######## design 1 ########
**Design 1: floorplan with the power grid**

Bar = 50 um. Pins as bars on the die edge.
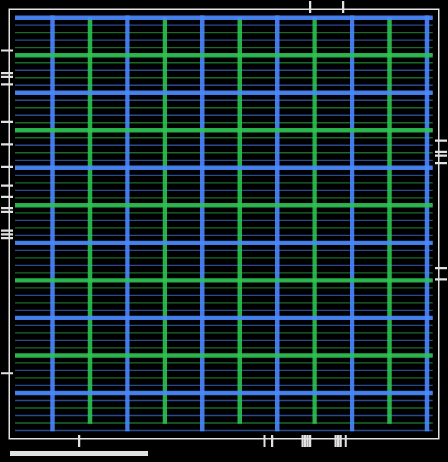

[config.mk]
export PLATFORM = sky130hd
export DESIGN_NAME = pwm_shift_ctrl
export DESIGN_NICKNAME = d
export VERILOG_FILES = /design/src/rtl/pwm_pkg.sv /design/src/rtl/pwm_channel_cmp.sv /design/src/rtl/pwm_shift_ctrl.sv
export SDC_FILE = /design/constraint.sdc
export NUM_CORES = 1
export LEC_CHECK = 0
export ABC_CLOCK_PERIOD_IN_PS = 4600
export CAP_MARGIN = 20
export CORE_MARGIN = 1.5
export CORE_UTILIZATION = 45
export DETAILED_ROUTE_END_ITERATION = 8
export PLACE_DENSITY_LB_ADDON = 0.25
export SYNTH_ARGS = -nofsm -noshare
export SYNTH_HDL_FRONTEND = slang
export SYNTH_SLANG_ARGS = --single-unit
[constraint.sdc]
create_clock -name clk -period 4.6 [get_ports clk]
set_input_delay 0.69 -clock clk [delete_from_list [all_inputs] [get_ports clk]]
set_output_delay 0.69 -clock clk [all_outputs]
set_load 0.1 [all_outputs]
[src/rtl/pwm_pkg.sv]
// pwm_pkg: shared constants and FSM encoding for the phase-shifting PWM block.
//   N_CH  : number of PWM channels
//   CNT_W : period counter / duty width (period = 2^CNT_W cycles)
//   CH_W  : channel index width
//   state_t : controller states IDLE / RUN / DRAIN
package pwm_pkg;
  localparam int N_CH  = 8;
  localparam int CNT_W = 8;
  localparam int CH_W  = $clog2(N_CH);

  typedef enum logic [1:0] {
    IDLE  = 2'b00,
    RUN   = 2'b01,
    DRAIN = 2'b10
  } state_t;
endpackage

[src/rtl/pwm_channel_cmp.sv]
// pwm_channel_cmp: one PWM channel; compares the shared period counter with
// the channel's selected duty and registers the result.
// Ports:
//   clk, rst_n : clock and asynchronous active-low reset
//   en         : controller busy; output forced low when 0
//   cnt        : shared period counter
//   duty       : high cycles per period for this output
//   pwm        : registered PWM output (one cycle after cnt)
module pwm_channel_cmp #(
  parameter int CNT_W = 8
) (
  input  logic             clk,
  input  logic             rst_n,
  input  logic             en,
  input  logic [CNT_W-1:0] cnt,
  input  logic [CNT_W-1:0] duty,
  output logic             pwm
);
  import pwm_pkg::*;

  logic pwm_p1;

  // Stage p1: compare result registered
  always_ff @(posedge clk or negedge rst_n) begin
    if (!rst_n) pwm_p1 <= 1'b0;
    else        pwm_p1 <= en && (cnt < duty);
  end

  assign pwm = pwm_p1;
endmodule

[src/rtl/pwm_shift_ctrl.sv]
// pwm_shift_ctrl: N_CH-channel PWM generator with double-buffered duties and
// periodic phase rotation of the duty-to-output mapping.
// Ports:
//   clk, rst_n  : clock, asynchronous active-low reset (release synchronised)
//   en          : run enable
//   wr_valid/wr_ready, wr_ch, wr_duty : duty write handshake
//   shift_div   : periods per rotation step, 0 freezes rotation
//   pwm         : registered PWM outputs
//   period_tick : pulse on the last count of each running period
//   busy        : high while RUN or DRAIN
module pwm_shift_ctrl #(
  parameter int N_CH  = pwm_pkg::N_CH,
  parameter int CNT_W = pwm_pkg::CNT_W
) (
  input  logic             clk,
  input  logic             rst_n,
  input  logic             en,
  input  logic             wr_valid,
  output logic             wr_ready,
  input  logic [2:0]       wr_ch,
  input  logic [CNT_W-1:0] wr_duty,
  input  logic [7:0]       shift_div,
  output logic [N_CH-1:0]  pwm,
  output logic             period_tick,
  output logic             busy
);
  import pwm_pkg::*;

  localparam logic [CNT_W-1:0] CNT_MAX = '1;

  logic [1:0]       rst_sync;
  logic             rst_int_n;
  state_t           state, state_nx;
  logic [CNT_W-1:0] cnt;
  logic [7:0]       pcnt;
  logic [CH_W-1:0]  rot;
  logic [CNT_W-1:0] shadow   [N_CH];
  logic [CNT_W-1:0] active   [N_CH];
  logic [CNT_W-1:0] duty_sel [N_CH];
  logic [CH_W-1:0]  sel_idx  [N_CH];
  logic             wrap, wr_fire, to_idle;

  // Assertion is immediate; release is delayed two edges so every flop
  // leaves reset on a clean edge.
  always_ff @(posedge clk or negedge rst_n) begin
    if (!rst_n) rst_sync <= 2'b00;
    else        rst_sync <= {rst_sync[0], 1'b1};
  end
  assign rst_int_n = rst_sync[1];

  always_comb begin
    state_nx = state;
    case (state)
      IDLE:    if (en) state_nx = RUN;
      RUN:     if (!en) state_nx = DRAIN;
      DRAIN: begin
        if (en)                  state_nx = RUN;
        else if (cnt == CNT_MAX) state_nx = IDLE;
      end
      default: state_nx = IDLE;
    endcase
  end

  assign busy        = (state != IDLE);
  assign wr_ready    = (state != DRAIN);
  assign wrap        = busy && (cnt == CNT_MAX);
  assign period_tick = wrap;
  assign wr_fire     = wr_valid && wr_ready;
  assign to_idle     = (state == DRAIN) && (state_nx == IDLE);

  always_ff @(posedge clk or negedge rst_int_n) begin
    if (!rst_int_n) begin
      state <= IDLE;
      cnt   <= '0;
    end else begin
      state <= state_nx;
      cnt   <= busy ? cnt + 1'b1 : '0;
    end
  end

  // Rotation: pcnt counts finished periods; the compare against shift_div-1
  // lets a lowered divider take effect at the very next wrap.
  always_ff @(posedge clk or negedge rst_int_n) begin
    if (!rst_int_n) begin
      pcnt <= '0;
      rot  <= '0;
    end else if (to_idle) begin
      pcnt <= '0;
      rot  <= '0;
    end else if (wrap && (shift_div != 8'd0)) begin
      if (pcnt >= shift_div - 8'd1) begin
        pcnt <= '0;
        rot  <= (int'(rot) == N_CH - 1) ? '0 : rot + 1'b1;
      end else begin
        pcnt <= pcnt + 8'd1;
      end
    end
  end

  // Shadow takes every accepted write; active follows shadow at the wrap,
  // with a same-cycle write bypassed so it is live from cnt=0.
  always_ff @(posedge clk or negedge rst_int_n) begin
    if (!rst_int_n) begin
      for (int i = 0; i < N_CH; i++) begin
        shadow[i] <= '0;
        active[i] <= '0;
      end
    end else begin
      if (wr_fire) shadow[wr_ch] <= wr_duty;
      if (wrap) begin
        for (int i = 0; i < N_CH; i++) active[i] <= shadow[i];
        if (wr_fire) active[wr_ch] <= wr_duty;
      end else if (wr_fire && (state == IDLE)) begin
        active[wr_ch] <= wr_duty;
      end
    end
  end

  always_comb begin
    for (int i = 0; i < N_CH; i++) begin
      sel_idx[i]  = CH_W'((i + int'(rot)) % N_CH);
      duty_sel[i] = active[sel_idx[i]];
    end
  end

  for (genvar gi = 0; gi < N_CH; gi++) begin : g_ch
    pwm_channel_cmp #(.CNT_W(CNT_W)) u_cmp (
      .clk   (clk),
      .rst_n (rst_int_n),
      .en    (busy),
      .cnt   (cnt),
      .duty  (duty_sel[gi]),
      .pwm   (pwm[gi])
    );
  end
endmodule
######## design 2 ########
==> src/rtl/hash_stream_merger.sv <==
// hash_stream_merger
// Merges NUM_HASHER independently hashed lanes back into one stream in strictly
// ascending serial order. Each lane has a one-entry hold register, and a single
// output register feeds the downstream partitioner. End-of-stream is reported
// once every lane has delivered its last beat.
//
// state    | meaning
// ---------+-------------------------------------------------------------
// ST_RUN   | accepting lane beats, emitting them in serial order
// ST_DRAIN | final beat of the whole stream is in the output register
// ST_DONE  | final beat has handshaken; lanes blocked, out_done high
module hash_stream_merger #(
    parameter int NUM_HASHER = 8,
    parameter int SERIAL_W   = 64
) (
    input  logic                           clk,
    input  logic                           resetn,
    output logic [NUM_HASHER-1:0]          in_ready,
    input  logic [NUM_HASHER*64-1:0]       in_tuple,
    input  logic [NUM_HASHER*32-1:0]       in_tag,
    input  logic [NUM_HASHER-1:0]          in_valid,
    input  logic [NUM_HASHER-1:0]          in_last_processed,
    input  logic [NUM_HASHER*SERIAL_W-1:0] in_serialnum,
    input  logic                           clear,
    input  logic                           out_ready,
    output logic                           out_valid,
    output logic [63:0]                    out_tuple,
    output logic [31:0]                    out_tag,
    output logic [SERIAL_W-1:0]            out_serialnum,
    output logic                           out_last_processed,
    output logic                           out_done,
    output logic                           err_dup_serial
);

    localparam int LANE_W = (NUM_HASHER > 1) ? $clog2(NUM_HASHER) : 1;

    typedef enum logic [1:0] {
        ST_RUN   = 2'd0,
        ST_DRAIN = 2'd1,
        ST_DONE  = 2'd2
    } state_t;

    state_t state;

    logic [NUM_HASHER-1:0] hold_v;
    logic [NUM_HASHER-1:0] hold_last;
    logic [63:0]           hold_tuple  [NUM_HASHER];
    logic [31:0]           hold_tag    [NUM_HASHER];
    logic [SERIAL_W-1:0]   hold_serial [NUM_HASHER];

    logic [SERIAL_W-1:0]   expected;
    logic [NUM_HASHER-1:0] lane_done;

    logic [NUM_HASHER-1:0] accept;
    logic [NUM_HASHER-1:0] accept_live;
    logic [NUM_HASHER-1:0] accept_dead;
    logic [NUM_HASHER-1:0] cand;
    logic [NUM_HASHER-1:0] hold_v_nxt;
    logic [LANE_W-1:0]     sel;
    logic                  multi_cand;
    logic                  load;
    logic                  last_of_stream;
    logic                  out_fire;

    function automatic int popcount(input logic [NUM_HASHER-1:0] v);
        int n;
        n = 0;
        for (int i = 0; i < NUM_HASHER; i++) begin
            n = n + int'(v[i]);
        end
        return n;
    endfunction

    // Candidate selection, load decision and next hold occupancy.
    always_comb begin
        accept      = in_valid & in_ready;
        // A lane that already delivered its last beat must stay silent;
        // anything it still sends is discarded and flagged.
        accept_live = accept & ~lane_done;
        accept_dead = accept & lane_done;

        cand = '0;
        for (int i = 0; i < NUM_HASHER; i++) begin
            cand[i] = hold_v[i] && (hold_serial[i] == expected);
        end

        // Lowest index wins when two lanes claim the same serial.
        sel = '0;
        for (int i = NUM_HASHER - 1; i >= 0; i--) begin
            if (cand[i]) begin
                sel = LANE_W'(i);
            end
        end
        multi_cand = (cand & (cand - NUM_HASHER'(1))) != '0;

        out_fire       = out_valid && out_ready;
        load           = (state == ST_RUN) && (cand != '0) && (!out_valid || out_ready);
        last_of_stream = hold_last[sel] && (popcount(lane_done) == NUM_HASHER - 1);

        hold_v_nxt = hold_v | accept_live;
        if (load) begin
            hold_v_nxt[sel] = 1'b0;
        end
    end

    // Per-lane hold registers: capture accepted beats, release on load.
    always_ff @(posedge clk or negedge resetn) begin
        if (!resetn) begin
            hold_v    <= '0;
            hold_last <= '0;
            for (int i = 0; i < NUM_HASHER; i++) begin
                hold_tuple[i]  <= '0;
                hold_tag[i]    <= '0;
                hold_serial[i] <= '0;
            end
        end else if (clear) begin
            hold_v <= '0;
        end else begin
            hold_v <= hold_v_nxt;
            for (int i = 0; i < NUM_HASHER; i++) begin
                if (accept_live[i]) begin
                    hold_tuple[i]  <= in_tuple[i*64 +: 64];
                    hold_tag[i]    <= in_tag[i*32 +: 32];
                    hold_serial[i] <= in_serialnum[i*SERIAL_W +: SERIAL_W];
                    hold_last[i]   <= in_last_processed[i];
                end
            end
        end
    end

    // Sequencing FSM with the output register, expected serial and status flags.
    always_ff @(posedge clk or negedge resetn) begin
        if (!resetn) begin
            state              <= ST_RUN;
            expected           <= '0;
            lane_done          <= '0;
            in_ready           <= '0;
            out_valid          <= 1'b0;
            out_tuple          <= '0;
            out_tag            <= '0;
            out_serialnum      <= '0;
            out_last_processed <= 1'b0;
            out_done           <= 1'b0;
            err_dup_serial     <= 1'b0;
        end else if (clear) begin
            // Restart wins over any handshake in the same cycle.
            state              <= ST_RUN;
            expected           <= '0;
            lane_done          <= '0;
            in_ready           <= '1;
            out_valid          <= 1'b0;
            out_tuple          <= '0;
            out_tag            <= '0;
            out_serialnum      <= '0;
            out_last_processed <= 1'b0;
            out_done           <= 1'b0;
            err_dup_serial     <= 1'b0;
        end else begin
            if (load) begin
                out_valid          <= 1'b1;
                out_tuple          <= hold_tuple[sel];
                out_tag            <= hold_tag[sel];
                out_serialnum      <= hold_serial[sel];
                out_last_processed <= last_of_stream;
                expected           <= expected + SERIAL_W'(1);
                if (hold_last[sel]) begin
                    lane_done[sel] <= 1'b1;
                end
            end else if (out_ready) begin
                out_valid          <= 1'b0;
                out_last_processed <= 1'b0;
            end

            if ((load && multi_cand) || (accept_dead != '0)) begin
                err_dup_serial <= 1'b1;
            end

            // Ready depends only on registered state, never on out_ready.
            if (state == ST_RUN && !(load && last_of_stream)) begin
                in_ready <= ~hold_v_nxt;
            end else begin
                in_ready <= '0;
            end

            case (state)
                ST_RUN: begin
                    if (load && last_of_stream) begin
                        state <= ST_DRAIN;
                    end
                end
                ST_DRAIN: begin
                    if (out_fire && out_last_processed) begin
                        state    <= ST_DONE;
                        out_done <= 1'b1;
                    end
                end
                ST_DONE: begin
                    out_done <= 1'b1;
                end
                default: begin
                    state <= ST_RUN;
                end
            endcase
        end
    end

endmodule

==> config.mk <==
export PLATFORM = sky130hd
export DESIGN_NAME = hash_stream_merger
export DESIGN_NICKNAME = d
export VERILOG_FILES = /design/src/rtl/hash_stream_merger.sv
export SDC_FILE = /design/constraint.sdc
export NUM_CORES = 2
export LEC_CHECK = 0
export CAP_MARGIN = 20
export CORE_AREA = 8 8 575 577
export CTS_CLUSTER_DIAMETER = 200
export CTS_CLUSTER_SIZE = 12
export DETAILED_ROUTE_END_ITERATION = 8
export DIE_AREA = 0 0 583 585
export PLACE_DENSITY = 0.54
export SKIP_LAST_GASP = 1
export SYNTH_ARGS = -nofsm -noshare
export SYNTH_HDL_FRONTEND = slang
export SYNTH_SLANG_ARGS = --single-unit
==> constraint.sdc <==
create_clock -name clk -period 3.9 [get_ports clk]
set_clock_uncertainty 0.2 [all_clocks]
set_input_delay 0.585 -clock clk [delete_from_list [all_inputs] [get_ports clk]]
set_output_delay 0.585 -clock clk [all_outputs]
set_load 0.02 [all_outputs]
######## design 3 ########
$ cat src/rtl/irq_vector_ctrl.sv
// -----------------------------------------------------------------------------
// irq_vector_ctrl
//
// Registered interrupt-vector controller sitting behind an 8-to-3 active-low
// priority encoder. The encoder outputs are synchronised, a request is
// qualified once it has been stable for STABLE_CYCLES samples, and the
// true-sense vector is then offered to the CPU through a valid/ack/eoi
// handshake. While a vector is pending or in service the encoder is masked
// through EI_bar.
//
// Optional feature macro: IRQ_TIMEOUT_EN
//   defined   : a service timeout of TIMEOUT_CYCLES returns the block to IDLE
//               and pulses irq_timeout for one cycle.
//   undefined : SERV waits indefinitely for eoi; irq_timeout is constant 0.
//
// Parameters
//   STABLE_CYCLES  : identical synchronised samples needed to accept (1..15)
//   TIMEOUT_CYCLES : service timeout in cycles (1..65535, IRQ_TIMEOUT_EN only)
//
// Ports
//   clk         in   rising-edge clock
//   rst_bar     in   asynchronous active-low reset
//   GS_bar      in   encoder group select (0 = request active)
//   Y_bar[2:0]  in   encoder active-low code
//   EI_bar      out  encoder enable, registered (1 = masked)
//   irq_valid   out  vector pending, registered
//   irq_vec     out  true-sense channel number, registered
//   irq_ack     in   CPU accepts the pending vector
//   irq_eoi     in   CPU end-of-interrupt
//   irq_busy    out  vector in service, registered
//   irq_timeout out  one-cycle service-timeout pulse, registered
// -----------------------------------------------------------------------------
module irq_vector_ctrl #(
   parameter int unsigned STABLE_CYCLES  = 2,
   parameter int unsigned TIMEOUT_CYCLES = 1000
) (
   input  logic       clk,
   input  logic       rst_bar,
   input  logic       GS_bar,
   input  logic [2:0] Y_bar,
   output logic       EI_bar,
   output logic       irq_valid,
   output logic [2:0] irq_vec,
   input  logic       irq_ack,
   input  logic       irq_eoi,
   output logic       irq_busy,
   output logic       irq_timeout
);

   localparam logic [3:0] STABLE_L = 4'(STABLE_CYCLES);

   typedef enum logic [1:0] {
      ST_IDLE = 2'd0,
      ST_QUAL = 2'd1,
      ST_PEND = 2'd2,
      ST_SERV = 2'd3
   } state_t;

   // Synchroniser stages
   logic       gs_meta_r;
   logic       gs_sync_r;
   logic [2:0] y_meta_r;
   logic [2:0] y_sync_r;

   // FSM state and qualification bookkeeping
   state_t     state_r;
   state_t     state_s;
   logic [2:0] cand_r;
   logic [2:0] cand_s;
   logic [3:0] cnt_r;
   logic [3:0] cnt_s;
   logic [3:0] cnt_inc_s;

   // Registered outputs and their next values
   logic       ei_r;
   logic       valid_r;
   logic       busy_r;
   logic       tmo_r;
   logic       tmo_s;
   logic [2:0] vec_r;
   logic [2:0] vec_s;

`ifdef IRQ_TIMEOUT_EN
   logic [15:0] to_cnt_r;
   logic [15:0] to_cnt_s;
   logic        to_limit_s;
`endif

   assign cnt_inc_s = cnt_r + 4'd1;

`ifdef IRQ_TIMEOUT_EN
   // The limit is hit on the edge where the incremented count would equal it
   assign to_limit_s = (({1'b0, to_cnt_r} + 17'd1) == 17'(TIMEOUT_CYCLES));
`endif

   // Two-flop synchronisers, preset to "no request"
   always_ff @(posedge clk or negedge rst_bar) begin
      if (!rst_bar) begin
         gs_meta_r <= 1'b1;
         gs_sync_r <= 1'b1;
         y_meta_r  <= 3'b111;
         y_sync_r  <= 3'b111;
      end else begin
         gs_meta_r <= GS_bar;
         gs_sync_r <= gs_meta_r;
         y_meta_r  <= Y_bar;
         y_sync_r  <= y_meta_r;
      end
   end

   // Next-state, qualification and vector-latch logic
   always_comb begin
      state_s = state_r;
      cand_s  = cand_r;
      cnt_s   = cnt_r;
      vec_s   = vec_r;
      tmo_s   = 1'b0;
`ifdef IRQ_TIMEOUT_EN
      to_cnt_s = to_cnt_r;
`endif
      case (state_r)
         ST_IDLE: begin
            if (!gs_sync_r) begin
               cand_s = y_sync_r;
               cnt_s  = 4'd1;
               if (STABLE_L == 4'd1) begin
                  state_s = ST_PEND;
                  vec_s   = ~y_sync_r;
               end else begin
                  state_s = ST_QUAL;
               end
            end else begin
               state_s = ST_IDLE;
            end
         end
         ST_QUAL: begin
            if (gs_sync_r) begin
               state_s = ST_IDLE;
            end else if (y_sync_r == cand_r) begin
               cnt_s = cnt_inc_s;
               // Exit on the equality compare so the 4-bit count never wraps
               if (cnt_inc_s == STABLE_L) begin
                  state_s = ST_PEND;
                  vec_s   = ~cand_r;
               end else begin
                  state_s = ST_QUAL;
               end
            end else begin
               // Code changed mid-qualification: restart on the new code
               cand_s = y_sync_r;
               cnt_s  = 4'd1;
            end
         end
         ST_PEND: begin
            // ack wins over a simultaneous eoi; eoi is ignored here
            if (irq_ack) begin
               state_s = ST_SERV;
`ifdef IRQ_TIMEOUT_EN
               to_cnt_s = 16'd0;
`endif
            end else begin
               state_s = ST_PEND;
            end
         end
         ST_SERV: begin
            if (irq_eoi) begin
               state_s = ST_IDLE;
            end else begin
`ifdef IRQ_TIMEOUT_EN
               if (to_limit_s) begin
                  state_s = ST_IDLE;
                  tmo_s   = 1'b1;
               end else begin
                  to_cnt_s = to_cnt_r + 16'd1;
               end
`else
               state_s = ST_SERV;
`endif
            end
         end
         default: begin
            state_s = ST_IDLE;
         end
      endcase
   end

   // State, qualification registers and registered outputs
   always_ff @(posedge clk or negedge rst_bar) begin
      if (!rst_bar) begin
         state_r <= ST_IDLE;
         cand_r  <= 3'b111;
         cnt_r   <= 4'd0;
         vec_r   <= 3'b000;
         ei_r    <= 1'b1;
         valid_r <= 1'b0;
         busy_r  <= 1'b0;
         tmo_r   <= 1'b0;
      end else begin
         state_r <= state_s;
         cand_r  <= cand_s;
         cnt_r   <= cnt_s;
         vec_r   <= vec_s;
         ei_r    <= (state_s == ST_PEND) || (state_s == ST_SERV);
         valid_r <= (state_s == ST_PEND);
         busy_r  <= (state_s == ST_SERV);
         tmo_r   <= tmo_s;
      end
   end

`ifdef IRQ_TIMEOUT_EN
   // Service-time counter
   always_ff @(posedge clk or negedge rst_bar) begin
      if (!rst_bar) begin
         to_cnt_r <= 16'd0;
      end else begin
         to_cnt_r <= to_cnt_s;
      end
   end
`endif

   assign EI_bar      = ei_r;
   assign irq_valid   = valid_r;
   assign irq_vec     = vec_r;
   assign irq_busy    = busy_r;
   assign irq_timeout = tmo_r;

endmodule

$ cat config.mk
export PLATFORM = sky130hd
export DESIGN_NAME = irq_vector_ctrl
export DESIGN_NICKNAME = d
export VERILOG_FILES = /design/src/rtl/irq_vector_ctrl.sv
export SDC_FILE = /design/constraint.sdc
export NUM_CORES = 1
export LEC_CHECK = 0
export CORE_UTILIZATION = 28
export CTS_BUF_LIST = sky130_fd_sc_hd__clkbuf_2 sky130_fd_sc_hd__clkbuf_4 sky130_fd_sc_hd__clkbuf_8
export CTS_CLUSTER_SIZE = 16
export DETAILED_ROUTE_END_ITERATION = 12
export GPL_ROUTABILITY_DRIVEN = 0
export PLACE_DENSITY = 0.5
export REMOVE_ABC_BUFFERS = 1
export SYNTH_ARGS = -nofsm -noshare
export SYNTH_HDL_FRONTEND = slang
export SYNTH_SLANG_ARGS = --single-unit
$ cat constraint.sdc
create_clock -name clk -period 3.6 [get_ports clk]
set_input_delay 0.54 -clock clk [delete_from_list [all_inputs] [get_ports clk]]
set_output_delay 0.54 -clock clk [all_outputs]
set_load 0.01 [all_outputs]
######## design 4 ########
`src/rtl/mdu_pkg.sv`:
```
// mdu_pkg
// Shared definitions for the multiply/divide sequencing controller:
//   - 4-bit MDU op encodings seen in the D and E pipeline stages
//   - controller FSM state type
//   - small op-classification helpers used by the controller
package mdu_pkg;

  localparam logic [3:0] MDU_NONE  = 4'd0;
  localparam logic [3:0] MDU_MULT  = 4'd1;
  localparam logic [3:0] MDU_MULTU = 4'd2;
  localparam logic [3:0] MDU_DIV   = 4'd3;
  localparam logic [3:0] MDU_DIVU  = 4'd4;
  localparam logic [3:0] MDU_MFHI  = 4'd5;
  localparam logic [3:0] MDU_MFLO  = 4'd6;
  localparam logic [3:0] MDU_MTHI  = 4'd7;
  localparam logic [3:0] MDU_MTLO  = 4'd8;
  localparam logic [3:0] MDU_BDS   = 4'd9;

  typedef enum logic [1:0] {
    ST_IDLE   = 2'd0,
    ST_RUN    = 2'd1,
    ST_COMMIT = 2'd2
  } mdu_state_e;

  // Ops that occupy the unit for a multi-cycle latency.
  function automatic logic is_long_op(input logic [3:0] op);
    return (op == MDU_MULT) || (op == MDU_MULTU) || (op == MDU_DIV) ||
           (op == MDU_DIVU) || (op == MDU_BDS);
  endfunction

  // Multiplies use the shorter latency; every other long op uses the divide latency.
  function automatic logic is_mult_op(input logic [3:0] op);
    return (op == MDU_MULT) || (op == MDU_MULTU);
  endfunction

  // HI/LO writes, which must not race an in-flight operation.
  function automatic logic is_mt_op(input logic [3:0] op);
    return (op == MDU_MTHI) || (op == MDU_MTLO);
  endfunction

  // HI/LO reads, which are always passed through.
  function automatic logic is_mf_op(input logic [3:0] op);
    return (op == MDU_MFHI) || (op == MDU_MFLO);
  endfunction

  // Any real MDU instruction (codes 10-15 behave as none).
  function automatic logic is_mdu_op(input logic [3:0] op);
    return (op >= MDU_MULT) && (op <= MDU_BDS);
  endfunction

endpackage

```
`src/rtl/mdu_lat_counter.sv`:
```
// mdu_lat_counter
// Loadable down-counter that times an in-flight MDU operation.
// Ports:
//   clk        - rising-edge clock
//   reset      - synchronous active-low reset, clears the count
//   load_i     - load load_val_i this cycle (takes priority over dec_i)
//   load_val_i - value to load (latency minus one)
//   dec_i      - decrement by one; saturates at zero
//   last_o     - count equals one, i.e. the final execute cycle
module mdu_lat_counter #(
  parameter int W = 4
) (
  input  logic         clk,
  input  logic         reset,
  input  logic         load_i,
  input  logic [W-1:0] load_val_i,
  input  logic         dec_i,
  output logic         last_o
);

  logic [W-1:0] cnt_q;
  logic [W-1:0] cnt_d;

  // Next count: a load restarts timing, otherwise count down without wrapping.
  always_comb begin
    cnt_d = cnt_q;
    if (load_i) begin
      cnt_d = load_val_i;
    end else if (dec_i && (cnt_q != '0)) begin
      cnt_d = cnt_q - 1'b1;
    end
  end

  // Count register.
  always_ff @(posedge clk) begin
    if (!reset) begin
      cnt_q <= '0;
    end else begin
      cnt_q <= cnt_d;
    end
  end

  assign last_o = (cnt_q == W'(1));

endmodule

```
`src/rtl/mdu_ctrl.sv`:
```
// mdu_ctrl
// Sequencing controller for the multiply/divide unit. Accepts long ops from
// E, times their latency, pulses the HI/LO commit and requests D-stage stalls
// while an MDU instruction would collide with an in-flight operation.
// Ports:
//   clk, reset        - clock and synchronous active-low reset
//   e_valid, e_op     - E-stage instruction valid and MDU op
//   d_valid, d_op     - D-stage instruction valid and MDU op
//   mdu_op            - op presented to the MDU datapath
//   mdu_start         - combinational: long op accepted this cycle
//   mdu_busy          - registered: an operation is in flight
//   hilo_we           - registered one-cycle HI/LO commit pulse
//   stall_d           - combinational stall request to the hazard unit
//   err               - sticky flag: an MDU op reached E while busy
module mdu_ctrl
  import mdu_pkg::*;
#(
  parameter int MULT_CYCLES = 5,
  parameter int DIV_CYCLES  = 10
) (
  input  logic       clk,
  input  logic       reset,
  input  logic       e_valid,
  input  logic [3:0] e_op,
  input  logic       d_valid,
  input  logic [3:0] d_op,
  output logic [3:0] mdu_op,
  output logic       mdu_start,
  output logic       mdu_busy,
  output logic       hilo_we,
  output logic       stall_d,
  output logic       err
);

  localparam int MAX_LAT = (MULT_CYCLES > DIV_CYCLES) ? MULT_CYCLES : DIV_CYCLES;
  localparam int CNT_W   = (MAX_LAT <= 2) ? 1 : $clog2(MAX_LAT);

  mdu_state_e       state_q;
  logic             busy_q;
  logic             hiloWe_q;
  logic             err_q;
  logic             isIdle;
  logic             startOp;
  logic             illegalOp;
  logic             cntLast;
  logic             cntDec;
  logic [CNT_W-1:0] loadVal;

  assign isIdle  = (state_q == ST_IDLE);
  assign startOp = reset && isIdle && e_valid && is_long_op(e_op);

  // An op that needs the unit arriving while busy means a stall was ignored.
  assign illegalOp = !isIdle && e_valid && (is_long_op(e_op) || is_mt_op(e_op));

  assign loadVal = is_mult_op(e_op) ? CNT_W'(MULT_CYCLES - 1) : CNT_W'(DIV_CYCLES - 1);
  assign cntDec  = (state_q == ST_RUN) && !cntLast;

  mdu_lat_counter #(
    .W(CNT_W)
  ) u_lat_counter (
    .clk       (clk),
    .reset     (reset),
    .load_i    (startOp),
    .load_val_i(loadVal),
    .dec_i     (cntDec),
    .last_o    (cntLast)
  );

  // Controller FSM with registered busy, commit pulse and sticky error flag.
  // The commit pulse is raised on entry to COMMIT so it is high exactly there.
  always_ff @(posedge clk) begin
    if (!reset) begin
      state_q  <= ST_IDLE;
      busy_q   <= 1'b0;
      hiloWe_q <= 1'b0;
      err_q    <= 1'b0;
    end else begin
      hiloWe_q <= 1'b0;
      unique case (state_q)
        ST_IDLE: begin
          if (startOp) begin
            state_q <= ST_RUN;
            busy_q  <= 1'b1;
          end
        end
        ST_RUN: begin
          if (cntLast) begin
            state_q  <= ST_COMMIT;
            hiloWe_q <= 1'b1;
          end
        end
        ST_COMMIT: begin
          state_q <= ST_IDLE;
          busy_q  <= 1'b0;
        end
        default: begin
          state_q <= ST_IDLE;
          busy_q  <= 1'b0;
        end
      endcase
      if (illegalOp) begin
        err_q <= 1'b1;
      end
    end
  end

  // Datapath op: reads always pass, long ops and writes only when the unit is free.
  always_comb begin
    mdu_op = MDU_NONE;
    if (reset && e_valid) begin
      if (is_mf_op(e_op)) begin
        mdu_op = e_op;
      end else if (isIdle && (is_long_op(e_op) || is_mt_op(e_op))) begin
        mdu_op = e_op;
      end
    end
  end

  assign mdu_start = startOp;
  assign mdu_busy  = busy_q;
  assign hilo_we   = hiloWe_q;
  assign err       = err_q;
  assign stall_d   = reset && d_valid && is_mdu_op(d_op) && (busy_q || startOp);

endmodule
```
`config.mk`:
```
export PLATFORM = sky130hd
export DESIGN_NAME = mdu_ctrl
export DESIGN_NICKNAME = d
export VERILOG_FILES = /design/src/rtl/mdu_pkg.sv /design/src/rtl/mdu_lat_counter.sv /design/src/rtl/mdu_ctrl.sv
export SDC_FILE = /design/constraint.sdc
export NUM_CORES = 1
export LEC_CHECK = 0
export CAP_MARGIN = 20
export CORE_AREA = 2 2 39 41
export CTS_BUF_LIST = sky130_fd_sc_hd__clkbuf_4
export DETAILED_ROUTE_END_ITERATION = 12
export DIE_AREA = 0 0 41 43
export GPL_ROUTABILITY_DRIVEN = 1
export MAX_ROUTING_LAYER = met4
export PLACE_DENSITY = 0.76
export RECOVER_POWER = 50
export SKIP_LAST_GASP = 1
export SLEW_MARGIN = 40
export SYNTH_ARGS = -nofsm -noshare
export SYNTH_HDL_FRONTEND = slang
export SYNTH_SLANG_ARGS = --single-unit
```
`constraint.sdc`:
```
create_clock -name clk -period 1.94 [get_ports clk]
set_input_delay 0.388 -clock clk [delete_from_list [all_inputs] [get_ports clk]]
set_output_delay 0.388 -clock clk [all_outputs]
set_load 0.02 [all_outputs]
```

==> screenshots <==
Floorplan with the power grid.
(a)
Bar = 10 um. Pins as bars on the die edge.
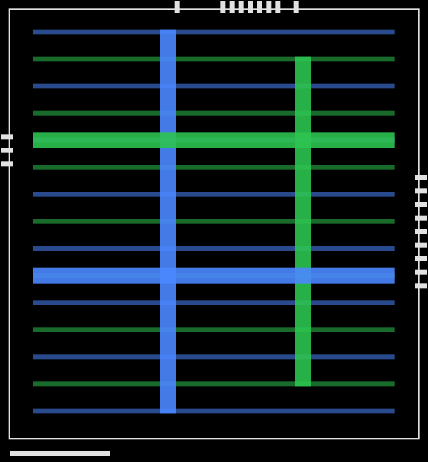
(b)
Bar = 20 um. Pins as bars on the die edge.
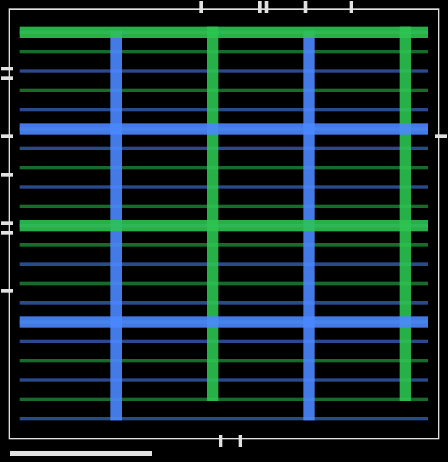
(c)
Bar = 200 um. Pins as bars on the die edge.
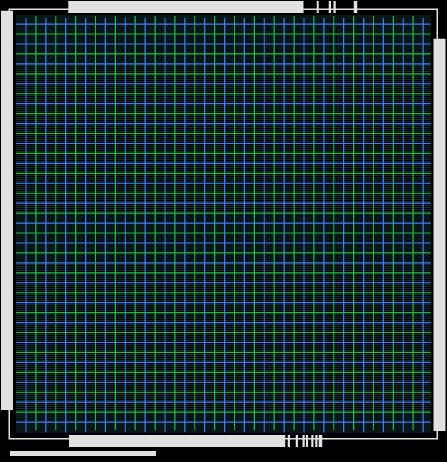
(c) -> design 2
(a) -> design 4
(b) -> design 3
Of these, largest die: (c)
Of these, smallest die: (a)

Key to (c):
- green: VDD
- blue: VSS
- rows: 209
- met4 straps: 41

**Design 3: cells coloured by class**

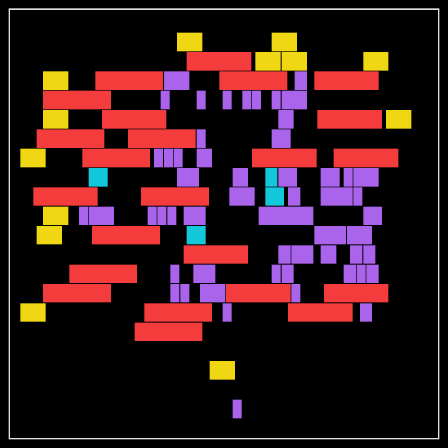
- purple: remaining logic cells (cells 55; share of their area 31%)
- cyan: clock drivers and dummy loads (cells 4; share of their area 2.5%)
- red: registers (cells 23; share of their area 54%)
- yellow: remaining buffers and delay cells (cells 13; share of their area 12%)

==> impl_metrics.yaml, design 3 <==
# implementation run metrics
status:
  status: "finished, final reports clean"
final_timing:
  timing.slew.headroom_pct: 34.8
  setup_ws_ns: 1.70
  period_used_pct: 52.9
  rsz0062_at_grt: "false"
  setup_viol: 0
  setup_tns_ns: 0
  worst_pin_slew_ns: 0.976
power_and_ir_drop:
  p_int_mw: 0.490
  power_density_nw_per_um2: 626
  p_clk_share_pct: 16.2
  maxPowerGroup: "registers"
  switchingPower_mw: 0.226
  swShare_pct: 31.6
setup_path:
  reg2reg_to: "irq_vec[1]"
  arrival_ns: 1.36
  slowest_stage: "dfstp_2"
  path_max_fanout: 1
  crit_chain: "clkdlybuf4s50_1"
  crit_buf_inv: 1
  endpoint: "EI_bar"
die:
  die_y_um: 60.3
  die_area_um2: 3630
logic_synthesis:
  syn_area_um2: 951
  ys_types: 28
  logic_family: "simple AND/OR/NAND/NOR gates"
  synthArstFlopShare_pct: 100
  synth_flops: 23
  synth-compound-area-share_pct: 7.24
  adder_share_pct: 2.63
  ys_sh_simple_pct: 16.7
  avgSynthCellArea_um2: 11.9
  ys_sh_xor_pct: 2.76
cts:
  cts_setup_buffers: 0
  clk_pin_slew_ns: 0.12
layout:
  seq_area_um2: 591
  area_growth_pct: 20.4
  instances_no_fill: 139
  layout.nets: 106
hold_path:
  worstHoldStart: "gs_meta_r"
  min_path_type: "reg -> reg"
  min_path_cells: 0
  min_to: "gs_sync_r"
routing:
  dr.pass1.iters: 4
  wl_um: 1490
global_route:
  grt_pass1_vias: 621
placement:
  portBuffers: 13
job:
  warning_count: 26
-- design 3: routing by layer --
metal	wire length, um	global-route usage (%)	vias to the layer above
li1	-	-	294
met1	695	12.7	291
met2	699	16.5	15
met3	66	4.55	5
met4	28	3.99	0
met5	0	0	-
-- design 3: layout make-up --
class                      instances  area share (%)
inverter                           5            1.64
multi-input combinational         50            28.2
sequential                        23            51.6
tap                               44            4.81
timing repair buffer              13            11.4
clock buffer                       3            1.97
clock inverter                     1           0.437
**Design 2: port wiring**

Bar = 200 um.
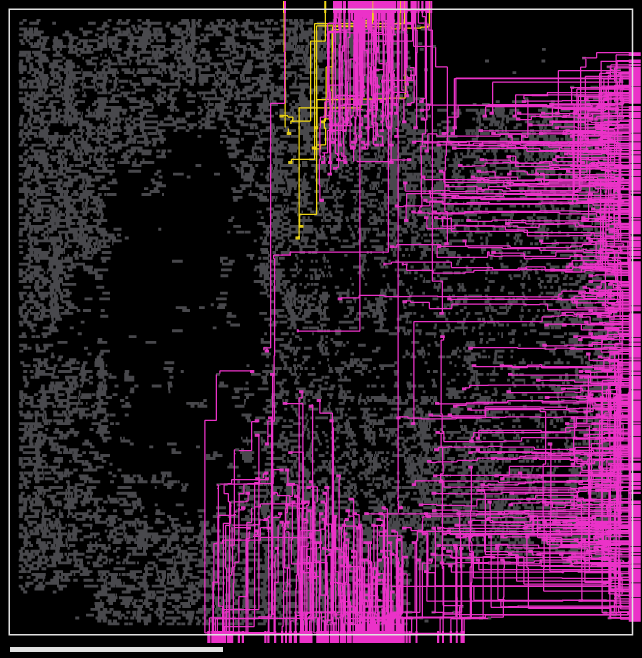
- yellow: in_last_processed (bits 8; direction input; edge top; end cells 8; buffers 8; wire 1,640 um)
- magenta: in_serialnum (bits 512; direction input; edge 323 right, 121 bottom, 68 top; end cells 512; buffers 512; wire 65.2 mm)

==> impl_metrics.yaml, design 2 <==
# implementation run metrics
global_route:
  grt_max_degree: 95
  grt_first_pass_wirelength_um: 760000
  grt_use_met1_pct: 40.8
  met2_usage_pct: 53.0
  overflow: 0
  grt_util_all_layers_pct: 33.3
cts:
  cts-root-buf: "clkbuf_16"
  hold_buffers: 1
  cts_setup_buffers: 117
  htree_levels: 4
  clockBufferDepth: 4
layout:
  seq_area_um2: 38600
  final-comb-area_um2: 38200
  instances_no_fill: 13900
  clkCellAreaFrac_pct: 3.31
  logic_gate_count: 4397
  utilization_pct: 37.5
  ff_count: 1542
placement:
  dpl.hpwl_um: 473000
  place_area_um2: 109000
  place_inst: 13500
setup_path:
  slowest_stage: "or4_4"
  crit_type: "reg -> reg"
  r2r_slack_ns: -0.45
  max_stage_delay_ns: 0.59
  path_max_fanout: 7
routing:
  wl_um: 596000
  dr.pass1.iters: 8
  met1_length_um: 232000
  drt-initial-drc-count: 7983
logic_synthesis:
  yosys-top-cells-count: "1,542 x dfrtp_1, 1,278 x mux2_2, 457 x nor2_1"
  ys_sh_simple_pct: 11.0
  yosys.cell_count.top_type: "dfrtp_1"
  syn_area_um2: 75200
  yosysWarnings: 0
  synth.top_cell.area_share_pct: 51.3
  ys_sh_xor_pct: 6.05
  synth_flops: 1542
  synthArstFlopShare_pct: 100
  ys_sh_mux_pct: 19.2
  synthCells: 6474
  top_cells_by_area: "dfrtp_1 51%, mux2_2 19%, xnor2_1 4.3%, nor2_1 2.3%, o21ai_0 1.7%"
  ys_types: 96
final_timing:
  timing.slew.headroom_pct: 26.2
  hold_viol: 0
  setup_viol: 238
  setup_ws_ns: -0.454
status:
  violations: "setup timing"
  status: "complete, but fails checks"
power_and_ir_drop:
  switchingPower_mw: 17.2
  leakage_nw: 50.0
  power_combinational_mw: 14.3
  vdd_drop_max_v: 0.000317
  p_comb_share_pct: 28.2
  sequentialPowerShare_pct: 44.1
  maxPowerGroup: "registers"
  p_clk_share_pct: 27.7
die:
  initial_utilization_pct: 23.3
  fp-row-count: 209
hold_path:
  worstHoldStart: "in_tuple[29]"
[design 2: registers in the layout (all words and copies together), names as in the netlist]
name and count:
out_valid 1, out_done 1, hold_v 8, hold_last 8
hold_serial 512, out_tuple 64, out_serialnum 64, expected 64
in_ready 8, out_last_processed 1, hold_tag 256, lane_done 8
hold_tuple 512, state 2, out_tag 32, err_dup_serial 1
[design 2: worst max-delay path: cells and delay by family (launching register included)]
family,cells,cell delay (ns)
compound gates,3,0.51
xor+xnor,1,0.36
buf+inv,9,1.56
flops,1,0.41
simple gates,5,1.15
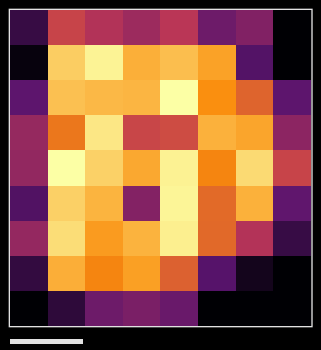
**Above:** design 4 (placement density heat map).
Bar = 10 um. 8 x 9 tiles, from black (low) to pale yellow (high), 0 to 100% covered.
- fullest tile: 100%
- emptiest ninth of the die: bottom right
- tiles over 75% full: 39%
- mean over tiles: 54%

==> impl_metrics.yaml, design 4 <==
# implementation run metrics
logic_synthesis:
  top_cells_by_area: "dfxtp_1 32%, and2_1 5.6%, o21ai_0 5.4%, nor2_1 5.4%, ha_1 4.5%"
  adder_share_pct: 4.49
  avgSynthCellArea_um2: 8.07
  ys_sh_mux_pct: 0
  logic_family: "simple AND/OR/NAND/NOR gates"
  yosys-top-cells-count: "9 x dfxtp_1, 8 x nor2_1, 6 x o21ai_0"
  synth_nets: 83
  synth-main-ff-cell: "dfxtp_1"
  syn_area_um2: 557
setup_path:
  reg2reg_depth: 6
  end_kind: "output pin"
  r2r_slack_ns: 0.29
  crit_required_ns: 1.55
  start_kind: "input port"
  r2r_start: "state_q[1]"
final_timing:
  setup_tns_ns: 0
  worst_pin_slew_ns: 0.503
  timing.hold.ws_ns: 0.488
  drv_slew: 0
  worst_clock_skew_ns: 0.00138
  setup_ws_ns: 0.0326
job:
  warning_count: 27
power_and_ir_drop:
  switchingPower_mw: 0.131
  sequentialPowerShare_pct: 40.8
  power_combinational_mw: 0.128
  p_total_mw: 0.486
  leakage_nw: 0.426
  p_clk_share_pct: 32.8
global_route:
  grt_max_degree: 9
  met2_usage_pct: 32.5
  grt_first_pass_wirelength_um: 2330
cts:
  hold_buffers: 0
  clock_latency_ns: 0.26
  cts-root-buf: "clkbuf_4"
  clk_pin_slew_ns: 0.06
routing:
  wl_per_cell_um: 13.1
  dr.pass1.iters: 4
  dr_wl_met3_um: 61
placement:
  place_inst: 116
  place_ws_ns: -0.820
  place.gp.congestion: 0.723
status:
  status: "finished, final reports clean"
layout:
  utilization_pct: 70.2
  n_antenna_cell: 0
  seq_area_um2: 180
hold_path:
  min_path_type: "reg -> reg"
  worstHoldStart: "err"
  min_path_cells: 1
die:
  fp.dieW_um: 41
## design 4: registers in the layout, indices dropped and copies added, names as in the netlist
name,flops
mdu_busy,1
hilo_we,1
state_q,2
u_lat_counter.cnt_q,4
err,1
## design 4: cell type report
type                       count  share of cell area, %
multi-input combinational     58                   45.6
sequential                     9                   18.6
tap                           16                   2.06
clock buffer                   4                   3.09
inverter                       2                  0.773
timing repair buffer          34                   29.9
**Design 1: congestion heat map**

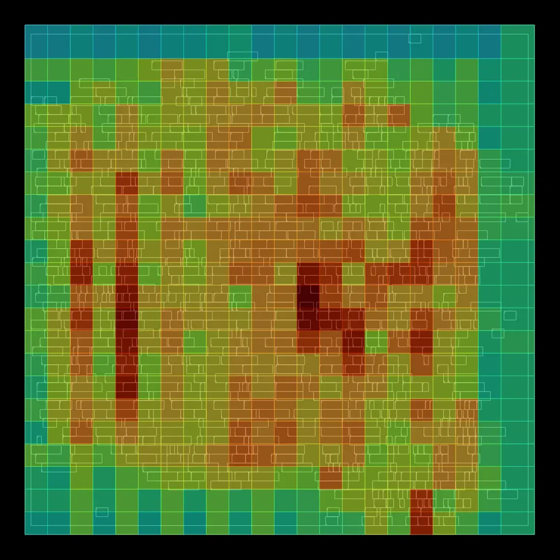
GRT Max-Usage Layer: met2
Final Util: 51.1%

## Picture notes: 'floorplan with the power grid' of design 1
- blue: VSS
- green: VDD
- met4 straps: 11
- rows: 55
- signal pins: 34
- met5 straps: 11
- met1 rails: 56

==> impl_metrics.yaml, design 1 <==
# implementation run metrics
layout:
  final-comb-area_um2: 5840
  reg_top3: "active: 64 flops, shadow: 64 flops"
  clkCellAreaFrac_pct: 5.43
  logic_gate_count: 557
  clockBufferCount: 18
final_timing:
  setup_ws_ns: 1.09
  fmax_mhz: 285
logic_synthesis:
  synth_flops: 159
setup_path:
  crit_type: "reg -> reg"
  crit_cells: 10
  max_stage_delay_ns: 0.76
global_route:
  gr-usage-met3_pct: 3.48
  grt_util_all_layers_pct: 22.3
status:
  status: "finished, final reports clean"
routing:
  drt-initial-drc-count: 756
==> design 1: how the worst min path moves through the flow <==
stage                           start           to  slack [ns]  cells after the start
after CTS                 rst_sync[0]  rst_sync[1]        0.36                      0
after floorplan           rst_sync[0]  rst_sync[1]        0.33                      0
after global placement    rst_sync[0]  rst_sync[1]        0.33                      0
after detailed placement  rst_sync[0]  rst_sync[1]        0.35                      0
final                     rst_sync[1]   shadow[41]        0.32                      0
after global routing      rst_sync[1]   active[43]        0.38                      0

######## design 5 ########
**Design 5: placement density heat map**

Bar = 50 um. 14 x 14 tiles, from black (low) to pale yellow (high), 0 to 100% covered.
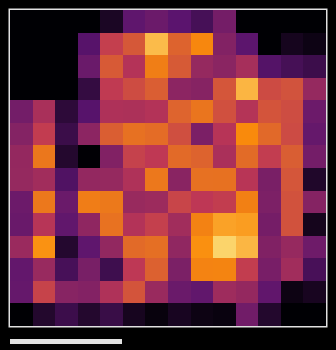

## config.mk

```make
export PLATFORM = sky130hd
export DESIGN_NAME = fetch_pc_unit
export DESIGN_NICKNAME = d
export VERILOG_FILES = /design/src/rtl/fetch_pc_unit.sv
export SDC_FILE = /design/constraint.sdc
export NUM_CORES = 1
export LEC_CHECK = 0
export CAP_MARGIN = 20
export CORE_MARGIN = 4
export CORE_UTILIZATION = 39
export CTS_CLUSTER_SIZE = 10
export DETAILED_ROUTE_END_ITERATION = 12
export DONT_BUFFER_PORTS = 1
export GPL_ROUTABILITY_DRIVEN = 0
export SKIP_CTS_REPAIR_TIMING = 1
export SYNTH_ARGS = -nofsm -noshare
export SYNTH_HDL_FRONTEND = slang
export SYNTH_SLANG_ARGS = --single-unit
```

## constraint.sdc

```tcl
create_clock -name clk -period 3.6 [get_ports clk]
set_input_delay 0.36 -clock clk [delete_from_list [all_inputs] [get_ports clk]]
set_output_delay 0.36 -clock clk [all_outputs]
set_load 0.005 [all_outputs]
```

## src/rtl/fetch_pc_unit.sv

```systemverilog
`default_nettype none
// +--------------------------------------------------------------------------+
// | fetch_pc_unit: PC register and single-entry instruction fetch stage.     |
// | Rev 1.0                                                                  |
// +--------------------------------------------------------------------------+
module fetch_pc_unit #(
  parameter logic [31:0] RESET_PC  = 32'h0040_0000,
  parameter logic [31:0] NOP_INSTR = 32'h0000_0013
) (
  input  logic        clk,
  input  logic        reset,
  input  logic        Branch_Flag_i,
  input  logic [31:0] Branch_Target_i,
  input  logic        Stall_i,
  input  logic        Imem_Ready_i,
  input  logic [31:0] Imem_Data_i,
  output logic        Imem_Req_o,
  output logic [31:0] Imem_Addr_o,
  output logic [31:0] Instr_o,
  output logic        Instr_Valid_o,
  output logic [31:0] PC_o,
  output logic [31:0] PC_Plus_4_o,
  output logic        Misalign_o
);

  typedef enum logic [1:0] {
    BOOT  = 2'd0,
    EMPTY = 2'd1,
    FULL  = 2'd2
  } state_e;

  state_e      state_q, state_d;
  logic [31:0] fetch_pc_q, fetch_pc_d;
  logic [31:0] instr_q, instr_d;
  logic [31:0] pc_q, pc_d;
  logic [31:0] pc4_q, pc4_d;
  logic        misalign_q, misalign_d;

  logic        w_consume;
  logic        w_redirect;
  logic        w_accept;

  // The redirect mux is combinational so the target goes out in the same cycle.
  always_comb begin
    w_consume   = (state_q == FULL) && !Stall_i;
    Imem_Req_o  = (state_q == EMPTY) || w_consume;
    w_redirect  = w_consume && Branch_Flag_i;
    Imem_Addr_o = w_redirect ? {Branch_Target_i[31:2], 2'b00} : fetch_pc_q;
    w_accept    = Imem_Req_o && Imem_Ready_i;
  end

  always_comb begin
    state_d    = state_q;
    fetch_pc_d = fetch_pc_q;
    instr_d    = instr_q;
    pc_d       = pc_q;
    pc4_d      = pc4_q;
    misalign_d = w_redirect && (Branch_Target_i[1:0] != 2'b00);
    case (state_q)
      BOOT: state_d = EMPTY;
      EMPTY, FULL: begin
        if (w_accept) begin
          instr_d    = Imem_Data_i;
          pc_d       = Imem_Addr_o;
          pc4_d      = Imem_Addr_o + 32'd4;
          fetch_pc_d = Imem_Addr_o + 32'd4;
          state_d    = FULL;
        end else if (Imem_Req_o) begin
          // Latch the outstanding address so it stays stable until accepted.
          fetch_pc_d = Imem_Addr_o;
          instr_d    = NOP_INSTR;
          state_d    = EMPTY;
        end
      end
      default: state_d = BOOT;
    endcase
  end

  always_ff @(posedge clk or negedge reset) begin
    if (!reset) begin
      state_q    <= BOOT;
      fetch_pc_q <= RESET_PC;
      instr_q    <= NOP_INSTR;
      pc_q       <= RESET_PC;
      pc4_q      <= RESET_PC + 32'd4;
      misalign_q <= 1'b0;
    end else begin
      state_q    <= state_d;
      fetch_pc_q <= fetch_pc_d;
      instr_q    <= instr_d;
      pc_q       <= pc_d;
      pc4_q      <= pc4_d;
      misalign_q <= misalign_d;
    end
  end

  assign Instr_o       = instr_q;
  assign Instr_Valid_o = (state_q == FULL);
  assign PC_o          = pc_q;
  assign PC_Plus_4_o   = pc4_q;
  assign Misalign_o    = misalign_q;

endmodule
`default_nettype wire

```

######## design 6 ########
[src/rtl/cache_types.sv]
// Shared cache-coherence types: bus transaction encodings, request/response
// payloads and the snoop-bus arbiter state encoding.
package cache_types;

  localparam int unsigned NUM_CACHE = 8;
  localparam int unsigned SRC_W     = $clog2(NUM_CACHE) + 1;
  localparam int unsigned ADDR_W    = 32;
  localparam int unsigned DATA_W    = 32;

  typedef enum logic [1:0] {
    GETS = 2'd0,
    GETM = 2'd1,
    PUTM = 2'd2,
    UPGR = 2'd3
  } bus_tx_t;

  typedef struct packed {
    logic              valid;
    logic [SRC_W-1:0]  source;
    bus_tx_t           bus_tx;
    logic [ADDR_W-1:0] addr;
  } req_msg_t;

  typedef struct packed {
    logic              valid;
    logic [ADDR_W-1:0] addr;
    logic [DATA_W-1:0] data;
  } resp_msg_t;

  typedef enum logic [1:0] {
    ARB_IDLE  = 2'd0,
    ARB_BCAST = 2'd1,
    ARB_WAIT  = 2'd2
  } arb_state_t;

endpackage

[src/rtl/coherence_bus_arbiter_if.sv]
// Snoop-bus signal bundle between the cache requesters / responders (master)
// and the coherence bus arbiter (slave).
interface coherence_bus_arbiter_if
  import cache_types::*;
#(
  parameter int unsigned NUM_REQ = NUM_CACHE
) ();

  req_msg_t [NUM_REQ-1:0] req_msg;
  logic     [NUM_REQ-1:0] req_ready;
  req_msg_t               bus_req;
  resp_msg_t              resp_in;
  resp_msg_t              bus_resp;
  logic                   busy;
  logic                   timeout_err;

  modport master (
    output req_msg,
    output resp_in,
    input  req_ready,
    input  bus_req,
    input  bus_resp,
    input  busy,
    input  timeout_err
  );

  modport slave (
    input  req_msg,
    input  resp_in,
    output req_ready,
    output bus_req,
    output bus_resp,
    output busy,
    output timeout_err
  );

endinterface

[src/rtl/rr_arbiter.sv]
// Combinational round-robin selector: first asserted request at or after ptr,
// wrapping from NUM_REQ-1 to 0.
module rr_arbiter #(
  parameter int unsigned NUM_REQ = 8,
  parameter int unsigned IDX_W   = (NUM_REQ > 1) ? $clog2(NUM_REQ) : 1
) (
  input  logic [NUM_REQ-1:0] req,
  input  logic [IDX_W-1:0]   ptr,
  output logic [NUM_REQ-1:0] grant,
  output logic [IDX_W-1:0]   idx,
  output logic               found
);

  int unsigned      pos;
  logic [IDX_W-1:0] pos_i;

  always_comb begin
    grant = '0;
    idx   = '0;
    found = 1'b0;
    pos   = 0;
    pos_i = '0;
    for (int unsigned off = 0; off < NUM_REQ; off++) begin
      pos = 32'(ptr) + off;
      if (pos >= NUM_REQ) pos = pos - NUM_REQ;
      pos_i = IDX_W'(pos);
      if (!found && req[pos_i]) begin
        found        = 1'b1;
        grant[pos_i] = 1'b1;
        idx          = pos_i;
      end
    end
  end

endmodule

[src/rtl/coherence_bus_arbiter.sv]
// Atomic snoop-bus arbiter: round-robin grant, one-cycle broadcast, then wait
// for the address-matching response or abort after TIMEOUT_CYCLES wait cycles.
module coherence_bus_arbiter
  import cache_types::*;
#(
  parameter int unsigned NUM_REQ        = NUM_CACHE,
  parameter int unsigned TIMEOUT_CYCLES = 255
) (
  input logic                    clk,
  input logic                    rst,
  coherence_bus_arbiter_if.slave bus
);

  localparam int unsigned      IDX_W    = (NUM_REQ > 1) ? $clog2(NUM_REQ) : 1;
  localparam int unsigned      CNT_W    = $clog2(TIMEOUT_CYCLES + 1);
  localparam logic [CNT_W-1:0] CNT_LAST = CNT_W'(TIMEOUT_CYCLES - 1);

  arb_state_t       state_q, state_d;
  logic [IDX_W-1:0] rr_ptr_q, rr_ptr_d;
  logic [CNT_W-1:0] wait_cnt_q, wait_cnt_d;
  req_msg_t         bus_req_q, bus_req_d;
  resp_msg_t        bus_resp_q, bus_resp_d;
  logic             busy_q, busy_d;
  logic             timeout_err_q, timeout_err_d;

  logic [NUM_REQ-1:0] req_valid;
  logic [NUM_REQ-1:0] grant;
  logic [NUM_REQ-1:0] req_ready_c;
  logic [IDX_W-1:0]   grant_idx;
  logic               grant_any;
  logic               resp_match;

  always_comb begin
    for (int unsigned i = 0; i < NUM_REQ; i++) req_valid[i] = bus.req_msg[i].valid;
  end

  rr_arbiter #(
    .NUM_REQ (NUM_REQ),
    .IDX_W   (IDX_W)
  ) u_rr_arbiter (
    .req   (req_valid),
    .ptr   (rr_ptr_q),
    .grant (grant),
    .idx   (grant_idx),
    .found (grant_any)
  );

  // bus_req_q keeps the granted address after the broadcast for completion matching
  assign resp_match = bus.resp_in.valid && (bus.resp_in.addr == bus_req_q.addr);

  always_comb begin
    state_d         = state_q;
    rr_ptr_d        = rr_ptr_q;
    wait_cnt_d      = wait_cnt_q;
    bus_req_d       = bus_req_q;
    bus_req_d.valid = 1'b0;
    bus_resp_d      = bus.resp_in;
    timeout_err_d   = 1'b0;
    req_ready_c     = '0;

    case (state_q)
      ARB_IDLE: begin
        if (grant_any) begin
          req_ready_c      = grant;
          bus_req_d        = bus.req_msg[grant_idx];
          bus_req_d.valid  = 1'b1;
          bus_req_d.source = SRC_W'(grant_idx);
          rr_ptr_d         = (32'(grant_idx) == NUM_REQ - 1) ? '0 : grant_idx + IDX_W'(1);
          state_d          = ARB_BCAST;
        end
      end
      ARB_BCAST: begin
        wait_cnt_d = '0;
        state_d    = ARB_WAIT;
      end
      ARB_WAIT: begin
        wait_cnt_d = wait_cnt_q + CNT_W'(1);
        if (resp_match) begin
          state_d = ARB_IDLE;
        end else if (wait_cnt_q == CNT_LAST) begin
          state_d       = ARB_IDLE;
          timeout_err_d = 1'b1;
        end
      end
      default: state_d = ARB_IDLE;
    endcase

    busy_d = (state_d != ARB_IDLE);
  end

  always_ff @(posedge clk) begin
    if (rst) begin
      state_q       <= ARB_IDLE;
      rr_ptr_q      <= '0;
      wait_cnt_q    <= '0;
      bus_req_q     <= '0;
      bus_resp_q    <= '0;
      busy_q        <= 1'b0;
      timeout_err_q <= 1'b0;
    end else begin
      state_q       <= state_d;
      rr_ptr_q      <= rr_ptr_d;
      wait_cnt_q    <= wait_cnt_d;
      bus_req_q     <= bus_req_d;
      bus_resp_q    <= bus_resp_d;
      busy_q        <= busy_d;
      timeout_err_q <= timeout_err_d;
    end
  end

  // Accept pulse is combinational so the requester can drop valid in the grant cycle
  assign bus.req_ready   = rst ? '0 : req_ready_c;
  assign bus.bus_req     = bus_req_q;
  assign bus.bus_resp    = bus_resp_q;
  assign bus.busy        = busy_q;
  assign bus.timeout_err = timeout_err_q;

endmodule

[src/flat_wrapper.sv]
// flat-port wrapper written by rule: the top's interface ports become plain ports
module coherence_bus_arbiter_flat import cache_types::*;
#(
  parameter int unsigned NUM_REQ        = NUM_CACHE,
  parameter int unsigned TIMEOUT_CYCLES = 255
)
  (clk, rst, bus_req_msg, bus_resp_in, bus_req_ready, bus_bus_req, bus_bus_resp, bus_busy, bus_timeout_err);
  coherence_bus_arbiter_if #(.NUM_REQ(NUM_REQ)) bus_i ();
  input logic clk;
  input logic rst;
  input wire logic [$bits(bus_i.req_msg)-1:0] bus_req_msg;
  input wire logic [$bits(bus_i.resp_in)-1:0] bus_resp_in;
  output wire logic [$bits(bus_i.req_ready)-1:0] bus_req_ready;
  output wire logic [$bits(bus_i.bus_req)-1:0] bus_bus_req;
  output wire logic [$bits(bus_i.bus_resp)-1:0] bus_bus_resp;
  output wire logic [$bits(bus_i.busy)-1:0] bus_busy;
  output wire logic [$bits(bus_i.timeout_err)-1:0] bus_timeout_err;
  assign bus_i.req_msg = bus_req_msg;
  assign bus_i.resp_in = bus_resp_in;
  assign bus_req_ready = bus_i.req_ready;
  assign bus_bus_req = bus_i.bus_req;
  assign bus_bus_resp = bus_i.bus_resp;
  assign bus_busy = bus_i.busy;
  assign bus_timeout_err = bus_i.timeout_err;
  coherence_bus_arbiter #(.NUM_REQ(NUM_REQ), .TIMEOUT_CYCLES(TIMEOUT_CYCLES)) u_core (.clk(clk), .rst(rst), .bus(bus_i));
endmodule
[config.mk]
export PLATFORM = sky130hd
export DESIGN_NAME = coherence_bus_arbiter_flat
export DESIGN_NICKNAME = d
export VERILOG_FILES = /design/src/rtl/cache_types.sv /design/src/rtl/coherence_bus_arbiter_if.sv /design/src/rtl/rr_arbiter.sv /design/src/rtl/coherence_bus_arbiter.sv /design/src/flat_wrapper.sv
export SDC_FILE = /design/constraint.sdc
export NUM_CORES = 1
export LEC_CHECK = 0
export CORE_AREA = 2 2 194 196
export DETAILED_ROUTE_END_ITERATION = 6
export DIE_AREA = 0 0 196 198
export HOLD_SLACK_MARGIN = 0.12
export SETUP_SLACK_MARGIN = 0.5
export SYNTH_ARGS = -nofsm -noshare
export SYNTH_HDL_FRONTEND = slang
export SYNTH_SLANG_ARGS = --single-unit
[constraint.sdc]
create_clock -name clk -period 6.2 [get_ports clk]
set_clock_uncertainty 0.05 [all_clocks]
set_input_delay 1.24 -clock clk [delete_from_list [all_inputs] [get_ports clk]]
set_output_delay 1.24 -clock clk [all_outputs]
set_load 0.005 [all_outputs]
######## design 7 ########
$ cat src/rtl/sakebi_fcs_appender.sv
// sakebi_fcs_appender: appends a CRC-32 FCS (LSB byte first) to a byte stream.
// Optional zero padding to MIN_FRAME_LEN payload bytes when SAKEBI_FCS_PAD_EN is defined.
//
// Ports:
//   i_clk    : clock, all logic on rising edge
//   i_rst_n  : synchronous active-low reset
//   i_data   : upstream payload byte
//   i_valid  : i_data valid
//   i_last   : i_data is the final payload byte
//   o_ready  : byte accepted when i_valid && o_ready
//   o_data   : downstream byte (payload, pad or FCS)
//   o_valid  : o_data valid
//   o_last   : o_data is the final FCS byte
//   i_ready  : downstream accepts when o_valid && i_ready

module sakebi_fcs_appender #(
    parameter int          DATA_WIDTH    = 8,
    parameter logic [31:0] CRC           = 32'h04C11DB7,
    parameter int          MIN_FRAME_LEN = 60
) (
    input  logic                  i_clk,
    input  logic                  i_rst_n,
    input  logic [DATA_WIDTH-1:0] i_data,
    input  logic                  i_valid,
    input  logic                  i_last,
    output logic                  o_ready,
    output logic [DATA_WIDTH-1:0] o_data,
    output logic                  o_valid,
    output logic                  o_last,
    input  logic                  i_ready
);

    // Only byte streams are supported; the pad counter is 6 bits wide.
    if (DATA_WIDTH != 8 || MIN_FRAME_LEN < 1 || MIN_FRAME_LEN > 63) begin : g_bad_cfg
        $error("sakebi_fcs_appender: unsupported DATA_WIDTH or MIN_FRAME_LEN");
    end

    function automatic logic [31:0] bit_rev32(input logic [31:0] v);
        logic [31:0] r;
        for (int i = 0; i < 32; i++) begin
            r[i] = v[31-i];
        end
        return r;
    endfunction

    localparam logic [31:0] POLY_R = bit_rev32(CRC);

    // One reflected CRC step over a whole byte.
    function automatic logic [31:0] crc_byte(input logic [31:0] c,
                                             input logic [7:0]  d);
        logic [31:0] r;
        r = c ^ {24'h0, d};
        for (int i = 0; i < 8; i++) begin
            r = r[0] ? ((r >> 1) ^ POLY_R) : (r >> 1);
        end
        return r;
    endfunction

    typedef enum logic [1:0] {
        S_DATA = 2'd0,
        S_FCS  = 2'd1
`ifdef SAKEBI_FCS_PAD_EN
        ,
        S_PAD  = 2'd2
`endif
    } state_t;

    state_t      state;
    logic [31:0] crc;
    logic [2:0]  fcs_cnt;
    logic [7:0]  fcs_byte;
    logic        out_free;
    logic        accept;

    // Output register may be reloaded when empty or being drained.
    assign out_free = !o_valid || i_ready;
    assign o_ready  = i_rst_n && (state == S_DATA) && out_free;
    assign accept   = i_valid && o_ready;

    always_comb begin
        fcs_byte = 8'h00;
        case (fcs_cnt[1:0])
            2'd0:    fcs_byte = ~crc[7:0];
            2'd1:    fcs_byte = ~crc[15:8];
            2'd2:    fcs_byte = ~crc[23:16];
            default: fcs_byte = ~crc[31:24];
        endcase
    end

`ifdef SAKEBI_FCS_PAD_EN
    localparam logic [5:0] MIN_LEN = 6'(MIN_FRAME_LEN);

    logic [5:0] count;
    logic [5:0] count_inc;

    // Count including the current byte, saturating at the minimum length.
    assign count_inc = (count == MIN_LEN) ? count : count + 6'd1;
`endif

    always_ff @(posedge i_clk) begin
        if (!i_rst_n) begin
            state   <= S_DATA;
            crc     <= 32'hFFFF_FFFF;
            fcs_cnt <= 3'd0;
            o_data  <= '0;
            o_valid <= 1'b0;
            o_last  <= 1'b0;
`ifdef SAKEBI_FCS_PAD_EN
            count   <= 6'd0;
`endif
        end else begin
            case (state)
                S_DATA: begin
                    if (accept) begin
                        o_data  <= i_data;
                        o_valid <= 1'b1;
                        o_last  <= 1'b0;
                        crc     <= crc_byte(crc, i_data);
`ifdef SAKEBI_FCS_PAD_EN
                        count   <= count_inc;
                        if (i_last) begin
                            state <= (count_inc < MIN_LEN) ? S_PAD : S_FCS;
                        end
`else
                        if (i_last) begin
                            state <= S_FCS;
                        end
`endif
                    end else if (out_free) begin
                        o_valid <= 1'b0;
                    end
                end
`ifdef SAKEBI_FCS_PAD_EN
                S_PAD: begin
                    if (out_free) begin
                        o_data  <= '0;
                        o_valid <= 1'b1;
                        o_last  <= 1'b0;
                        crc     <= crc_byte(crc, 8'h00);
                        count   <= count_inc;
                        if (count_inc == MIN_LEN) begin
                            state <= S_FCS;
                        end
                    end
                end
`endif
                S_FCS: begin
                    if (out_free) begin
                        // fcs_cnt==4 means byte 3 has just been handed off.
                        if (fcs_cnt == 3'd4) begin
                            state   <= S_DATA;
                            crc     <= 32'hFFFF_FFFF;
                            fcs_cnt <= 3'd0;
                            o_valid <= 1'b0;
                            o_last  <= 1'b0;
`ifdef SAKEBI_FCS_PAD_EN
                            count   <= 6'd0;
`endif
                        end else begin
                            o_data  <= fcs_byte;
                            o_valid <= 1'b1;
                            o_last  <= (fcs_cnt == 3'd3);
                            fcs_cnt <= fcs_cnt + 3'd1;
                        end
                    end
                end
                default: begin
                    state <= S_DATA;
                end
            endcase
        end
    end

endmodule

$ cat config.mk
export PLATFORM = sky130hd
export DESIGN_NAME = sakebi_fcs_appender
export DESIGN_NICKNAME = d
export VERILOG_FILES = /design/src/rtl/sakebi_fcs_appender.sv
export SDC_FILE = /design/constraint.sdc
export NUM_CORES = 1
export LEC_CHECK = 0
export ABC_AREA = 1
export CORE_UTILIZATION = 58
export DETAILED_ROUTE_END_ITERATION = 12
export PLACE_DENSITY = 0.79
export REMOVE_ABC_BUFFERS = 1
export SLEW_MARGIN = 20
export SYNTH_ARGS = -nofsm -noshare
export SYNTH_HDL_FRONTEND = slang
export SYNTH_SLANG_ARGS = --single-unit
$ cat constraint.sdc
create_clock -name i_clk -period 3.8 [get_ports i_clk]
set_clock_uncertainty 0.15 [all_clocks]
set_input_delay 0.76 -clock i_clk [delete_from_list [all_inputs] [get_ports i_clk]]
set_output_delay 0.76 -clock i_clk [all_outputs]
set_load 0.05 [all_outputs]
######## design 8 ########
`config.mk`:
```
export PLATFORM = sky130hd
export DESIGN_NAME = alu_issue_ctrl
export DESIGN_NICKNAME = d
export VERILOG_FILES = /design/src/rtl/alu_pkg.sv /design/src/rtl/alu_regfile.sv /design/src/rtl/alu_issue_ctrl.sv
export SDC_FILE = /design/constraint.sdc
export NUM_CORES = 1
export LEC_CHECK = 0
export CAP_MARGIN = 25
export CORE_UTILIZATION = 26
export DETAILED_ROUTE_END_ITERATION = 16
export HOLD_SLACK_MARGIN = 0.1
export RECOVER_POWER = 100
export SYNTH_ARGS = -nofsm -noshare
export SYNTH_HDL_FRONTEND = slang
export SYNTH_HIERARCHICAL = 1
export SYNTH_SLANG_ARGS = --single-unit
export TNS_END_PERCENT = 1
```
`constraint.sdc`:
```
create_clock -name clk -period 4.4 [get_ports clk]
set_input_delay 0.88 -clock clk [delete_from_list [all_inputs] [get_ports clk]]
set_output_delay 0.88 -clock clk [all_outputs]
set_load 0.03 [all_outputs]
```
`src/rtl/alu_pkg.sv`:
```
`timescale 1ns/1ps
`default_nettype none
// ============================================================================
// Module  : alu_pkg
// Brief   : Opcodes, FSM state encoding and instruction field positions
//           shared by the ALU issue controller and its register file.
// Rev     : 1.0  initial release
// ============================================================================
package alu_pkg;

    localparam int c_DATA_W  = 8;
    localparam int c_INSTR_W = 16;
    localparam int c_RADDR_W = 3;

    // ALU opcodes (alu_fsl)
    localparam logic [3:0] c_OP_ADD = 4'b0000;
    localparam logic [3:0] c_OP_SUB = 4'b0001;
    localparam logic [3:0] c_OP_AND = 4'b0010;
    localparam logic [3:0] c_OP_OR  = 4'b0011;
    localparam logic [3:0] c_OP_XOR = 4'b0100;
    localparam logic [3:0] c_OP_MUL = 4'b1110;
    localparam logic [3:0] c_OP_CMP = 4'b1111;

    // Instruction field positions
    localparam int c_LDI_BIT = 15;
    localparam int c_FSL_MSB = 14;
    localparam int c_FSL_LSB = 11;
    localparam int c_RD_MSB  = 10;
    localparam int c_RD_LSB  = 8;
    localparam int c_RS_MSB  = 7;
    localparam int c_RS_LSB  = 5;
    localparam int c_IMM_MSB = 7;
    localparam int c_IMM_LSB = 0;

    typedef enum logic [1:0] {
        ST_IDLE = 2'd0,
        ST_EXEC = 2'd1,
        ST_WB   = 2'd2,
        ST_WBH  = 2'd3
    } state_t;

    function automatic logic [c_RADDR_W-1:0] fld_rd(input logic [c_INSTR_W-1:0] ins);
        return ins[c_RD_MSB:c_RD_LSB];
    endfunction

    function automatic logic [c_RADDR_W-1:0] fld_rs(input logic [c_INSTR_W-1:0] ins);
        return ins[c_RS_MSB:c_RS_LSB];
    endfunction

    function automatic logic [3:0] fld_fsl(input logic [c_INSTR_W-1:0] ins);
        return ins[c_FSL_MSB:c_FSL_LSB];
    endfunction

    function automatic logic [c_DATA_W-1:0] fld_imm(input logic [c_INSTR_W-1:0] ins);
        return ins[c_IMM_MSB:c_IMM_LSB];
    endfunction

endpackage : alu_pkg

`default_nettype wire

```
`src/rtl/alu_regfile.sv`:
```
`timescale 1ns/1ps
`default_nettype none
// ============================================================================
// Module  : alu_regfile
// Brief   : NREG x 8 register file, one write port, three combinational reads.
// Rev     : 1.0  initial release
// ============================================================================
module alu_regfile
    import alu_pkg::*;
#(
    parameter int NREG = 8,
    parameter int AW   = $clog2(NREG)
) (
    input  logic                clk,
    input  logic                rst,
    input  logic                i_we,
    input  logic [AW-1:0]       i_waddr,
    input  logic [c_DATA_W-1:0] i_wdata,
    input  logic [AW-1:0]       i_rd_addr,
    output logic [c_DATA_W-1:0] o_rd_data,
    input  logic [AW-1:0]       i_rs_addr,
    output logic [c_DATA_W-1:0] o_rs_data,
    input  logic [AW-1:0]       i_dbg_addr,
    output logic [c_DATA_W-1:0] o_dbg_data
);

    logic [c_DATA_W-1:0] w_mem [NREG];

    generate
        for (genvar gi = 0; gi < NREG; gi++) begin : g_reg
            logic [c_DATA_W-1:0] r_q;

            always_ff @(posedge clk or posedge rst) begin
                if (rst) begin
                    r_q <= '0;
                end else if (i_we && (i_waddr == AW'(gi))) begin
                    r_q <= i_wdata;
                end
            end

            assign w_mem[gi] = r_q;
        end
    endgenerate

    assign o_rd_data  = w_mem[i_rd_addr];
    assign o_rs_data  = w_mem[i_rs_addr];
    assign o_dbg_data = w_mem[i_dbg_addr];

endmodule : alu_regfile

`default_nettype wire

```
`src/rtl/alu_issue_ctrl.sv`:
```
`timescale 1ns/1ps
`default_nettype none
// ============================================================================
// Module  : alu_issue_ctrl
// Brief   : Single-issue controller: accepts LDI/ALU instructions, sequences
//           operand fetch, result capture and writeback. Define
//           ALU_CTRL_MULHI_EN to write the MULTIPLY high byte to R[rd+1].
// Rev     : 1.0  initial release
// ============================================================================
module alu_issue_ctrl
    import alu_pkg::*;
#(
    parameter int NREG = 8
) (
    input  logic                      clk,
    input  logic                      reset,
    input  logic                      instr_valid,
    output logic                      instr_ready,
    input  logic [c_INSTR_W-1:0]      instr,
    output logic [c_DATA_W-1:0]       alu_a,
    output logic [c_DATA_W-1:0]       alu_b,
    output logic [3:0]                alu_fsl,
    input  logic [c_DATA_W-1:0]       alu_result,
    input  logic [c_DATA_W-1:0]       alu_mul_high,
    input  logic [3:0]                alu_sreg,
    output logic [3:0]                sreg,
    output logic                      done,
    input  logic [$clog2(NREG)-1:0]   dbg_addr,
    output logic [c_DATA_W-1:0]       dbg_data
);

    localparam int c_AW = $clog2(NREG);

    state_t                r_state;
    state_t                w_state_nxt;
    logic [c_INSTR_W-1:0]  r_instr;
    logic [c_DATA_W-1:0]   r_res;
    logic [3:0]            r_flags;
    logic [3:0]            r_sreg;
    logic                  r_done;

    logic                  w_accept;
    logic                  w_is_ldi;
    logic [3:0]            w_fsl;
    logic [c_AW-1:0]       w_rd;
    logic [c_AW-1:0]       w_rs;
    logic [c_DATA_W-1:0]   w_imm;
    logic [c_DATA_W-1:0]   w_rd_data;
    logic [c_DATA_W-1:0]   w_rs_data;

    logic                  w_we;
    logic [c_AW-1:0]       w_waddr;
    logic [c_DATA_W-1:0]   w_wdata;
    logic                  w_sreg_we;
    logic                  w_done_nxt;

    assign instr_ready = (r_state == ST_IDLE);
    assign w_accept    = instr_valid && instr_ready;

    // Operands and opcode come from the latched word only, so they stay put
    // from one accept edge to the next.
    assign w_is_ldi = r_instr[c_LDI_BIT];
    assign w_fsl    = fld_fsl(r_instr);
    assign w_rd     = fld_rd(r_instr);
    assign w_rs     = fld_rs(r_instr);
    assign w_imm    = fld_imm(r_instr);

    assign alu_a    = w_rd_data;
    assign alu_b    = w_rs_data;
    assign alu_fsl  = w_fsl;
    assign sreg     = r_sreg;
    assign done     = r_done;

    always_ff @(posedge clk or posedge reset) begin
        if (reset) begin
            r_instr <= '0;
        end else if (w_accept) begin
            r_instr <= instr;
        end
    end

`ifdef ALU_CTRL_MULHI_EN
    logic [c_DATA_W-1:0] r_hi;

    always_ff @(posedge clk or posedge reset) begin
        if (reset) begin
            r_hi <= '0;
        end else if (r_state == ST_EXEC) begin
            r_hi <= alu_mul_high;
        end
    end
`else
    logic w_unused_mulhi;
    assign w_unused_mulhi = ^alu_mul_high;
`endif

    always_ff @(posedge clk or posedge reset) begin
        if (reset) begin
            r_res   <= '0;
            r_flags <= '0;
        end else if (r_state == ST_EXEC) begin
            r_res   <= alu_result;
            r_flags <= alu_sreg;
        end
    end

    always_ff @(posedge clk or posedge reset) begin
        if (reset) begin
            r_state <= ST_IDLE;
        end else begin
            r_state <= w_state_nxt;
        end
    end

    always_ff @(posedge clk or posedge reset) begin
        if (reset) begin
            r_sreg <= '0;
            r_done <= 1'b0;
        end else begin
            r_done <= w_done_nxt;
            if (w_sreg_we) begin
                r_sreg <= r_flags;
            end
        end
    end

    always_comb begin
        w_state_nxt = r_state;
        w_we        = 1'b0;
        w_waddr     = w_rd;
        w_wdata     = r_res;
        w_sreg_we   = 1'b0;
        w_done_nxt  = 1'b0;

        case (r_state)
            ST_IDLE: begin
                // LDI has nothing to compute, so it skips straight to writeback.
                if (instr_valid) begin
                    w_state_nxt = instr[c_LDI_BIT] ? ST_WB : ST_EXEC;
                end
            end
            ST_EXEC: begin
                w_state_nxt = ST_WB;
            end
            ST_WB: begin
                w_state_nxt = ST_IDLE;
                w_done_nxt  = 1'b1;
                if (w_is_ldi) begin
                    w_we    = 1'b1;
                    w_wdata = w_imm;
                end else begin
                    w_sreg_we = 1'b1;
                    w_we      = (w_fsl != c_OP_CMP);
`ifdef ALU_CTRL_MULHI_EN
                    if (w_fsl == c_OP_MUL) begin
                        w_state_nxt = ST_WBH;
                        w_done_nxt  = 1'b0;
                    end
`endif
                end
            end
`ifdef ALU_CTRL_MULHI_EN
            ST_WBH: begin
                // rd+1 wraps naturally in the address width (R7 -> R0).
                w_we        = 1'b1;
                w_waddr     = w_rd + c_AW'(1);
                w_wdata     = r_hi;
                w_done_nxt  = 1'b1;
                w_state_nxt = ST_IDLE;
            end
`endif
            default: begin
                w_state_nxt = ST_IDLE;
            end
        endcase
    end

    alu_regfile #(
        .NREG (NREG),
        .AW   (c_AW)
    ) u_regfile (
        .clk        (clk),
        .rst        (reset),
        .i_we       (w_we),
        .i_waddr    (w_waddr),
        .i_wdata    (w_wdata),
        .i_rd_addr  (w_rd),
        .o_rd_data  (w_rd_data),
        .i_rs_addr  (w_rs),
        .o_rs_data  (w_rs_data),
        .i_dbg_addr (dbg_addr),
        .o_dbg_data (dbg_data)
    );

endmodule : alu_issue_ctrl

`default_nettype wire
```
**Design 7: congestion heat map**

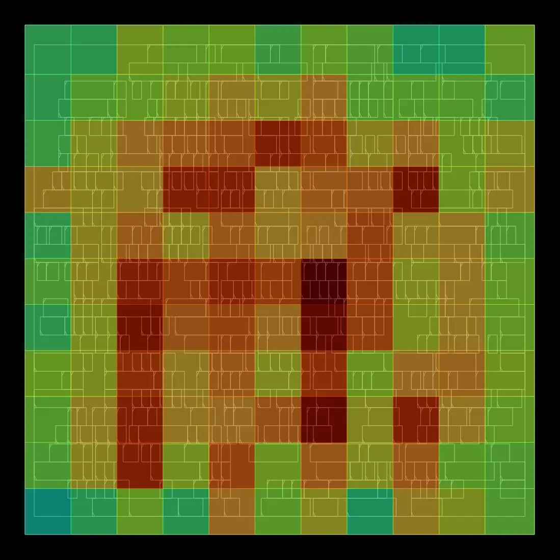
Final Util: 69.1%
gr usage total: 31.0%

==> impl_metrics.yaml, design 7 <==
# implementation run metrics
status:
  status: "finished, final reports clean"
placement:
  place.gp.congestion: 0.928
  place_area_um2: 3480
  place_ws_ns: 0.771
  place_inst: 598
  dpl.hpwl_um: 6210
  portBuffers: 23
routing:
  wl_per_cell_um: 14.5
  top_layer: "met4"
  viasPerCell: 5.66
cts:
  cts-root-buf: "clkbuf_8"
  clk_pin_slew_ns: 0.09
  cts_sinks: 46
  tritoncts: "yes"
  cts.repair.resized: 0
  hold_buffers: 0
  clock_latency_ns: 0.30
final_timing:
  rsz0062_at_grt: "false"
  fmax_mhz: 365
  timing.slew.headroom_pct: 50.1
  setup_tns_ns: 0
setup_path:
  r2r_slack_ns: 1.36
  r2r_start: "fcs_cnt[0]"
  crit_cells: 11
  crit_type: "in -> reg"
  reg2reg_to: "o_data[6]"
  max_stage_delay_ns: 0.46
  crit_chain: "clkdlybuf4s50_1 -> inv_1 -> nand2_1 -> nand2_1 -> nand2_1 -> nand2_1 -> nand2_1 -> nand2_1 -> nand2_1 -> o211ai_1 -> nand2_1"
  arrival_ns: 2.79
  crit_buf_inv: 2
  slowest_stage: "clkdlybuf4s50_1"
  crit_family: "simple AND/OR/NAND/NOR gates"
  end_kind: "flip-flop"
  reg2reg_depth: 9
layout:
  n_antenna_cell: 0
  buffers: 28
  final-comb-area_um2: 1970
  fillers: 464
  clockBufferCount: 6
  buffer_area_share_pct: 7.72
  finalInstanceArea_um2: 3600
  comb_area_share_pct: 54.9
  final_cell_mix: "184 x nand2_1, 56 x inv_1, 46 x dfxtp_1, 41 x a21oi_1, 34 x o21ai_0"
die:
  core_um2: 5200
  die_area_um2: 5840
  fp-row-count: 26
  taps: 70
  initial_utilization_pct: 61.7
  die_y_um: 76.4
logic_synthesis:
  synth_seq_share_pct: 28.7
  synthCells: 519
  ys_sh_simple_pct: 31.5
  yosys_area_um2: 3210
  synthArstFlopShare_pct: 0
  ys_types: 28
  synth-main-ff-cell: "dfxtp_1"
  synth_flops: 46
global_route:
  busiest_layer: "met2"
  grt_max_degree: 32
hold_path:
  min_path_type: "reg -> reg"
  min_path_cells: 2
  worstHoldStart: "crc[23]"
  min_to: "crc[23]"
job:
  warning_count: 29
## design 7: report_power, final
part	switching [mW]	internal (mW)	leakage, nW
Sequential	0.0347	0.526	0.380
Combinational	0.366	0.191	1.39
Clock	0.168	0.211	0.0573
Total	0.569	0.927	1.83
## design 7: metrics by stage
stage                     utilization [%]  hold WS, ns
after global routing                 69.1        0.339
final                                69.1        0.331
after CTS                            69.1        0.331
after global placement               66.9        0.307
after detailed placement             66.9        0.309
after floorplan                         -        0.290
## design 7: state kept, by name (all words and copies together) (netlist names)
register  flops
o_last        1
state         1
crc          32
o_valid       1
fcs_cnt       3
o_data        8
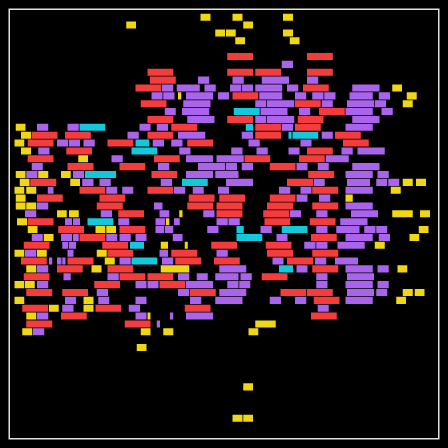
**Above:** design 8 (cells coloured by class).
- cyan: clock drivers and dummy loads (cells 16; share of their area 4.9%)
- red: registers (cells 99; share of their area 39%)
- yellow: remaining buffers and delay cells (cells 77; share of their area 12%)
- purple: remaining logic cells (cells 197; share of their area 44%)

==> impl_metrics.yaml, design 8 <==
# implementation run metrics
logic_synthesis:
  top_cells_by_area: "dfrtp_1 45%, mux2_2 24%, mux4_1 18%, mux4_2 3.7%, mux2_1 1.8%"
  yosysWarnings: 6
  logic_family: "multiplexers"
  ys_sh_xor_pct: 0
  synth_seq_share_pct: 44.7
die:
  die_y_um: 148
status:
  status: "complete, but fails checks"
  violations: "capacitance limit, slew limit"
job:
  max-cap-violations: 4
cts:
  clk_pin_slew_ns: 0.06
  cts_sinks: 99
power_and_ir_drop:
  p_comb_share_pct: 43.7
  swShare_pct: 34.9
  p_int_mw: 2.89
final_timing:
  drv_slew: 105
  timing.hold.ws_ns: 0.485
setup_path:
  slowest_stage: "dlygate4sd3_1"
  crit_buf_inv: 3
  start_kind: "input port"
global_route:
  grt_max_degree: 42
  grt_util_all_layers_pct: 12.5
placement:
  place_inst: 647
  place_area_um2: 6430
routing:
  drtAntennaViolNets: 0
  dr.pass1.iters: 6
layout:
  area_growth_pct: 21.3
  instances_no_fill: 664
  largest_register: "u_regfile/g.r_q"
  seq-cell-share_pct: 36.8
==> design 8: how the worst min path moves through the flow <==
stage          slack (ns)  cells past startpoint          to  startpoint
2_1_floorplan        0.45                      1  r_instr[0]  r_instr[0]
3_3_place_gp         0.46                      1  r_instr[4]  r_instr[4]
3_5_place_dp         0.47                      1  r_instr[3]  r_instr[3]
4_1_cts              0.49                      1  r_instr[3]  r_instr[3]
5_1_grt              0.51                      1  r_instr[4]  r_instr[4]
6_report             0.49                      1  r_instr[4]  r_instr[4]
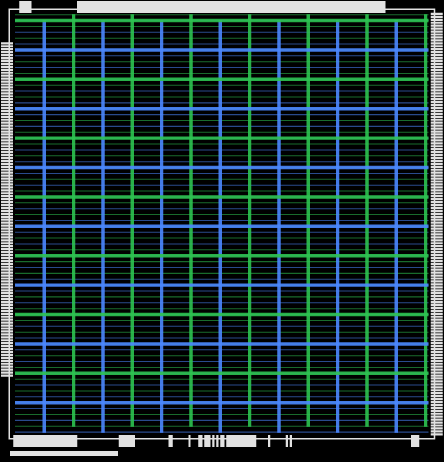
**Above:** design 6 (floorplan with the power grid).
Bar = 50 um. Pins as bars on the die edge.
- blue: VSS
- green: VDD
- met1 rails: 72
- met5 straps: 14

==> impl_metrics.yaml, design 6 <==
# implementation run metrics
status:
  status: "finished, final reports clean"
setup_path:
  end_kind: "output pin"
  max_stage_delay_ns: 0.53
  slowest_stage: "mux4_2"
  worst_path_most_repeated_cell: "mux4_2"
  reg2reg_to: "u_core.bus.bus_req[31]"
  crit_buf_inv: 3
  crit_type: "in -> out"
power_and_ir_drop:
  maxPowerGroup: "combinational cells"
  leakage_nw: 5.34
  power_density_nw_per_um2: 462
  p_clk_share_pct: 16.2
  vdd_drop_max_v: 0.000375
  p_total_mw: 6.49
  sequentialPowerShare_pct: 15.9
  swShare_pct: 45.2
  p_int_mw: 3.56
hold_path:
  min_to: "u_core.wait_cnt_q[7]"
  min_path_cells: 2
job:
  warning_count: 66
routing:
  via_count: 8982
  drc: 0
  dr_wl_met2_um: 19000
  met1_length_um: 16100
  viasPerCell: 4.94
logic_synthesis:
  ys_sh_xor_pct: 4.10
  synthArstFlopShare_pct: 0
  ys_sh_simple_pct: 21.1
  yosys_area_um2: 8340
  synth-main-ff-cell: "dfxtp_1"
  ys_sh_mux_pct: 17.3
  top_area_cell: "dfxtp_1"
  synth_seq_share_pct: 28.3
  adder_share_pct: 1.95
  logic_family: "AND-OR/OR-AND gates"
  yosysWarnings: 0
cts:
  clock_latency_ns: 0.43
  cts_buffers: 17
  tritoncts: "yes"
  hold_buffers: 0
  htree_levels: 4
layout:
  logic_gate_count: 689
  utilization_pct: 38.0
  fillers: 3716
  buffers: 494
  instances_no_fill: 1820
  n_antenna_cell: 0
  final_common_cell: "clkdlybuf4s50_1"
  buffer_area_share_pct: 34.5
placement:
  place_inst: 1783
  place.gp.congestion: 0.829
  place_area_um2: 13400
die:
  fp.dieW_um: 196
  core_um2: 37000
global_route:
  busiest_layer: "met2"
  grt_use_met1_pct: 24.1
  grt_max_degree: 75
  grt_first_pass_wirelength_um: 56000
  gr-usage-met3_pct: 5.01
final_timing:
  worst_pin_slew_ns: 1.06
  hold_viol: 0
  finalCriticalPeriod_ns: 5.54
  setup_tns_ns: 0
  drv_slew: 0
==> design 6: sequential cells by signal (all words and copies together), names as in the netlist, named ones only <==
| name | cells |
|---|---|
| u_core.bus.timeout_err | 1 |
| u_core.bus.bus_req | 38 |
| u_core.bus.bus_resp | 65 |
| u_core.rr_ptr_q | 2 |
| u_core.state_q | 2 |
| u_core.bus.busy | 1 |
| u_core.wait_cnt_q | 8 |
==> design 6: repair_timing <==
action / CTS / global route
pin swaps: 2 / 0
endpoints found under the setup margin: 8 / 6
endpoints found under the hold margin: 0 / 0
resized: 14 / 1
buffers inserted: 5 / 0
**Design 5: floorplan with the power grid**

Bar = 50 um. Pins as bars on the die edge.
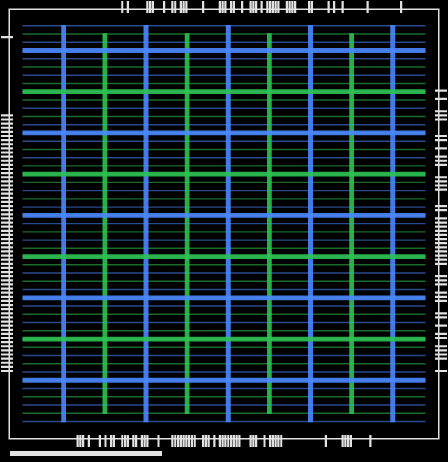
- green: VDD
- blue: VSS
- met5 straps: 9
- rows: 48
- met4 straps: 9
- signal pins: 200
- met1 rails: 49

About 'placement density heat map' of design 5:
- tiles over 75% full: 4.1%
- emptiest ninth of the die: top left
- densest ninth of the die: middle
- nearly empty tiles: 11%
- mean over tiles: 38%

==> impl_metrics.yaml, design 5 <==
# implementation run metrics
logic_synthesis:
  ys_sh_simple_pct: 22.1
  synth.top_cell.area_share_pct: 44.1
  synth_nets: 858
  synthArstFlopShare_pct: 100
  avgSynthCellArea_um2: 8.82
  top_cells_by_area: "dfrtp_1 44%, nand2_1 8.7%, o21ai_0 6.1%, mux2i_1 4.2%, dfstp_2 2.7%"
  ys_sh_mux_pct: 5.05
  adder_share_pct: 0.904
global_route:
  grt_antenna_before_repair: 0
  grt_use_met1_pct: 28.3
  met2_usage_pct: 31.3
die:
  initial_utilization_pct: 39.9
  die_area_um2: 19900
  fp-row-count: 48
final_timing:
  timing.hold.ws_ns: 0.0388
  worst_clock_skew_ns: 0.0137
layout:
  n_antenna_cell: 0
  seq_area_um2: 3240
  clkCellAreaFrac_pct: 7.95
  layout.nets: 852
  final-comb-area_um2: 3350
power_and_ir_drop:
  power_density_nw_per_um2: 757
setup_path:
  crit_type: "reg -> out"
  arrival_ns: 2.98
status:
  status: "finished, final reports clean"
cts:
  cts_sinks: 129
routing:
  viasPerCell: 5.75
  dr.pass1.iters: 5
## design 5: through the flow
stage	power, mW	worst slack [ns]
2_1_floorplan	3.49	0.0706
3_3_place_gp	4.06	0.464
3_5_place_dp	4.09	0.334
4_1_cts	5.95	0.261
5_1_grt	6.33	0.0817
6_report	5.92	0.258
## design 5: power by group
part | total [mW] | leakage (nW) | switching [mW] | internal [mW]
clock network | 1.85 | 0.296 | 0.733 | 1.11
logic | 1.72 | 1.45 | 1.14 | 0.587
registers | 2.36 | 1.69 | 0.438 | 1.92
total | 5.92 | 3.44 | 2.31 | 3.62

######## design 9 ########
**Design 9: cells coloured by class**

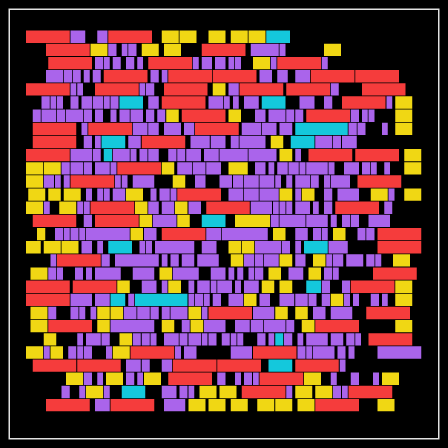

### config.mk
export PLATFORM = sky130hd
export DESIGN_NAME = approx_mac_accum_flat
export DESIGN_NICKNAME = d
export VERILOG_FILES = /design/src/rtl/approx_arith_pkg.sv /design/src/rtl/approx_mac_accum_if.sv /design/src/rtl/approx_sat_adder.sv /design/src/rtl/approx_mac_accum.sv /design/src/flat_wrapper.sv
export SDC_FILE = /design/constraint.sdc
export NUM_CORES = 1
export LEC_CHECK = 0
export CAP_MARGIN = 20
export CORE_MARGIN = 3
export CORE_UTILIZATION = 56
export CTS_BUF_LIST = sky130_fd_sc_hd__clkbuf_8
export DETAILED_ROUTE_END_ITERATION = 10
export MAX_ROUTING_LAYER = met4
export PLACE_DENSITY = 0.84
export SETUP_SLACK_MARGIN = 0.15
export SLEW_MARGIN = 15
export SYNTH_ARGS = -nofsm -noshare
export SYNTH_HDL_FRONTEND = slang
export SYNTH_SLANG_ARGS = --single-unit
### constraint.sdc
create_clock -name clk -period 2.8 [get_ports clk]
set_input_delay 0.56 -clock clk [delete_from_list [all_inputs] [get_ports clk]]
set_output_delay 0.56 -clock clk [all_outputs]
set_load 0.02 [all_outputs]
### src/rtl/approx_arith_pkg.sv
// rtl/approx_arith_pkg.sv - shared arithmetic types and saturating add for the approximate datapath
package approx_arith_pkg;

  localparam int PROD_W = 16;

  typedef enum logic {
    ACCUM = 1'b0,
    FLUSH = 1'b1
  } state_t;

  typedef struct packed {
    logic [63:0] sum;
    logic        sat;
  } sat_res_t;

  // Adds three unsigned operands and clamps to w bits; a set sat_in forces the clamp.
  // Two guard bits above the widest operand catch the carry of a three-way add.
  function automatic sat_res_t sat_add(
    input logic [63:0] a,
    input logic [63:0] b,
    input logic [63:0] c,
    input logic        sat_in,
    input int unsigned w
  );
    logic [65:0] t;
    logic [65:0] lim;
    sat_res_t    r;
    t   = {2'b00, a} + {2'b00, b} + {2'b00, c};
    lim = (66'd1 << w) - 66'd1;
    if (sat_in || (t > lim)) begin
      r.sum = lim[63:0];
      r.sat = 1'b1;
    end else begin
      r.sum = t[63:0];
      r.sat = 1'b0;
    end
    return r;
  endfunction

endpackage

### src/rtl/approx_mac_accum_if.sv
// rtl/approx_mac_accum_if.sv - product input stream and result output stream of the accumulator
interface approx_mac_accum_if
  import approx_arith_pkg::*;
#(
  parameter int ACC_W = 24,
  parameter int CNT_W = 8
) ();

  logic              in_valid;
  logic              in_ready;
  logic [PROD_W-1:0] in_prod;
  logic              in_last;
  logic              out_valid;
  logic              out_ready;
  logic [ACC_W-1:0]  out_sum;
  logic              out_sat;
  logic [CNT_W-1:0]  out_cnt;

  modport slave (
    input  in_valid, in_prod, in_last, out_ready,
    output in_ready, out_valid, out_sum, out_sat, out_cnt
  );

  modport master (
    output in_valid, in_prod, in_last, out_ready,
    input  in_ready, out_valid, out_sum, out_sat, out_cnt
  );

endinterface

### src/rtl/approx_sat_adder.sv
// rtl/approx_sat_adder.sv - combinational acc + product + bias with sticky saturation
module approx_sat_adder
  import approx_arith_pkg::*;
#(
  parameter int ACC_W = 24
) (
  input  logic [ACC_W-1:0]  i_acc,
  input  logic [PROD_W-1:0] i_prod,
  input  logic [PROD_W-1:0] i_bias,
  input  logic              i_sat,
  output logic [ACC_W-1:0]  o_sum,
  output logic              o_sat
);

  sat_res_t w_res;

  // Single ripple add plus clamp mux, no internal register.
  always_comb begin
    w_res = sat_add(64'(i_acc), 64'(i_prod), 64'(i_bias), i_sat, ACC_W);
  end

  assign o_sum = w_res.sum[ACC_W-1:0];
  // Bits above ACC_W are zero by construction; folding them in keeps the whole result consumed.
  assign o_sat = w_res.sat | (|w_res.sum[63:ACC_W]);

endmodule

### src/rtl/approx_mac_accum.sv
// rtl/approx_mac_accum.sv - saturating per-vector accumulator with bias, count and result register
module approx_mac_accum
  import approx_arith_pkg::*;
#(
  parameter int                ACC_W = 24,
  parameter int                CNT_W = 8,
  parameter logic [PROD_W-1:0] BIAS  = '0
) (
  input logic               clk,
  input logic               rst,
  approx_mac_accum_if.slave bus
);

  state_t           r_state;
  state_t           w_state_next;
  logic [ACC_W-1:0] r_acc;
  logic [CNT_W-1:0] r_cnt;
  logic             r_sat;
  logic [ACC_W-1:0] r_out_sum;
  logic [CNT_W-1:0] r_out_cnt;
  logic             r_out_sat;
  logic [ACC_W-1:0] w_sum;
  logic             w_sat;
  logic [CNT_W-1:0] w_cnt_next;
  logic             w_in_ready;
  logic             w_in_fire;
  logic             w_out_fire;
  logic             w_load;

  // A result is pending exactly while in FLUSH; in_ready only looks at that and out_ready.
  assign bus.out_valid = (r_state == FLUSH);
  assign w_in_ready    = (r_state == ACCUM) || bus.out_ready;
  assign bus.in_ready  = w_in_ready;
  assign w_in_fire     = bus.in_valid && w_in_ready;
  assign w_out_fire    = (r_state == FLUSH) && bus.out_ready;

  assign bus.out_sum = r_out_sum;
  assign bus.out_sat = r_out_sat;
  assign bus.out_cnt = r_out_cnt;

  approx_sat_adder #(
    .ACC_W(ACC_W)
  ) u_adder (
    .i_acc  (r_acc),
    .i_prod (bus.in_prod),
    .i_bias (BIAS),
    .i_sat  (r_sat),
    .o_sum  (w_sum),
    .o_sat  (w_sat)
  );

  // Element counter sticks at all ones instead of wrapping.
  assign w_cnt_next = (&r_cnt) ? r_cnt : r_cnt + 1'b1;

  // State register.
  always_ff @(posedge clk or posedge rst) begin
    if (rst) begin
      r_state <= ACCUM;
    end else begin
      r_state <= w_state_next;
    end
  end

  // Next state: a last-accept always (re)loads the result, else a drained result returns to ACCUM.
  always_comb begin
    w_state_next = r_state;
    w_load       = 1'b0;
    case (r_state)
      ACCUM: begin
        if (w_in_fire && bus.in_last) begin
          w_load       = 1'b1;
          w_state_next = FLUSH;
        end
      end
      FLUSH: begin
        if (w_in_fire && bus.in_last) begin
          w_load = 1'b1;
        end else if (w_out_fire) begin
          w_state_next = ACCUM;
        end
      end
      default: w_state_next = ACCUM;
    endcase
  end

  // Running accumulator, count and sticky flag; cleared when a vector closes.
  always_ff @(posedge clk or posedge rst) begin
    if (rst) begin
      r_acc <= '0;
      r_cnt <= '0;
      r_sat <= 1'b0;
    end else if (w_in_fire) begin
      if (bus.in_last) begin
        r_acc <= '0;
        r_cnt <= '0;
        r_sat <= 1'b0;
      end else begin
        r_acc <= w_sum;
        r_cnt <= w_cnt_next;
        r_sat <= w_sat;
      end
    end
  end

  // Result register captures the post-update values and holds them until the next load.
  always_ff @(posedge clk or posedge rst) begin
    if (rst) begin
      r_out_sum <= '0;
      r_out_sat <= 1'b0;
      r_out_cnt <= '0;
    end else if (w_load) begin
      r_out_sum <= w_sum;
      r_out_sat <= w_sat;
      r_out_cnt <= w_cnt_next;
    end
  end

endmodule

### src/flat_wrapper.sv
// flat-port wrapper written by rule: the top's interface ports become plain ports
module approx_mac_accum_flat import approx_arith_pkg::*;
#(
  parameter int                ACC_W = 24,
  parameter int                CNT_W = 8,
  parameter logic [PROD_W-1:0] BIAS  = '0
)
  (clk, rst, bus_in_valid, bus_in_prod, bus_in_last, bus_out_ready, bus_in_ready, bus_out_valid, bus_out_sum, bus_out_sat, bus_out_cnt);
  approx_mac_accum_if #(.ACC_W(ACC_W), .CNT_W(CNT_W)) bus_i ();
  input logic clk;
  input logic rst;
  input wire logic [$bits(bus_i.in_valid)-1:0] bus_in_valid;
  input wire logic [$bits(bus_i.in_prod)-1:0] bus_in_prod;
  input wire logic [$bits(bus_i.in_last)-1:0] bus_in_last;
  input wire logic [$bits(bus_i.out_ready)-1:0] bus_out_ready;
  output wire logic [$bits(bus_i.in_ready)-1:0] bus_in_ready;
  output wire logic [$bits(bus_i.out_valid)-1:0] bus_out_valid;
  output wire logic [$bits(bus_i.out_sum)-1:0] bus_out_sum;
  output wire logic [$bits(bus_i.out_sat)-1:0] bus_out_sat;
  output wire logic [$bits(bus_i.out_cnt)-1:0] bus_out_cnt;
  assign bus_i.in_valid = bus_in_valid;
  assign bus_i.in_prod = bus_in_prod;
  assign bus_i.in_last = bus_in_last;
  assign bus_i.out_ready = bus_out_ready;
  assign bus_in_ready = bus_i.in_ready;
  assign bus_out_valid = bus_i.out_valid;
  assign bus_out_sum = bus_i.out_sum;
  assign bus_out_sat = bus_i.out_sat;
  assign bus_out_cnt = bus_i.out_cnt;
  approx_mac_accum #(.ACC_W(ACC_W), .CNT_W(CNT_W), .BIAS(BIAS)) u_core (.clk(clk), .rst(rst), .bus(bus_i));
endmodule
######## design 10 ########
File: src/rtl/aes_ct_uart_tx.sv
// rtl/aes_ct_uart_tx.sv - ciphertext-to-UART hex streamer
// Captures the 128-bit ct on a valid rising edge and sends it as 32 ASCII hex chars (+CR LF).
module aes_ct_uart_tx #(
  parameter int CLKS_PER_BIT = 434,
  parameter int STOP_BITS    = 1,
  parameter bit APPEND_CRLF  = 1'b1
) (
  input  logic         clk,
  input  logic         rst_n,
  input  logic [127:0] ct,
  input  logic         valid,
  output logic         tx,
  output logic         busy,
  output logic         done,
  output logic         overrun
);

  localparam int              CW        = (CLKS_PER_BIT > 1) ? $clog2(CLKS_PER_BIT) : 1;
  localparam logic [CW-1:0]   CNT_MAX   = CW'(CLKS_PER_BIT - 1);
  localparam logic [5:0]      LAST_CHAR = APPEND_CRLF ? 6'd33 : 6'd31;
  localparam logic            SB_LAST   = (STOP_BITS == 2);

  typedef enum logic [1:0] {IDLE, START, DATA, STOP} state_e;

  state_e         state_q, state_d;
  logic [CW-1:0]  cnt_q, cnt_d;
  logic [2:0]     bit_q, bit_d;
  logic           sb_q, sb_d;
  logic [5:0]     char_q, char_d;
  logic [7:0]     shreg_q, shreg_d;
  logic [127:0]   buf_q, buf_d;
  logic           valid_q;
  logic           tx_q, tx_d;
  logic           busy_q, busy_d;
  logic           done_q, done_d;
  logic           overrun_q, overrun_d;

  logic rise, msg_active, cnt_wrap;

  function automatic logic [7:0] hex_char(input logic [127:0] b, input logic [5:0] idx);
    logic [127:0] sh;
    logic [3:0]   nib;
    sh  = b << {idx, 2'b00};
    nib = sh[127:124];
    if (idx == 6'd32)      hex_char = 8'h0D;
    else if (idx == 6'd33) hex_char = 8'h0A;
    else if (nib < 4'd10)  hex_char = 8'h30 + {4'h0, nib};
    else                   hex_char = 8'h37 + {4'h0, nib};
  endfunction

  assign rise       = valid & ~valid_q;
  // The done cycle still belongs to the finishing message, so an edge there is an overrun.
  assign msg_active = (state_q != IDLE) || done_q;
  assign cnt_wrap   = (cnt_q == CNT_MAX);

  always_comb begin
    state_d   = state_q;
    cnt_d     = cnt_q;
    bit_d     = bit_q;
    sb_d      = sb_q;
    char_d    = char_q;
    shreg_d   = shreg_q;
    buf_d     = buf_q;
    tx_d      = tx_q;
    busy_d    = busy_q;
    done_d    = 1'b0;
    overrun_d = overrun_q | (rise & msg_active);

    unique case (state_q)
      IDLE: begin
        if (rise && !done_q) begin
          buf_d   = ct;
          shreg_d = hex_char(ct, 6'd0);
          char_d  = 6'd0;
          cnt_d   = '0;
          busy_d  = 1'b1;
          tx_d    = 1'b0;
          state_d = START;
        end
      end
      START: begin
        if (cnt_wrap) begin
          cnt_d   = '0;
          bit_d   = 3'd0;
          tx_d    = shreg_q[0];
          state_d = DATA;
        end else begin
          cnt_d = cnt_q + CW'(1);
        end
      end
      DATA: begin
        if (cnt_wrap) begin
          cnt_d = '0;
          if (bit_q == 3'd7) begin
            tx_d    = 1'b1;
            sb_d    = 1'b0;
            state_d = STOP;
          end else begin
            bit_d   = bit_q + 3'd1;
            shreg_d = shreg_q >> 1;
            tx_d    = shreg_q[1];
          end
        end else begin
          cnt_d = cnt_q + CW'(1);
        end
      end
      STOP: begin
        if (cnt_wrap) begin
          cnt_d = '0;
          if (sb_q == SB_LAST) begin
            if (char_q == LAST_CHAR) begin
              busy_d  = 1'b0;
              done_d  = 1'b1;
              state_d = IDLE;
            end else begin
              char_d  = char_q + 6'd1;
              shreg_d = hex_char(buf_q, char_q + 6'd1);
              tx_d    = 1'b0;
              state_d = START;
            end
          end else begin
            sb_d = 1'b1;
          end
        end else begin
          cnt_d = cnt_q + CW'(1);
        end
      end
      default: state_d = IDLE;
    endcase
  end

  always_ff @(posedge clk or negedge rst_n) begin
    if (!rst_n) begin
      state_q   <= IDLE;
      cnt_q     <= '0;
      bit_q     <= 3'd0;
      sb_q      <= 1'b0;
      char_q    <= 6'd0;
      shreg_q   <= 8'h00;
      buf_q     <= '0;
      valid_q   <= 1'b0;
      tx_q      <= 1'b1;
      busy_q    <= 1'b0;
      done_q    <= 1'b0;
      overrun_q <= 1'b0;
    end else begin
      state_q   <= state_d;
      cnt_q     <= cnt_d;
      bit_q     <= bit_d;
      sb_q      <= sb_d;
      char_q    <= char_d;
      shreg_q   <= shreg_d;
      buf_q     <= buf_d;
      valid_q   <= valid;
      tx_q      <= tx_d;
      busy_q    <= busy_d;
      done_q    <= done_d;
      overrun_q <= overrun_d;
    end
  end

  assign tx      = tx_q;
  assign busy    = busy_q;
  assign done    = done_q;
  assign overrun = overrun_q;

endmodule
File: config.mk
export PLATFORM = sky130hd
export DESIGN_NAME = aes_ct_uart_tx
export DESIGN_NICKNAME = d
export VERILOG_FILES = /design/src/rtl/aes_ct_uart_tx.sv
export SDC_FILE = /design/constraint.sdc
export NUM_CORES = 1
export LEC_CHECK = 0
export CORE_MARGIN = 3
export CORE_UTILIZATION = 35
export DETAILED_ROUTE_END_ITERATION = 8
export PLACE_DENSITY = 0.65
export REMOVE_ABC_BUFFERS = 1
export SYNTH_ARGS = -nofsm -noshare
export SYNTH_HDL_FRONTEND = slang
export SYNTH_SLANG_ARGS = --single-unit
File: constraint.sdc
create_clock -name clk -period 3.55 [get_ports clk]
set_input_delay 1.065 -clock clk [delete_from_list [all_inputs] [get_ports clk]]
set_output_delay 1.065 -clock clk [all_outputs]
set_load 0.01 [all_outputs]
######## design 11 ########
**config.mk**
```make
export PLATFORM = sky130hd
export DESIGN_NAME = pq_buffer_ctrl
export DESIGN_NICKNAME = d
export VERILOG_FILES = /design/src/rtl/pq_buffer_ctrl_pkg.sv /design/src/rtl/pq_buffer_ctrl.sv
export SDC_FILE = /design/constraint.sdc
export NUM_CORES = 1
export LEC_CHECK = 0
export CAP_MARGIN = 20
export CORE_ASPECT_RATIO = 0.8
export CORE_UTILIZATION = 40
export CTS_BUF_LIST = sky130_fd_sc_hd__clkbuf_4 sky130_fd_sc_hd__clkbuf_8 sky130_fd_sc_hd__clkbuf_16
export DETAILED_ROUTE_END_ITERATION = 6
export GPL_ROUTABILITY_DRIVEN = 0
export PLACE_DENSITY_LB_ADDON = 0.12
export SYNTH_ARGS = -nofsm -noshare
export SYNTH_HDL_FRONTEND = slang
export SYNTH_SLANG_ARGS = --single-unit
```
**constraint.sdc**
```tcl
create_clock -name clk -period 2.2 [get_ports clk]
set_clock_uncertainty 0.05 [all_clocks]
set_input_delay 0.44 -clock clk [delete_from_list [all_inputs] [get_ports clk]]
set_output_delay 0.44 -clock clk [all_outputs]
set_load 0.02 [all_outputs]
```
**src/rtl/pq_buffer_ctrl_pkg.sv**
```systemverilog
// ---------------------------------------------------------------------------
// pq_buffer_ctrl_pkg
// Shared definitions for the ping-pong buffer sequencer: the state encoding
// and the buffer depth derivation from the address width.
// No ports (package).
// ---------------------------------------------------------------------------
package pq_buffer_ctrl_pkg;

    // State encoding kept as plain constants so legacy tools see fixed codes.
    localparam logic [1:0] ST_IDLE     = 2'd0;
    localparam logic [1:0] ST_INIT_CLR = 2'd1;
    localparam logic [1:0] ST_RUN      = 2'd2;
    localparam logic [1:0] ST_SWAP     = 2'd3;

    // Number of words in one bank for a given address width.
    function automatic int depthOf(input int addrWidth);
        return 1 << addrWidth;
    endfunction

endpackage

```
**src/rtl/pq_buffer_ctrl.sv**
```systemverilog
// ---------------------------------------------------------------------------
// pq_buffer_ctrl
// Sequencer for the two-bank ping-pong buffer. The producer fills the write
// bank through port 2, the consumer drains the read bank through port 1, and
// the banks swap once both sides have signalled end-of-frame. Also performs
// the initial clear sweep, the optional zero-on-read write-back and the
// stall that protects a read from its own pending write-back.
//
// Ports
//   clk, rst_n                        clock, async active-low reset
//   start, abort                      begin clear sweep / return to idle
//   prod_wvalid/waddr/wdata/eof       producer request, prod_wready accept
//   cons_rvalid/raddr/eof             consumer request, cons_rready accept
//   cons_dvalid, cons_rdata           read data, one cycle after the read
//   buf_ctrl, buf_clear               bank select and clear to pq_buffer
//   buf_wr_en1/addr1/din1, buf_rd_en1/addr1   port-1 strobes
//   buf_wr_en2/addr2/din2, buf_rd_en2/addr2   port-2 strobes (read tied 0)
//   buf_dout1                         port-1 read data from pq_buffer
//   busy, swap_pulse, swap_cnt        status
// ---------------------------------------------------------------------------
module pq_buffer_ctrl
    import pq_buffer_ctrl_pkg::*;
#(
    parameter int DATA_WIDTH  = 8,
    parameter int ADDR_WIDTH  = 4,
    parameter int CLR_ON_READ = 1,
    parameter int CNT_WIDTH   = 16
) (
    input  logic                  clk,
    input  logic                  rst_n,
    input  logic                  start,
    input  logic                  abort,
    input  logic                  prod_wvalid,
    input  logic [ADDR_WIDTH-1:0] prod_waddr,
    input  logic [DATA_WIDTH-1:0] prod_wdata,
    input  logic                  prod_eof,
    output logic                  prod_wready,
    input  logic                  cons_rvalid,
    input  logic [ADDR_WIDTH-1:0] cons_raddr,
    input  logic                  cons_eof,
    output logic                  cons_rready,
    output logic                  cons_dvalid,
    output logic [DATA_WIDTH-1:0] cons_rdata,
    output logic                  buf_ctrl,
    output logic                  buf_clear,
    output logic                  buf_wr_en1,
    output logic [ADDR_WIDTH-1:0] buf_wr_addr1,
    output logic [DATA_WIDTH-1:0] buf_din1,
    output logic                  buf_rd_en1,
    output logic [ADDR_WIDTH-1:0] buf_rd_addr1,
    output logic                  buf_wr_en2,
    output logic [ADDR_WIDTH-1:0] buf_wr_addr2,
    output logic [DATA_WIDTH-1:0] buf_din2,
    output logic                  buf_rd_en2,
    output logic [ADDR_WIDTH-1:0] buf_rd_addr2,
    input  logic [DATA_WIDTH-1:0] buf_dout1,
    output logic                  busy,
    output logic                  swap_pulse,
    output logic [CNT_WIDTH-1:0]  swap_cnt
);

    localparam int                  DEPTH     = depthOf(ADDR_WIDTH);
    localparam logic [ADDR_WIDTH-1:0] LAST_ADDR = ADDR_WIDTH'(DEPTH - 1);
    localparam bit                  WB_EN     = (CLR_ON_READ != 0);

    logic [1:0]            r_state;
    logic [ADDR_WIDTH-1:0] r_clrAddr;
    logic                  r_pDone;
    logic                  r_cDone;
    logic                  r_wbPend;
    logic [ADDR_WIDTH-1:0] r_wbAddr;
    logic                  r_dValid;
    logic                  r_bufCtrl;
    logic [CNT_WIDTH-1:0]  r_swapCnt;

    logic w_init;
    logic w_run;
    logic w_clrLast;
    logic w_hazard;
    logic w_writeAcc;
    logic w_prodEofAcc;
    logic w_readAcc;
    logic w_consEofAcc;
    logic w_swapGo;
    logic w_wbActive;

    // Handshake decode. A read that would hit the word still waiting for its
    // zero write-back is held off for one cycle so it sees the cleared value.
    assign w_init       = (r_state == ST_INIT_CLR);
    assign w_run        = (r_state == ST_RUN);
    assign w_clrLast    = w_init && (r_clrAddr == LAST_ADDR);
    assign w_hazard     = WB_EN && r_wbPend && cons_rvalid && (cons_raddr == r_wbAddr);
    assign prod_wready  = w_run && !r_pDone;
    assign cons_rready  = w_run && !r_cDone && !w_hazard;
    assign w_writeAcc   = prod_wready && prod_wvalid;
    assign w_prodEofAcc = prod_wready && prod_eof;
    assign w_readAcc    = cons_rready && cons_rvalid;
    assign w_consEofAcc = cons_rready && cons_eof;
    assign w_swapGo     = w_run && r_pDone && r_cDone && !r_wbPend;
    assign w_wbActive   = w_run && r_wbPend;

    // Buffer strobes. Port 1 is shared between the clear sweep, the consumer
    // read and the write-back; idle address/data lines are parked at zero.
    assign buf_clear    = w_init;
    assign buf_wr_en1   = w_init || w_wbActive;
    assign buf_wr_addr1 = w_init ? r_clrAddr : (w_wbActive ? r_wbAddr : '0);
    assign buf_din1     = '0;
    assign buf_rd_en1   = w_readAcc;
    assign buf_rd_addr1 = w_readAcc ? cons_raddr : '0;
    assign buf_wr_en2   = w_writeAcc;
    assign buf_wr_addr2 = w_writeAcc ? prod_waddr : '0;
    assign buf_din2     = w_writeAcc ? prod_wdata : '0;
    assign buf_rd_en2   = 1'b0;
    assign buf_rd_addr2 = '0;

    assign cons_dvalid  = r_dValid;
    assign cons_rdata   = r_dValid ? buf_dout1 : '0;
    assign buf_ctrl     = r_bufCtrl;
    assign busy         = (r_state != ST_IDLE);
    assign swap_pulse   = (r_state == ST_SWAP);
    assign swap_cnt     = r_swapCnt;

    // Main sequencer. The clear sweep walks every address once, then the
    // block alternates between RUN and a single SWAP cycle. Abort wins over
    // everything and drops straight back to IDLE.
    always_ff @(posedge clk or negedge rst_n) begin
        if (!rst_n) begin
            r_state   <= ST_IDLE;
            r_clrAddr <= '0;
        end else if (abort) begin
            r_state   <= ST_IDLE;
            r_clrAddr <= '0;
        end else begin
            case (r_state)
                ST_IDLE: begin
                    if (start) begin
                        r_state   <= ST_INIT_CLR;
                        r_clrAddr <= '0;
                    end
                end
                ST_INIT_CLR: begin
                    if (w_clrLast) r_state <= ST_RUN;
                    else           r_clrAddr <= r_clrAddr + ADDR_WIDTH'(1);
                end
                ST_RUN: begin
                    if (w_swapGo) r_state <= ST_SWAP;
                end
                ST_SWAP: r_state <= ST_RUN;
                default: r_state <= ST_IDLE;
            endcase
        end
    end

    // End-of-frame flags. After the sweep the read bank holds nothing, so the
    // consumer side starts out already done and the first swap only waits for
    // the producer.
    always_ff @(posedge clk or negedge rst_n) begin
        if (!rst_n) begin
            r_pDone <= 1'b0;
            r_cDone <= 1'b0;
        end else if (abort || w_swapGo) begin
            r_pDone <= 1'b0;
            r_cDone <= 1'b0;
        end else if (w_clrLast) begin
            r_pDone <= 1'b0;
            r_cDone <= 1'b1;
        end else begin
            if (w_prodEofAcc) r_pDone <= 1'b1;
            if (w_consEofAcc) r_cDone <= 1'b1;
        end
    end

    // Read pipeline. Every accepted read produces data the next cycle and,
    // with zero-on-read enabled, a write-back of zero to the same address.
    always_ff @(posedge clk or negedge rst_n) begin
        if (!rst_n) begin
            r_dValid <= 1'b0;
            r_wbPend <= 1'b0;
            r_wbAddr <= '0;
        end else if (abort) begin
            r_dValid <= 1'b0;
            r_wbPend <= 1'b0;
        end else begin
            r_dValid <= w_readAcc;
            r_wbPend <= WB_EN && w_readAcc;
            if (w_readAcc) r_wbAddr <= cons_raddr;
        end
    end

    // Bank select and swap counter. Both survive an abort so the parent can
    // still tell which bank was last handed over; a fresh sweep zeroes the
    // count.
    always_ff @(posedge clk or negedge rst_n) begin
        if (!rst_n) begin
            r_bufCtrl <= 1'b0;
            r_swapCnt <= '0;
        end else if (!abort) begin
            if (w_clrLast) begin
                r_swapCnt <= '0;
            end else if (w_swapGo) begin
                r_bufCtrl <= !r_bufCtrl;
                r_swapCnt <= r_swapCnt + CNT_WIDTH'(1);
            end
        end
    end

endmodule

```

==> notes/layouts.md <==
Pictures saved along the way, in no particular order.

Placement density heat map.
Plate I
Bar = 50 um. 16 x 16 tiles, from black (low) to pale yellow (high), 0 to 100% covered.
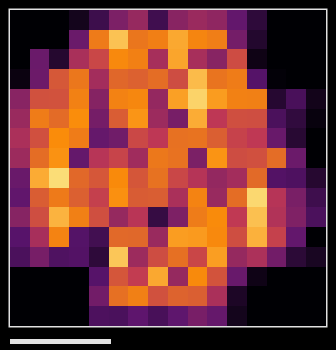
Plate II
Bar = 20 um. 9 x 9 tiles, from black (low) to pale yellow (high), 0 to 100% covered.
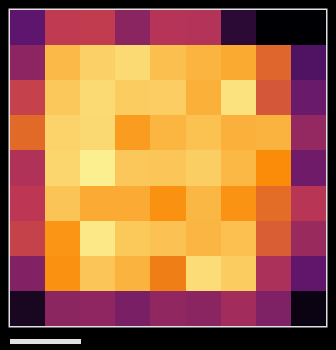
Plate III
Bar = 20 um. 8 x 6 tiles, from black (low) to pale yellow (high), 0 to 100% covered.
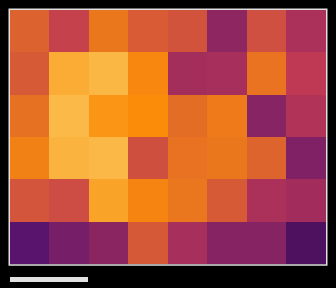
design 11 -> Plate III
design 9 -> Plate II
design 10 -> Plate I
- lowest utilization: Plate I
- smallest die: Plate III

Key to Plate II:
- emptiest ninth of the die: top right
- tiles over 75% full: 52%
- nearly empty tiles: 2.5%

**Design 11: cells coloured by class**

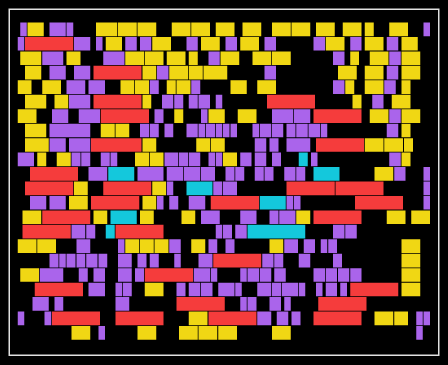
- purple: remaining logic cells (cells 189; share of their area 38%)
- red: registers (cells 30; share of their area 25%)
- yellow: remaining buffers and delay cells (cells 114; share of their area 33%)
- cyan: clock drivers and dummy loads (cells 8; share of their area 3.6%)

==> impl_metrics.yaml, design 11 <==
# implementation run metrics
status:
  status: "complete, but fails checks"
  violations: "setup timing"
setup_path:
  crit_buf_inv: 1
  end_kind: "output pin"
  endpoint: "buf_rd_addr1[1]"
  r2r_start: "r_state[1]"
  path_max_fanout: 5
  crit_required_ns: 1.71
  critPathLaunch: "r_state[0]"
  r2r_slack_ns: 0.20
  crit_family: "simple AND/OR/NAND/NOR gates"
  crit_chain: "nand2b_4 -> or3b_4 -> a31oi_4 -> and2_4 -> buf_6"
  reg2reg_depth: 5
global_route:
  overflow: 0
  grt_max_degree: 31
  grt_use_met1_pct: 33.3
  grt_pass1_vias: 1821
  grt_antenna_before_repair: 0
layout:
  largest_register_ffs: 16
  area_growth_pct: 57.0
  finalInstanceArea_um2: 3100
cts:
  hold_buffers: 0
  tritoncts: "yes"
  cts-root-buf: "clkbuf_8"
die:
  die_y_um: 64.8
  ios: 99
logic_synthesis:
  adder_share_pct: 1.27
  top_cells_by_area: "dfrtp_1 38%, buf_4 4.9%, and3_1 4.8%, a31oi_1 4.4%, and2_1 4.4%"
  synthArstFlopShare_pct: 100
  synth.top_cell.area_share_pct: 38.0
  top_area_cell: "dfrtp_1"
  yosys-top-cells-count: "30 x dfrtp_1, 18 x nand2_1, 17 x o21ai_0"
  ys_sh_xor_pct: 2.22
  yosys.cell_count.top_type: "dfrtp_1"
  synth-main-ff-cell: "dfrtp_1"
  edf_count: 0
placement:
  place_area_um2: 2980
power_and_ir_drop:
  switchingPower_mw: 0.313
  power_combinational_mw: 0.179
  powerClk_mw: 0.546
  p_int_mw: 0.986
routing:
  via_count: 2145
  drc: 0
  drt-initial-drc-count: 119
  viasPerCell: 5.35
final_timing:
  rsz0062_at_grt: "true"
  hold_viol: 0
  setup_viol: 1
  setup_tns_ns: -0.00138
  setup_ws_ns: -0.00138
hold_path:
  min_path_cells: 1
==> design 11: cell type report <==
type / count / area [um^2]
fill: 385 / 1550
multi-input combinational: 186 / 1150
timing repair buffer: 114 / 1000
sequential: 30 / 752
tap: 60 / 75.1
clock buffer: 5 / 68.8
clock inverter: 3 / 40.0
inverter: 3 / 11.3
==> design 11: what timing repair did <==
| action | 4_1_cts | 5_1_grt |
|---|---|---|
| setup endpoints to repair | 34 | 31 |
| gates resized | 61 | 39 |
| setup buffers | 0 | 6 |
| pin swaps | 1 | 3 |
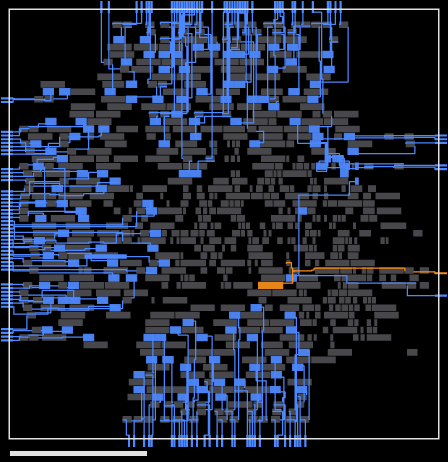
**Above:** design 10 (port wiring).
Bar = 50 um.
- orange: busy (bits 1; direction output; edge right; end cells 1; buffers 1; wire 66.0 um)
- blue: ct (bits 128; direction input; edge 46 left, 44 top, 32 bottom, 6 right; end cells 140; buffers 128; wire 4,240 um)

**Design 10: floorplan with the power grid**

Bar = 50 um. Pins as bars on the die edge.
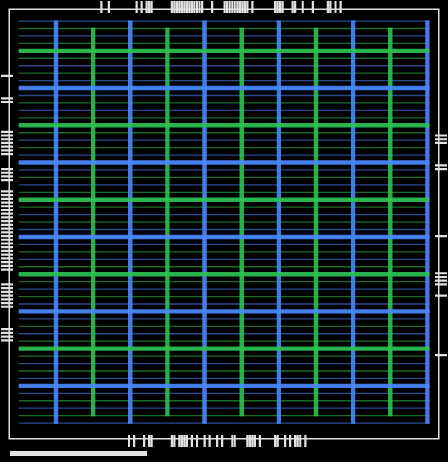
- green: VDD
- blue: VSS
- rows: 54
- met4 straps: 11
- met5 straps: 10
- met1 rails: 55
- signal pins: 135

==> impl_metrics.yaml, design 10 <==
# implementation run metrics
setup_path:
  crit_family: "AND-OR/OR-AND gates"
  endpoint: "shreg_q[1]"
  r2r_start: "char_q[1]"
status:
  status: "finished, final reports clean"
layout:
  final_common_cell: "dfrtp_1"
  layout.nets: 887
  utilization_pct: 46.3
  fillers: 2005
hold_path:
  worstHoldStart: "overrun"
  min_path_type: "reg -> reg"
logic_synthesis:
  ys_cells: 605
  synth-compound-area-share_pct: 7.54
  ys_sh_simple_pct: 7.19
  logic_family: "multiplexers"
  avgSynthCellArea_um2: 13.1
  ys_types: 59
  top_cells_by_area: "dfrtp_1 50%, mux2_2 19%, mux4_2 9.4%, o21ai_0 2.4%, ha_1 2.2%"
  synthCells: 605
  top_area_cell: "dfrtp_1"
  synth_flops: 160
  adder_share_pct: 2.21
final_timing:
  setup_viol: 0
  drv_slew: 0
  setup_ws_ns: 0.426
  timing.hold.ws_ns: 0.480
routing:
  drc: 0
global_route:
  grt_pass1_vias: 5489
  grt_first_pass_wirelength_um: 29800
  busiest_layer: "met2"
placement:
  place.gp.congestion: 0.803
  place_inst: 1003
die:
  initial_utilization_pct: 35.9
  ios: 135
cts:
  clockBufferDepth: 2
  cts-root-buf: "clkbuf_16"
power_and_ir_drop:
  vdd_drop_max_v: 0.000267
-- design 10: area by class of cell --
cell class | count | share of cell area (%)
Multi-Input combinational cell | 400 | 36.5
Tap cell | 280 | 3.44
Inverter | 11 | 0.405
Sequential cell | 160 | 39.3
Clock buffer | 19 | 4.35
Timing Repair Buffer | 152 | 15.0
Clock inverter | 13 | 1.03
-- design 10: state kept, by name, summed over array words and instances, names as in the netlist --
signal,count
buf_q,128
cnt_q,9
shreg_q,7
char_q,6
bit_q,3
state_q,2
busy,1
done,1
overrun,1
tx,1
valid_q,1
**Design 9: floorplan with the power grid**

Bar = 20 um. Pins as bars on the die edge.
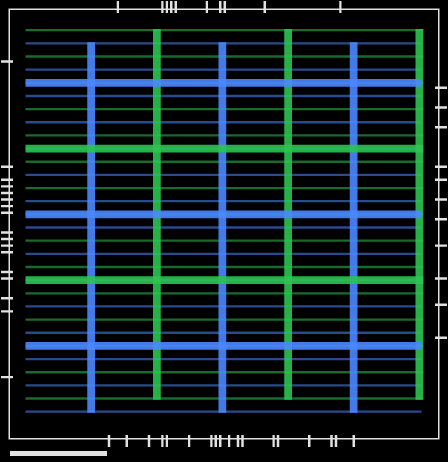
- blue: VSS
- green: VDD
- met1 rails: 30
- rows: 29
- met5 straps: 5

**Design 9: congestion heat map**

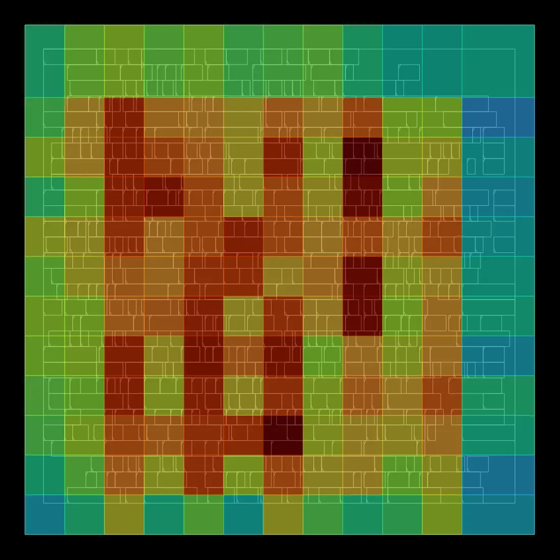
met1 usage: 35.0%
gr usage total: 28.6%
Final Util: 79.1%

## Picture notes: 'cells coloured by class' of design 9
- purple: remaining logic cells (cells 339; share of their area 44%)
- yellow: remaining buffers and delay cells (cells 100; share of their area 18%)
- red: registers (cells 67; share of their area 33%)
- cyan: clock drivers and dummy loads (cells 16; share of their area 4.5%)

==> impl_metrics.yaml, design 9 <==
# implementation run metrics
final_timing:
  worst_pin_slew_ns: 0.690
layout:
  instances_no_fill: 599
  ff_count: 67
  final-comb-area_um2: 2170
  buffer_area_share_pct: 17.6
  logic_gate_count: 329
global_route:
  grt_pass1_vias: 3565
  overflow: 0
  grt_antenna_before_repair: 0
logic_synthesis:
  ys_sh_mux_pct: 1.08
  yosys_area_um2: 3810
  ys_cells: 424
  synth_seq_share_pct: 44.0
  synth-main-ff-cell: "dfrtp_1"
  synthArstFlopShare_pct: 100
  yosys.cell_count.top_type: "dfrtp_1"
  synthCells: 424
  logic_family: "AND-OR/OR-AND gates"
cts:
  cts_sinks: 67
  htree_levels: 3
setup_path:
  r2r_start: "u_core.r_acc[0]"
die:
  die_y_um: 88.5
  core_um2: 6460
power_and_ir_drop:
  leakage_nw: 2.25
  p_total_mw: 4.69
status:
  status: "finished, final reports clean"
-- design 9: worst max-delay path, cell delays in order --
cell and delay (ns):
clkdlybuf4s50_1 0.48, ha_4 0.34, o211ai_1 0.12, a21o_1 0.22, a21o_4 0.24, o311ai_4 0.30, buf_12 0.17, a21o_2 0.24
nor2_1 0.09, o21ai_1 0.17
-- design 9: sequential cells by signal, indices dropped and copies added, names as in the netlist --
register and cells:
u_core.r_acc 24, u_core.r_sat 1, u_core.bus.out_sum 24, u_core.bus.out_cnt 8, u_core.bus.out_sat 1, u_core.r_cnt 8
u_core.bus.out_valid 1


==> screenshots <==
Floorplan with the power grid.
panel A
Bar = 50 um. Pins as bars on the die edge.
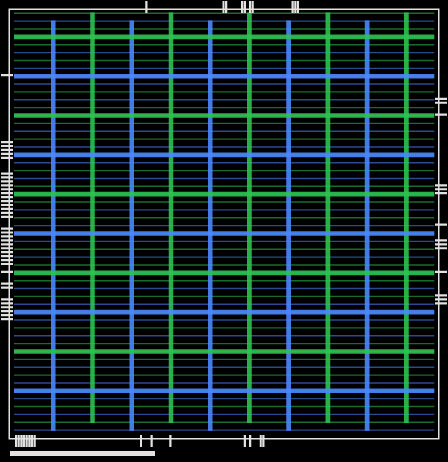
panel B
Bar = 20 um. Pins as bars on the die edge.
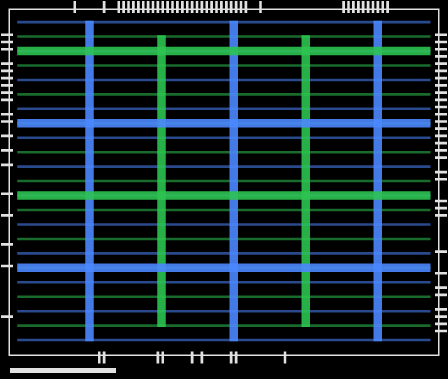
panel C
Bar = 20 um. Pins as bars on the die edge.
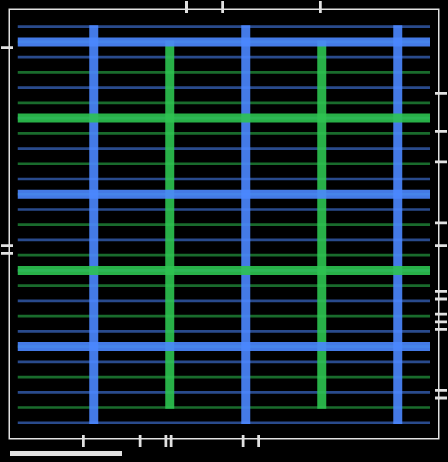
- design 7 = panel C
- design 11 = panel B
- design 8 = panel A
The one with the fewest pins is panel C.
The one with the most pins is panel B.

Key to panel A:
- green: VDD
- blue: VSS
- rows: 53
- met1 rails: 54
- met4 straps: 10


==> layout pictures side by side <==
Congestion heat map.
image #1
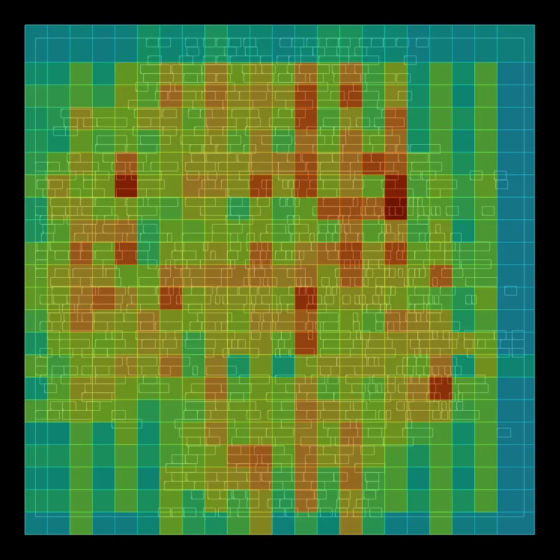
image #2
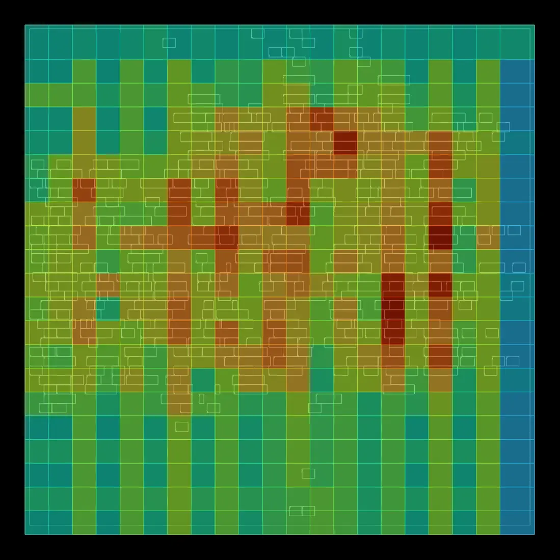
image #3
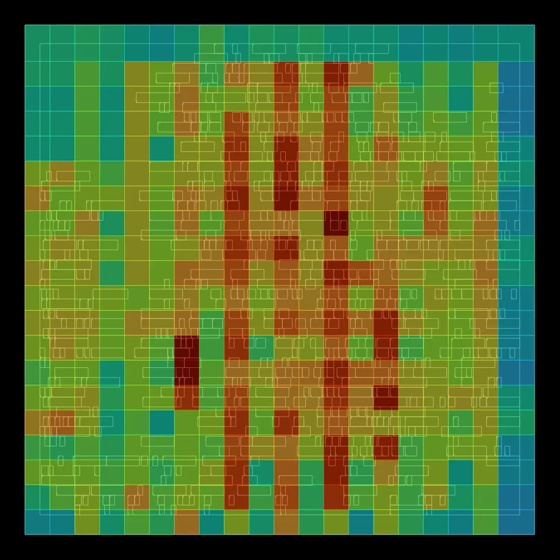
image #4
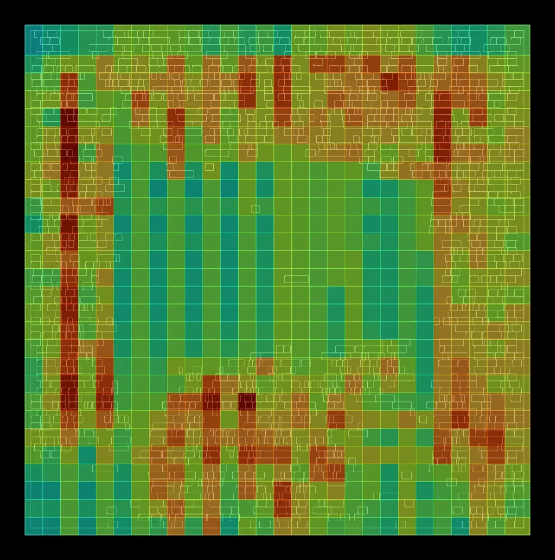
image #5
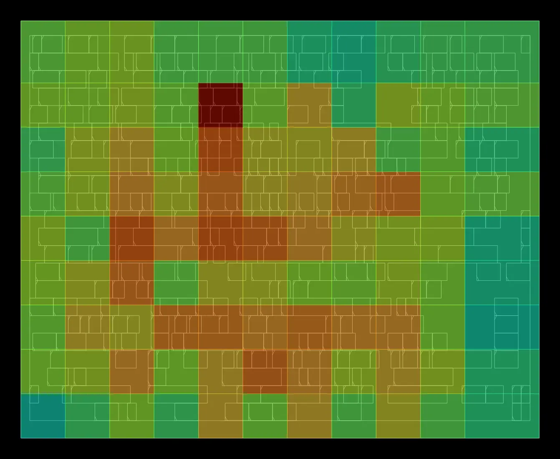
image #6
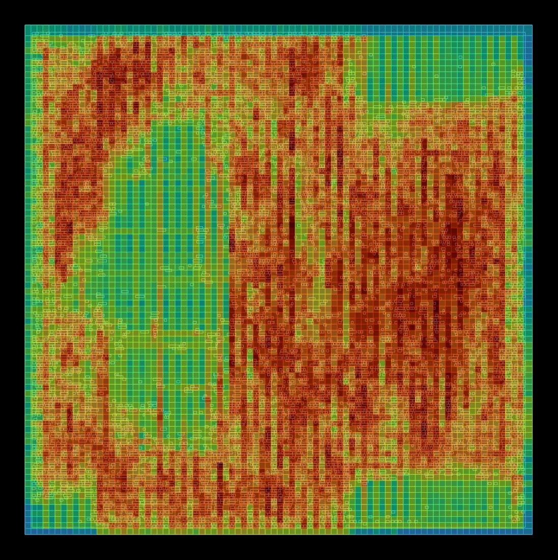
| from | picture |
|---|---|
| design 11 | image #5 |
| design 5 | image #3 |
| design 6 | image #4 |
| design 8 | image #2 |
| design 10 | image #1 |
| design 2 | image #6 |

Power is estimated from default activity; no workload was simulated.
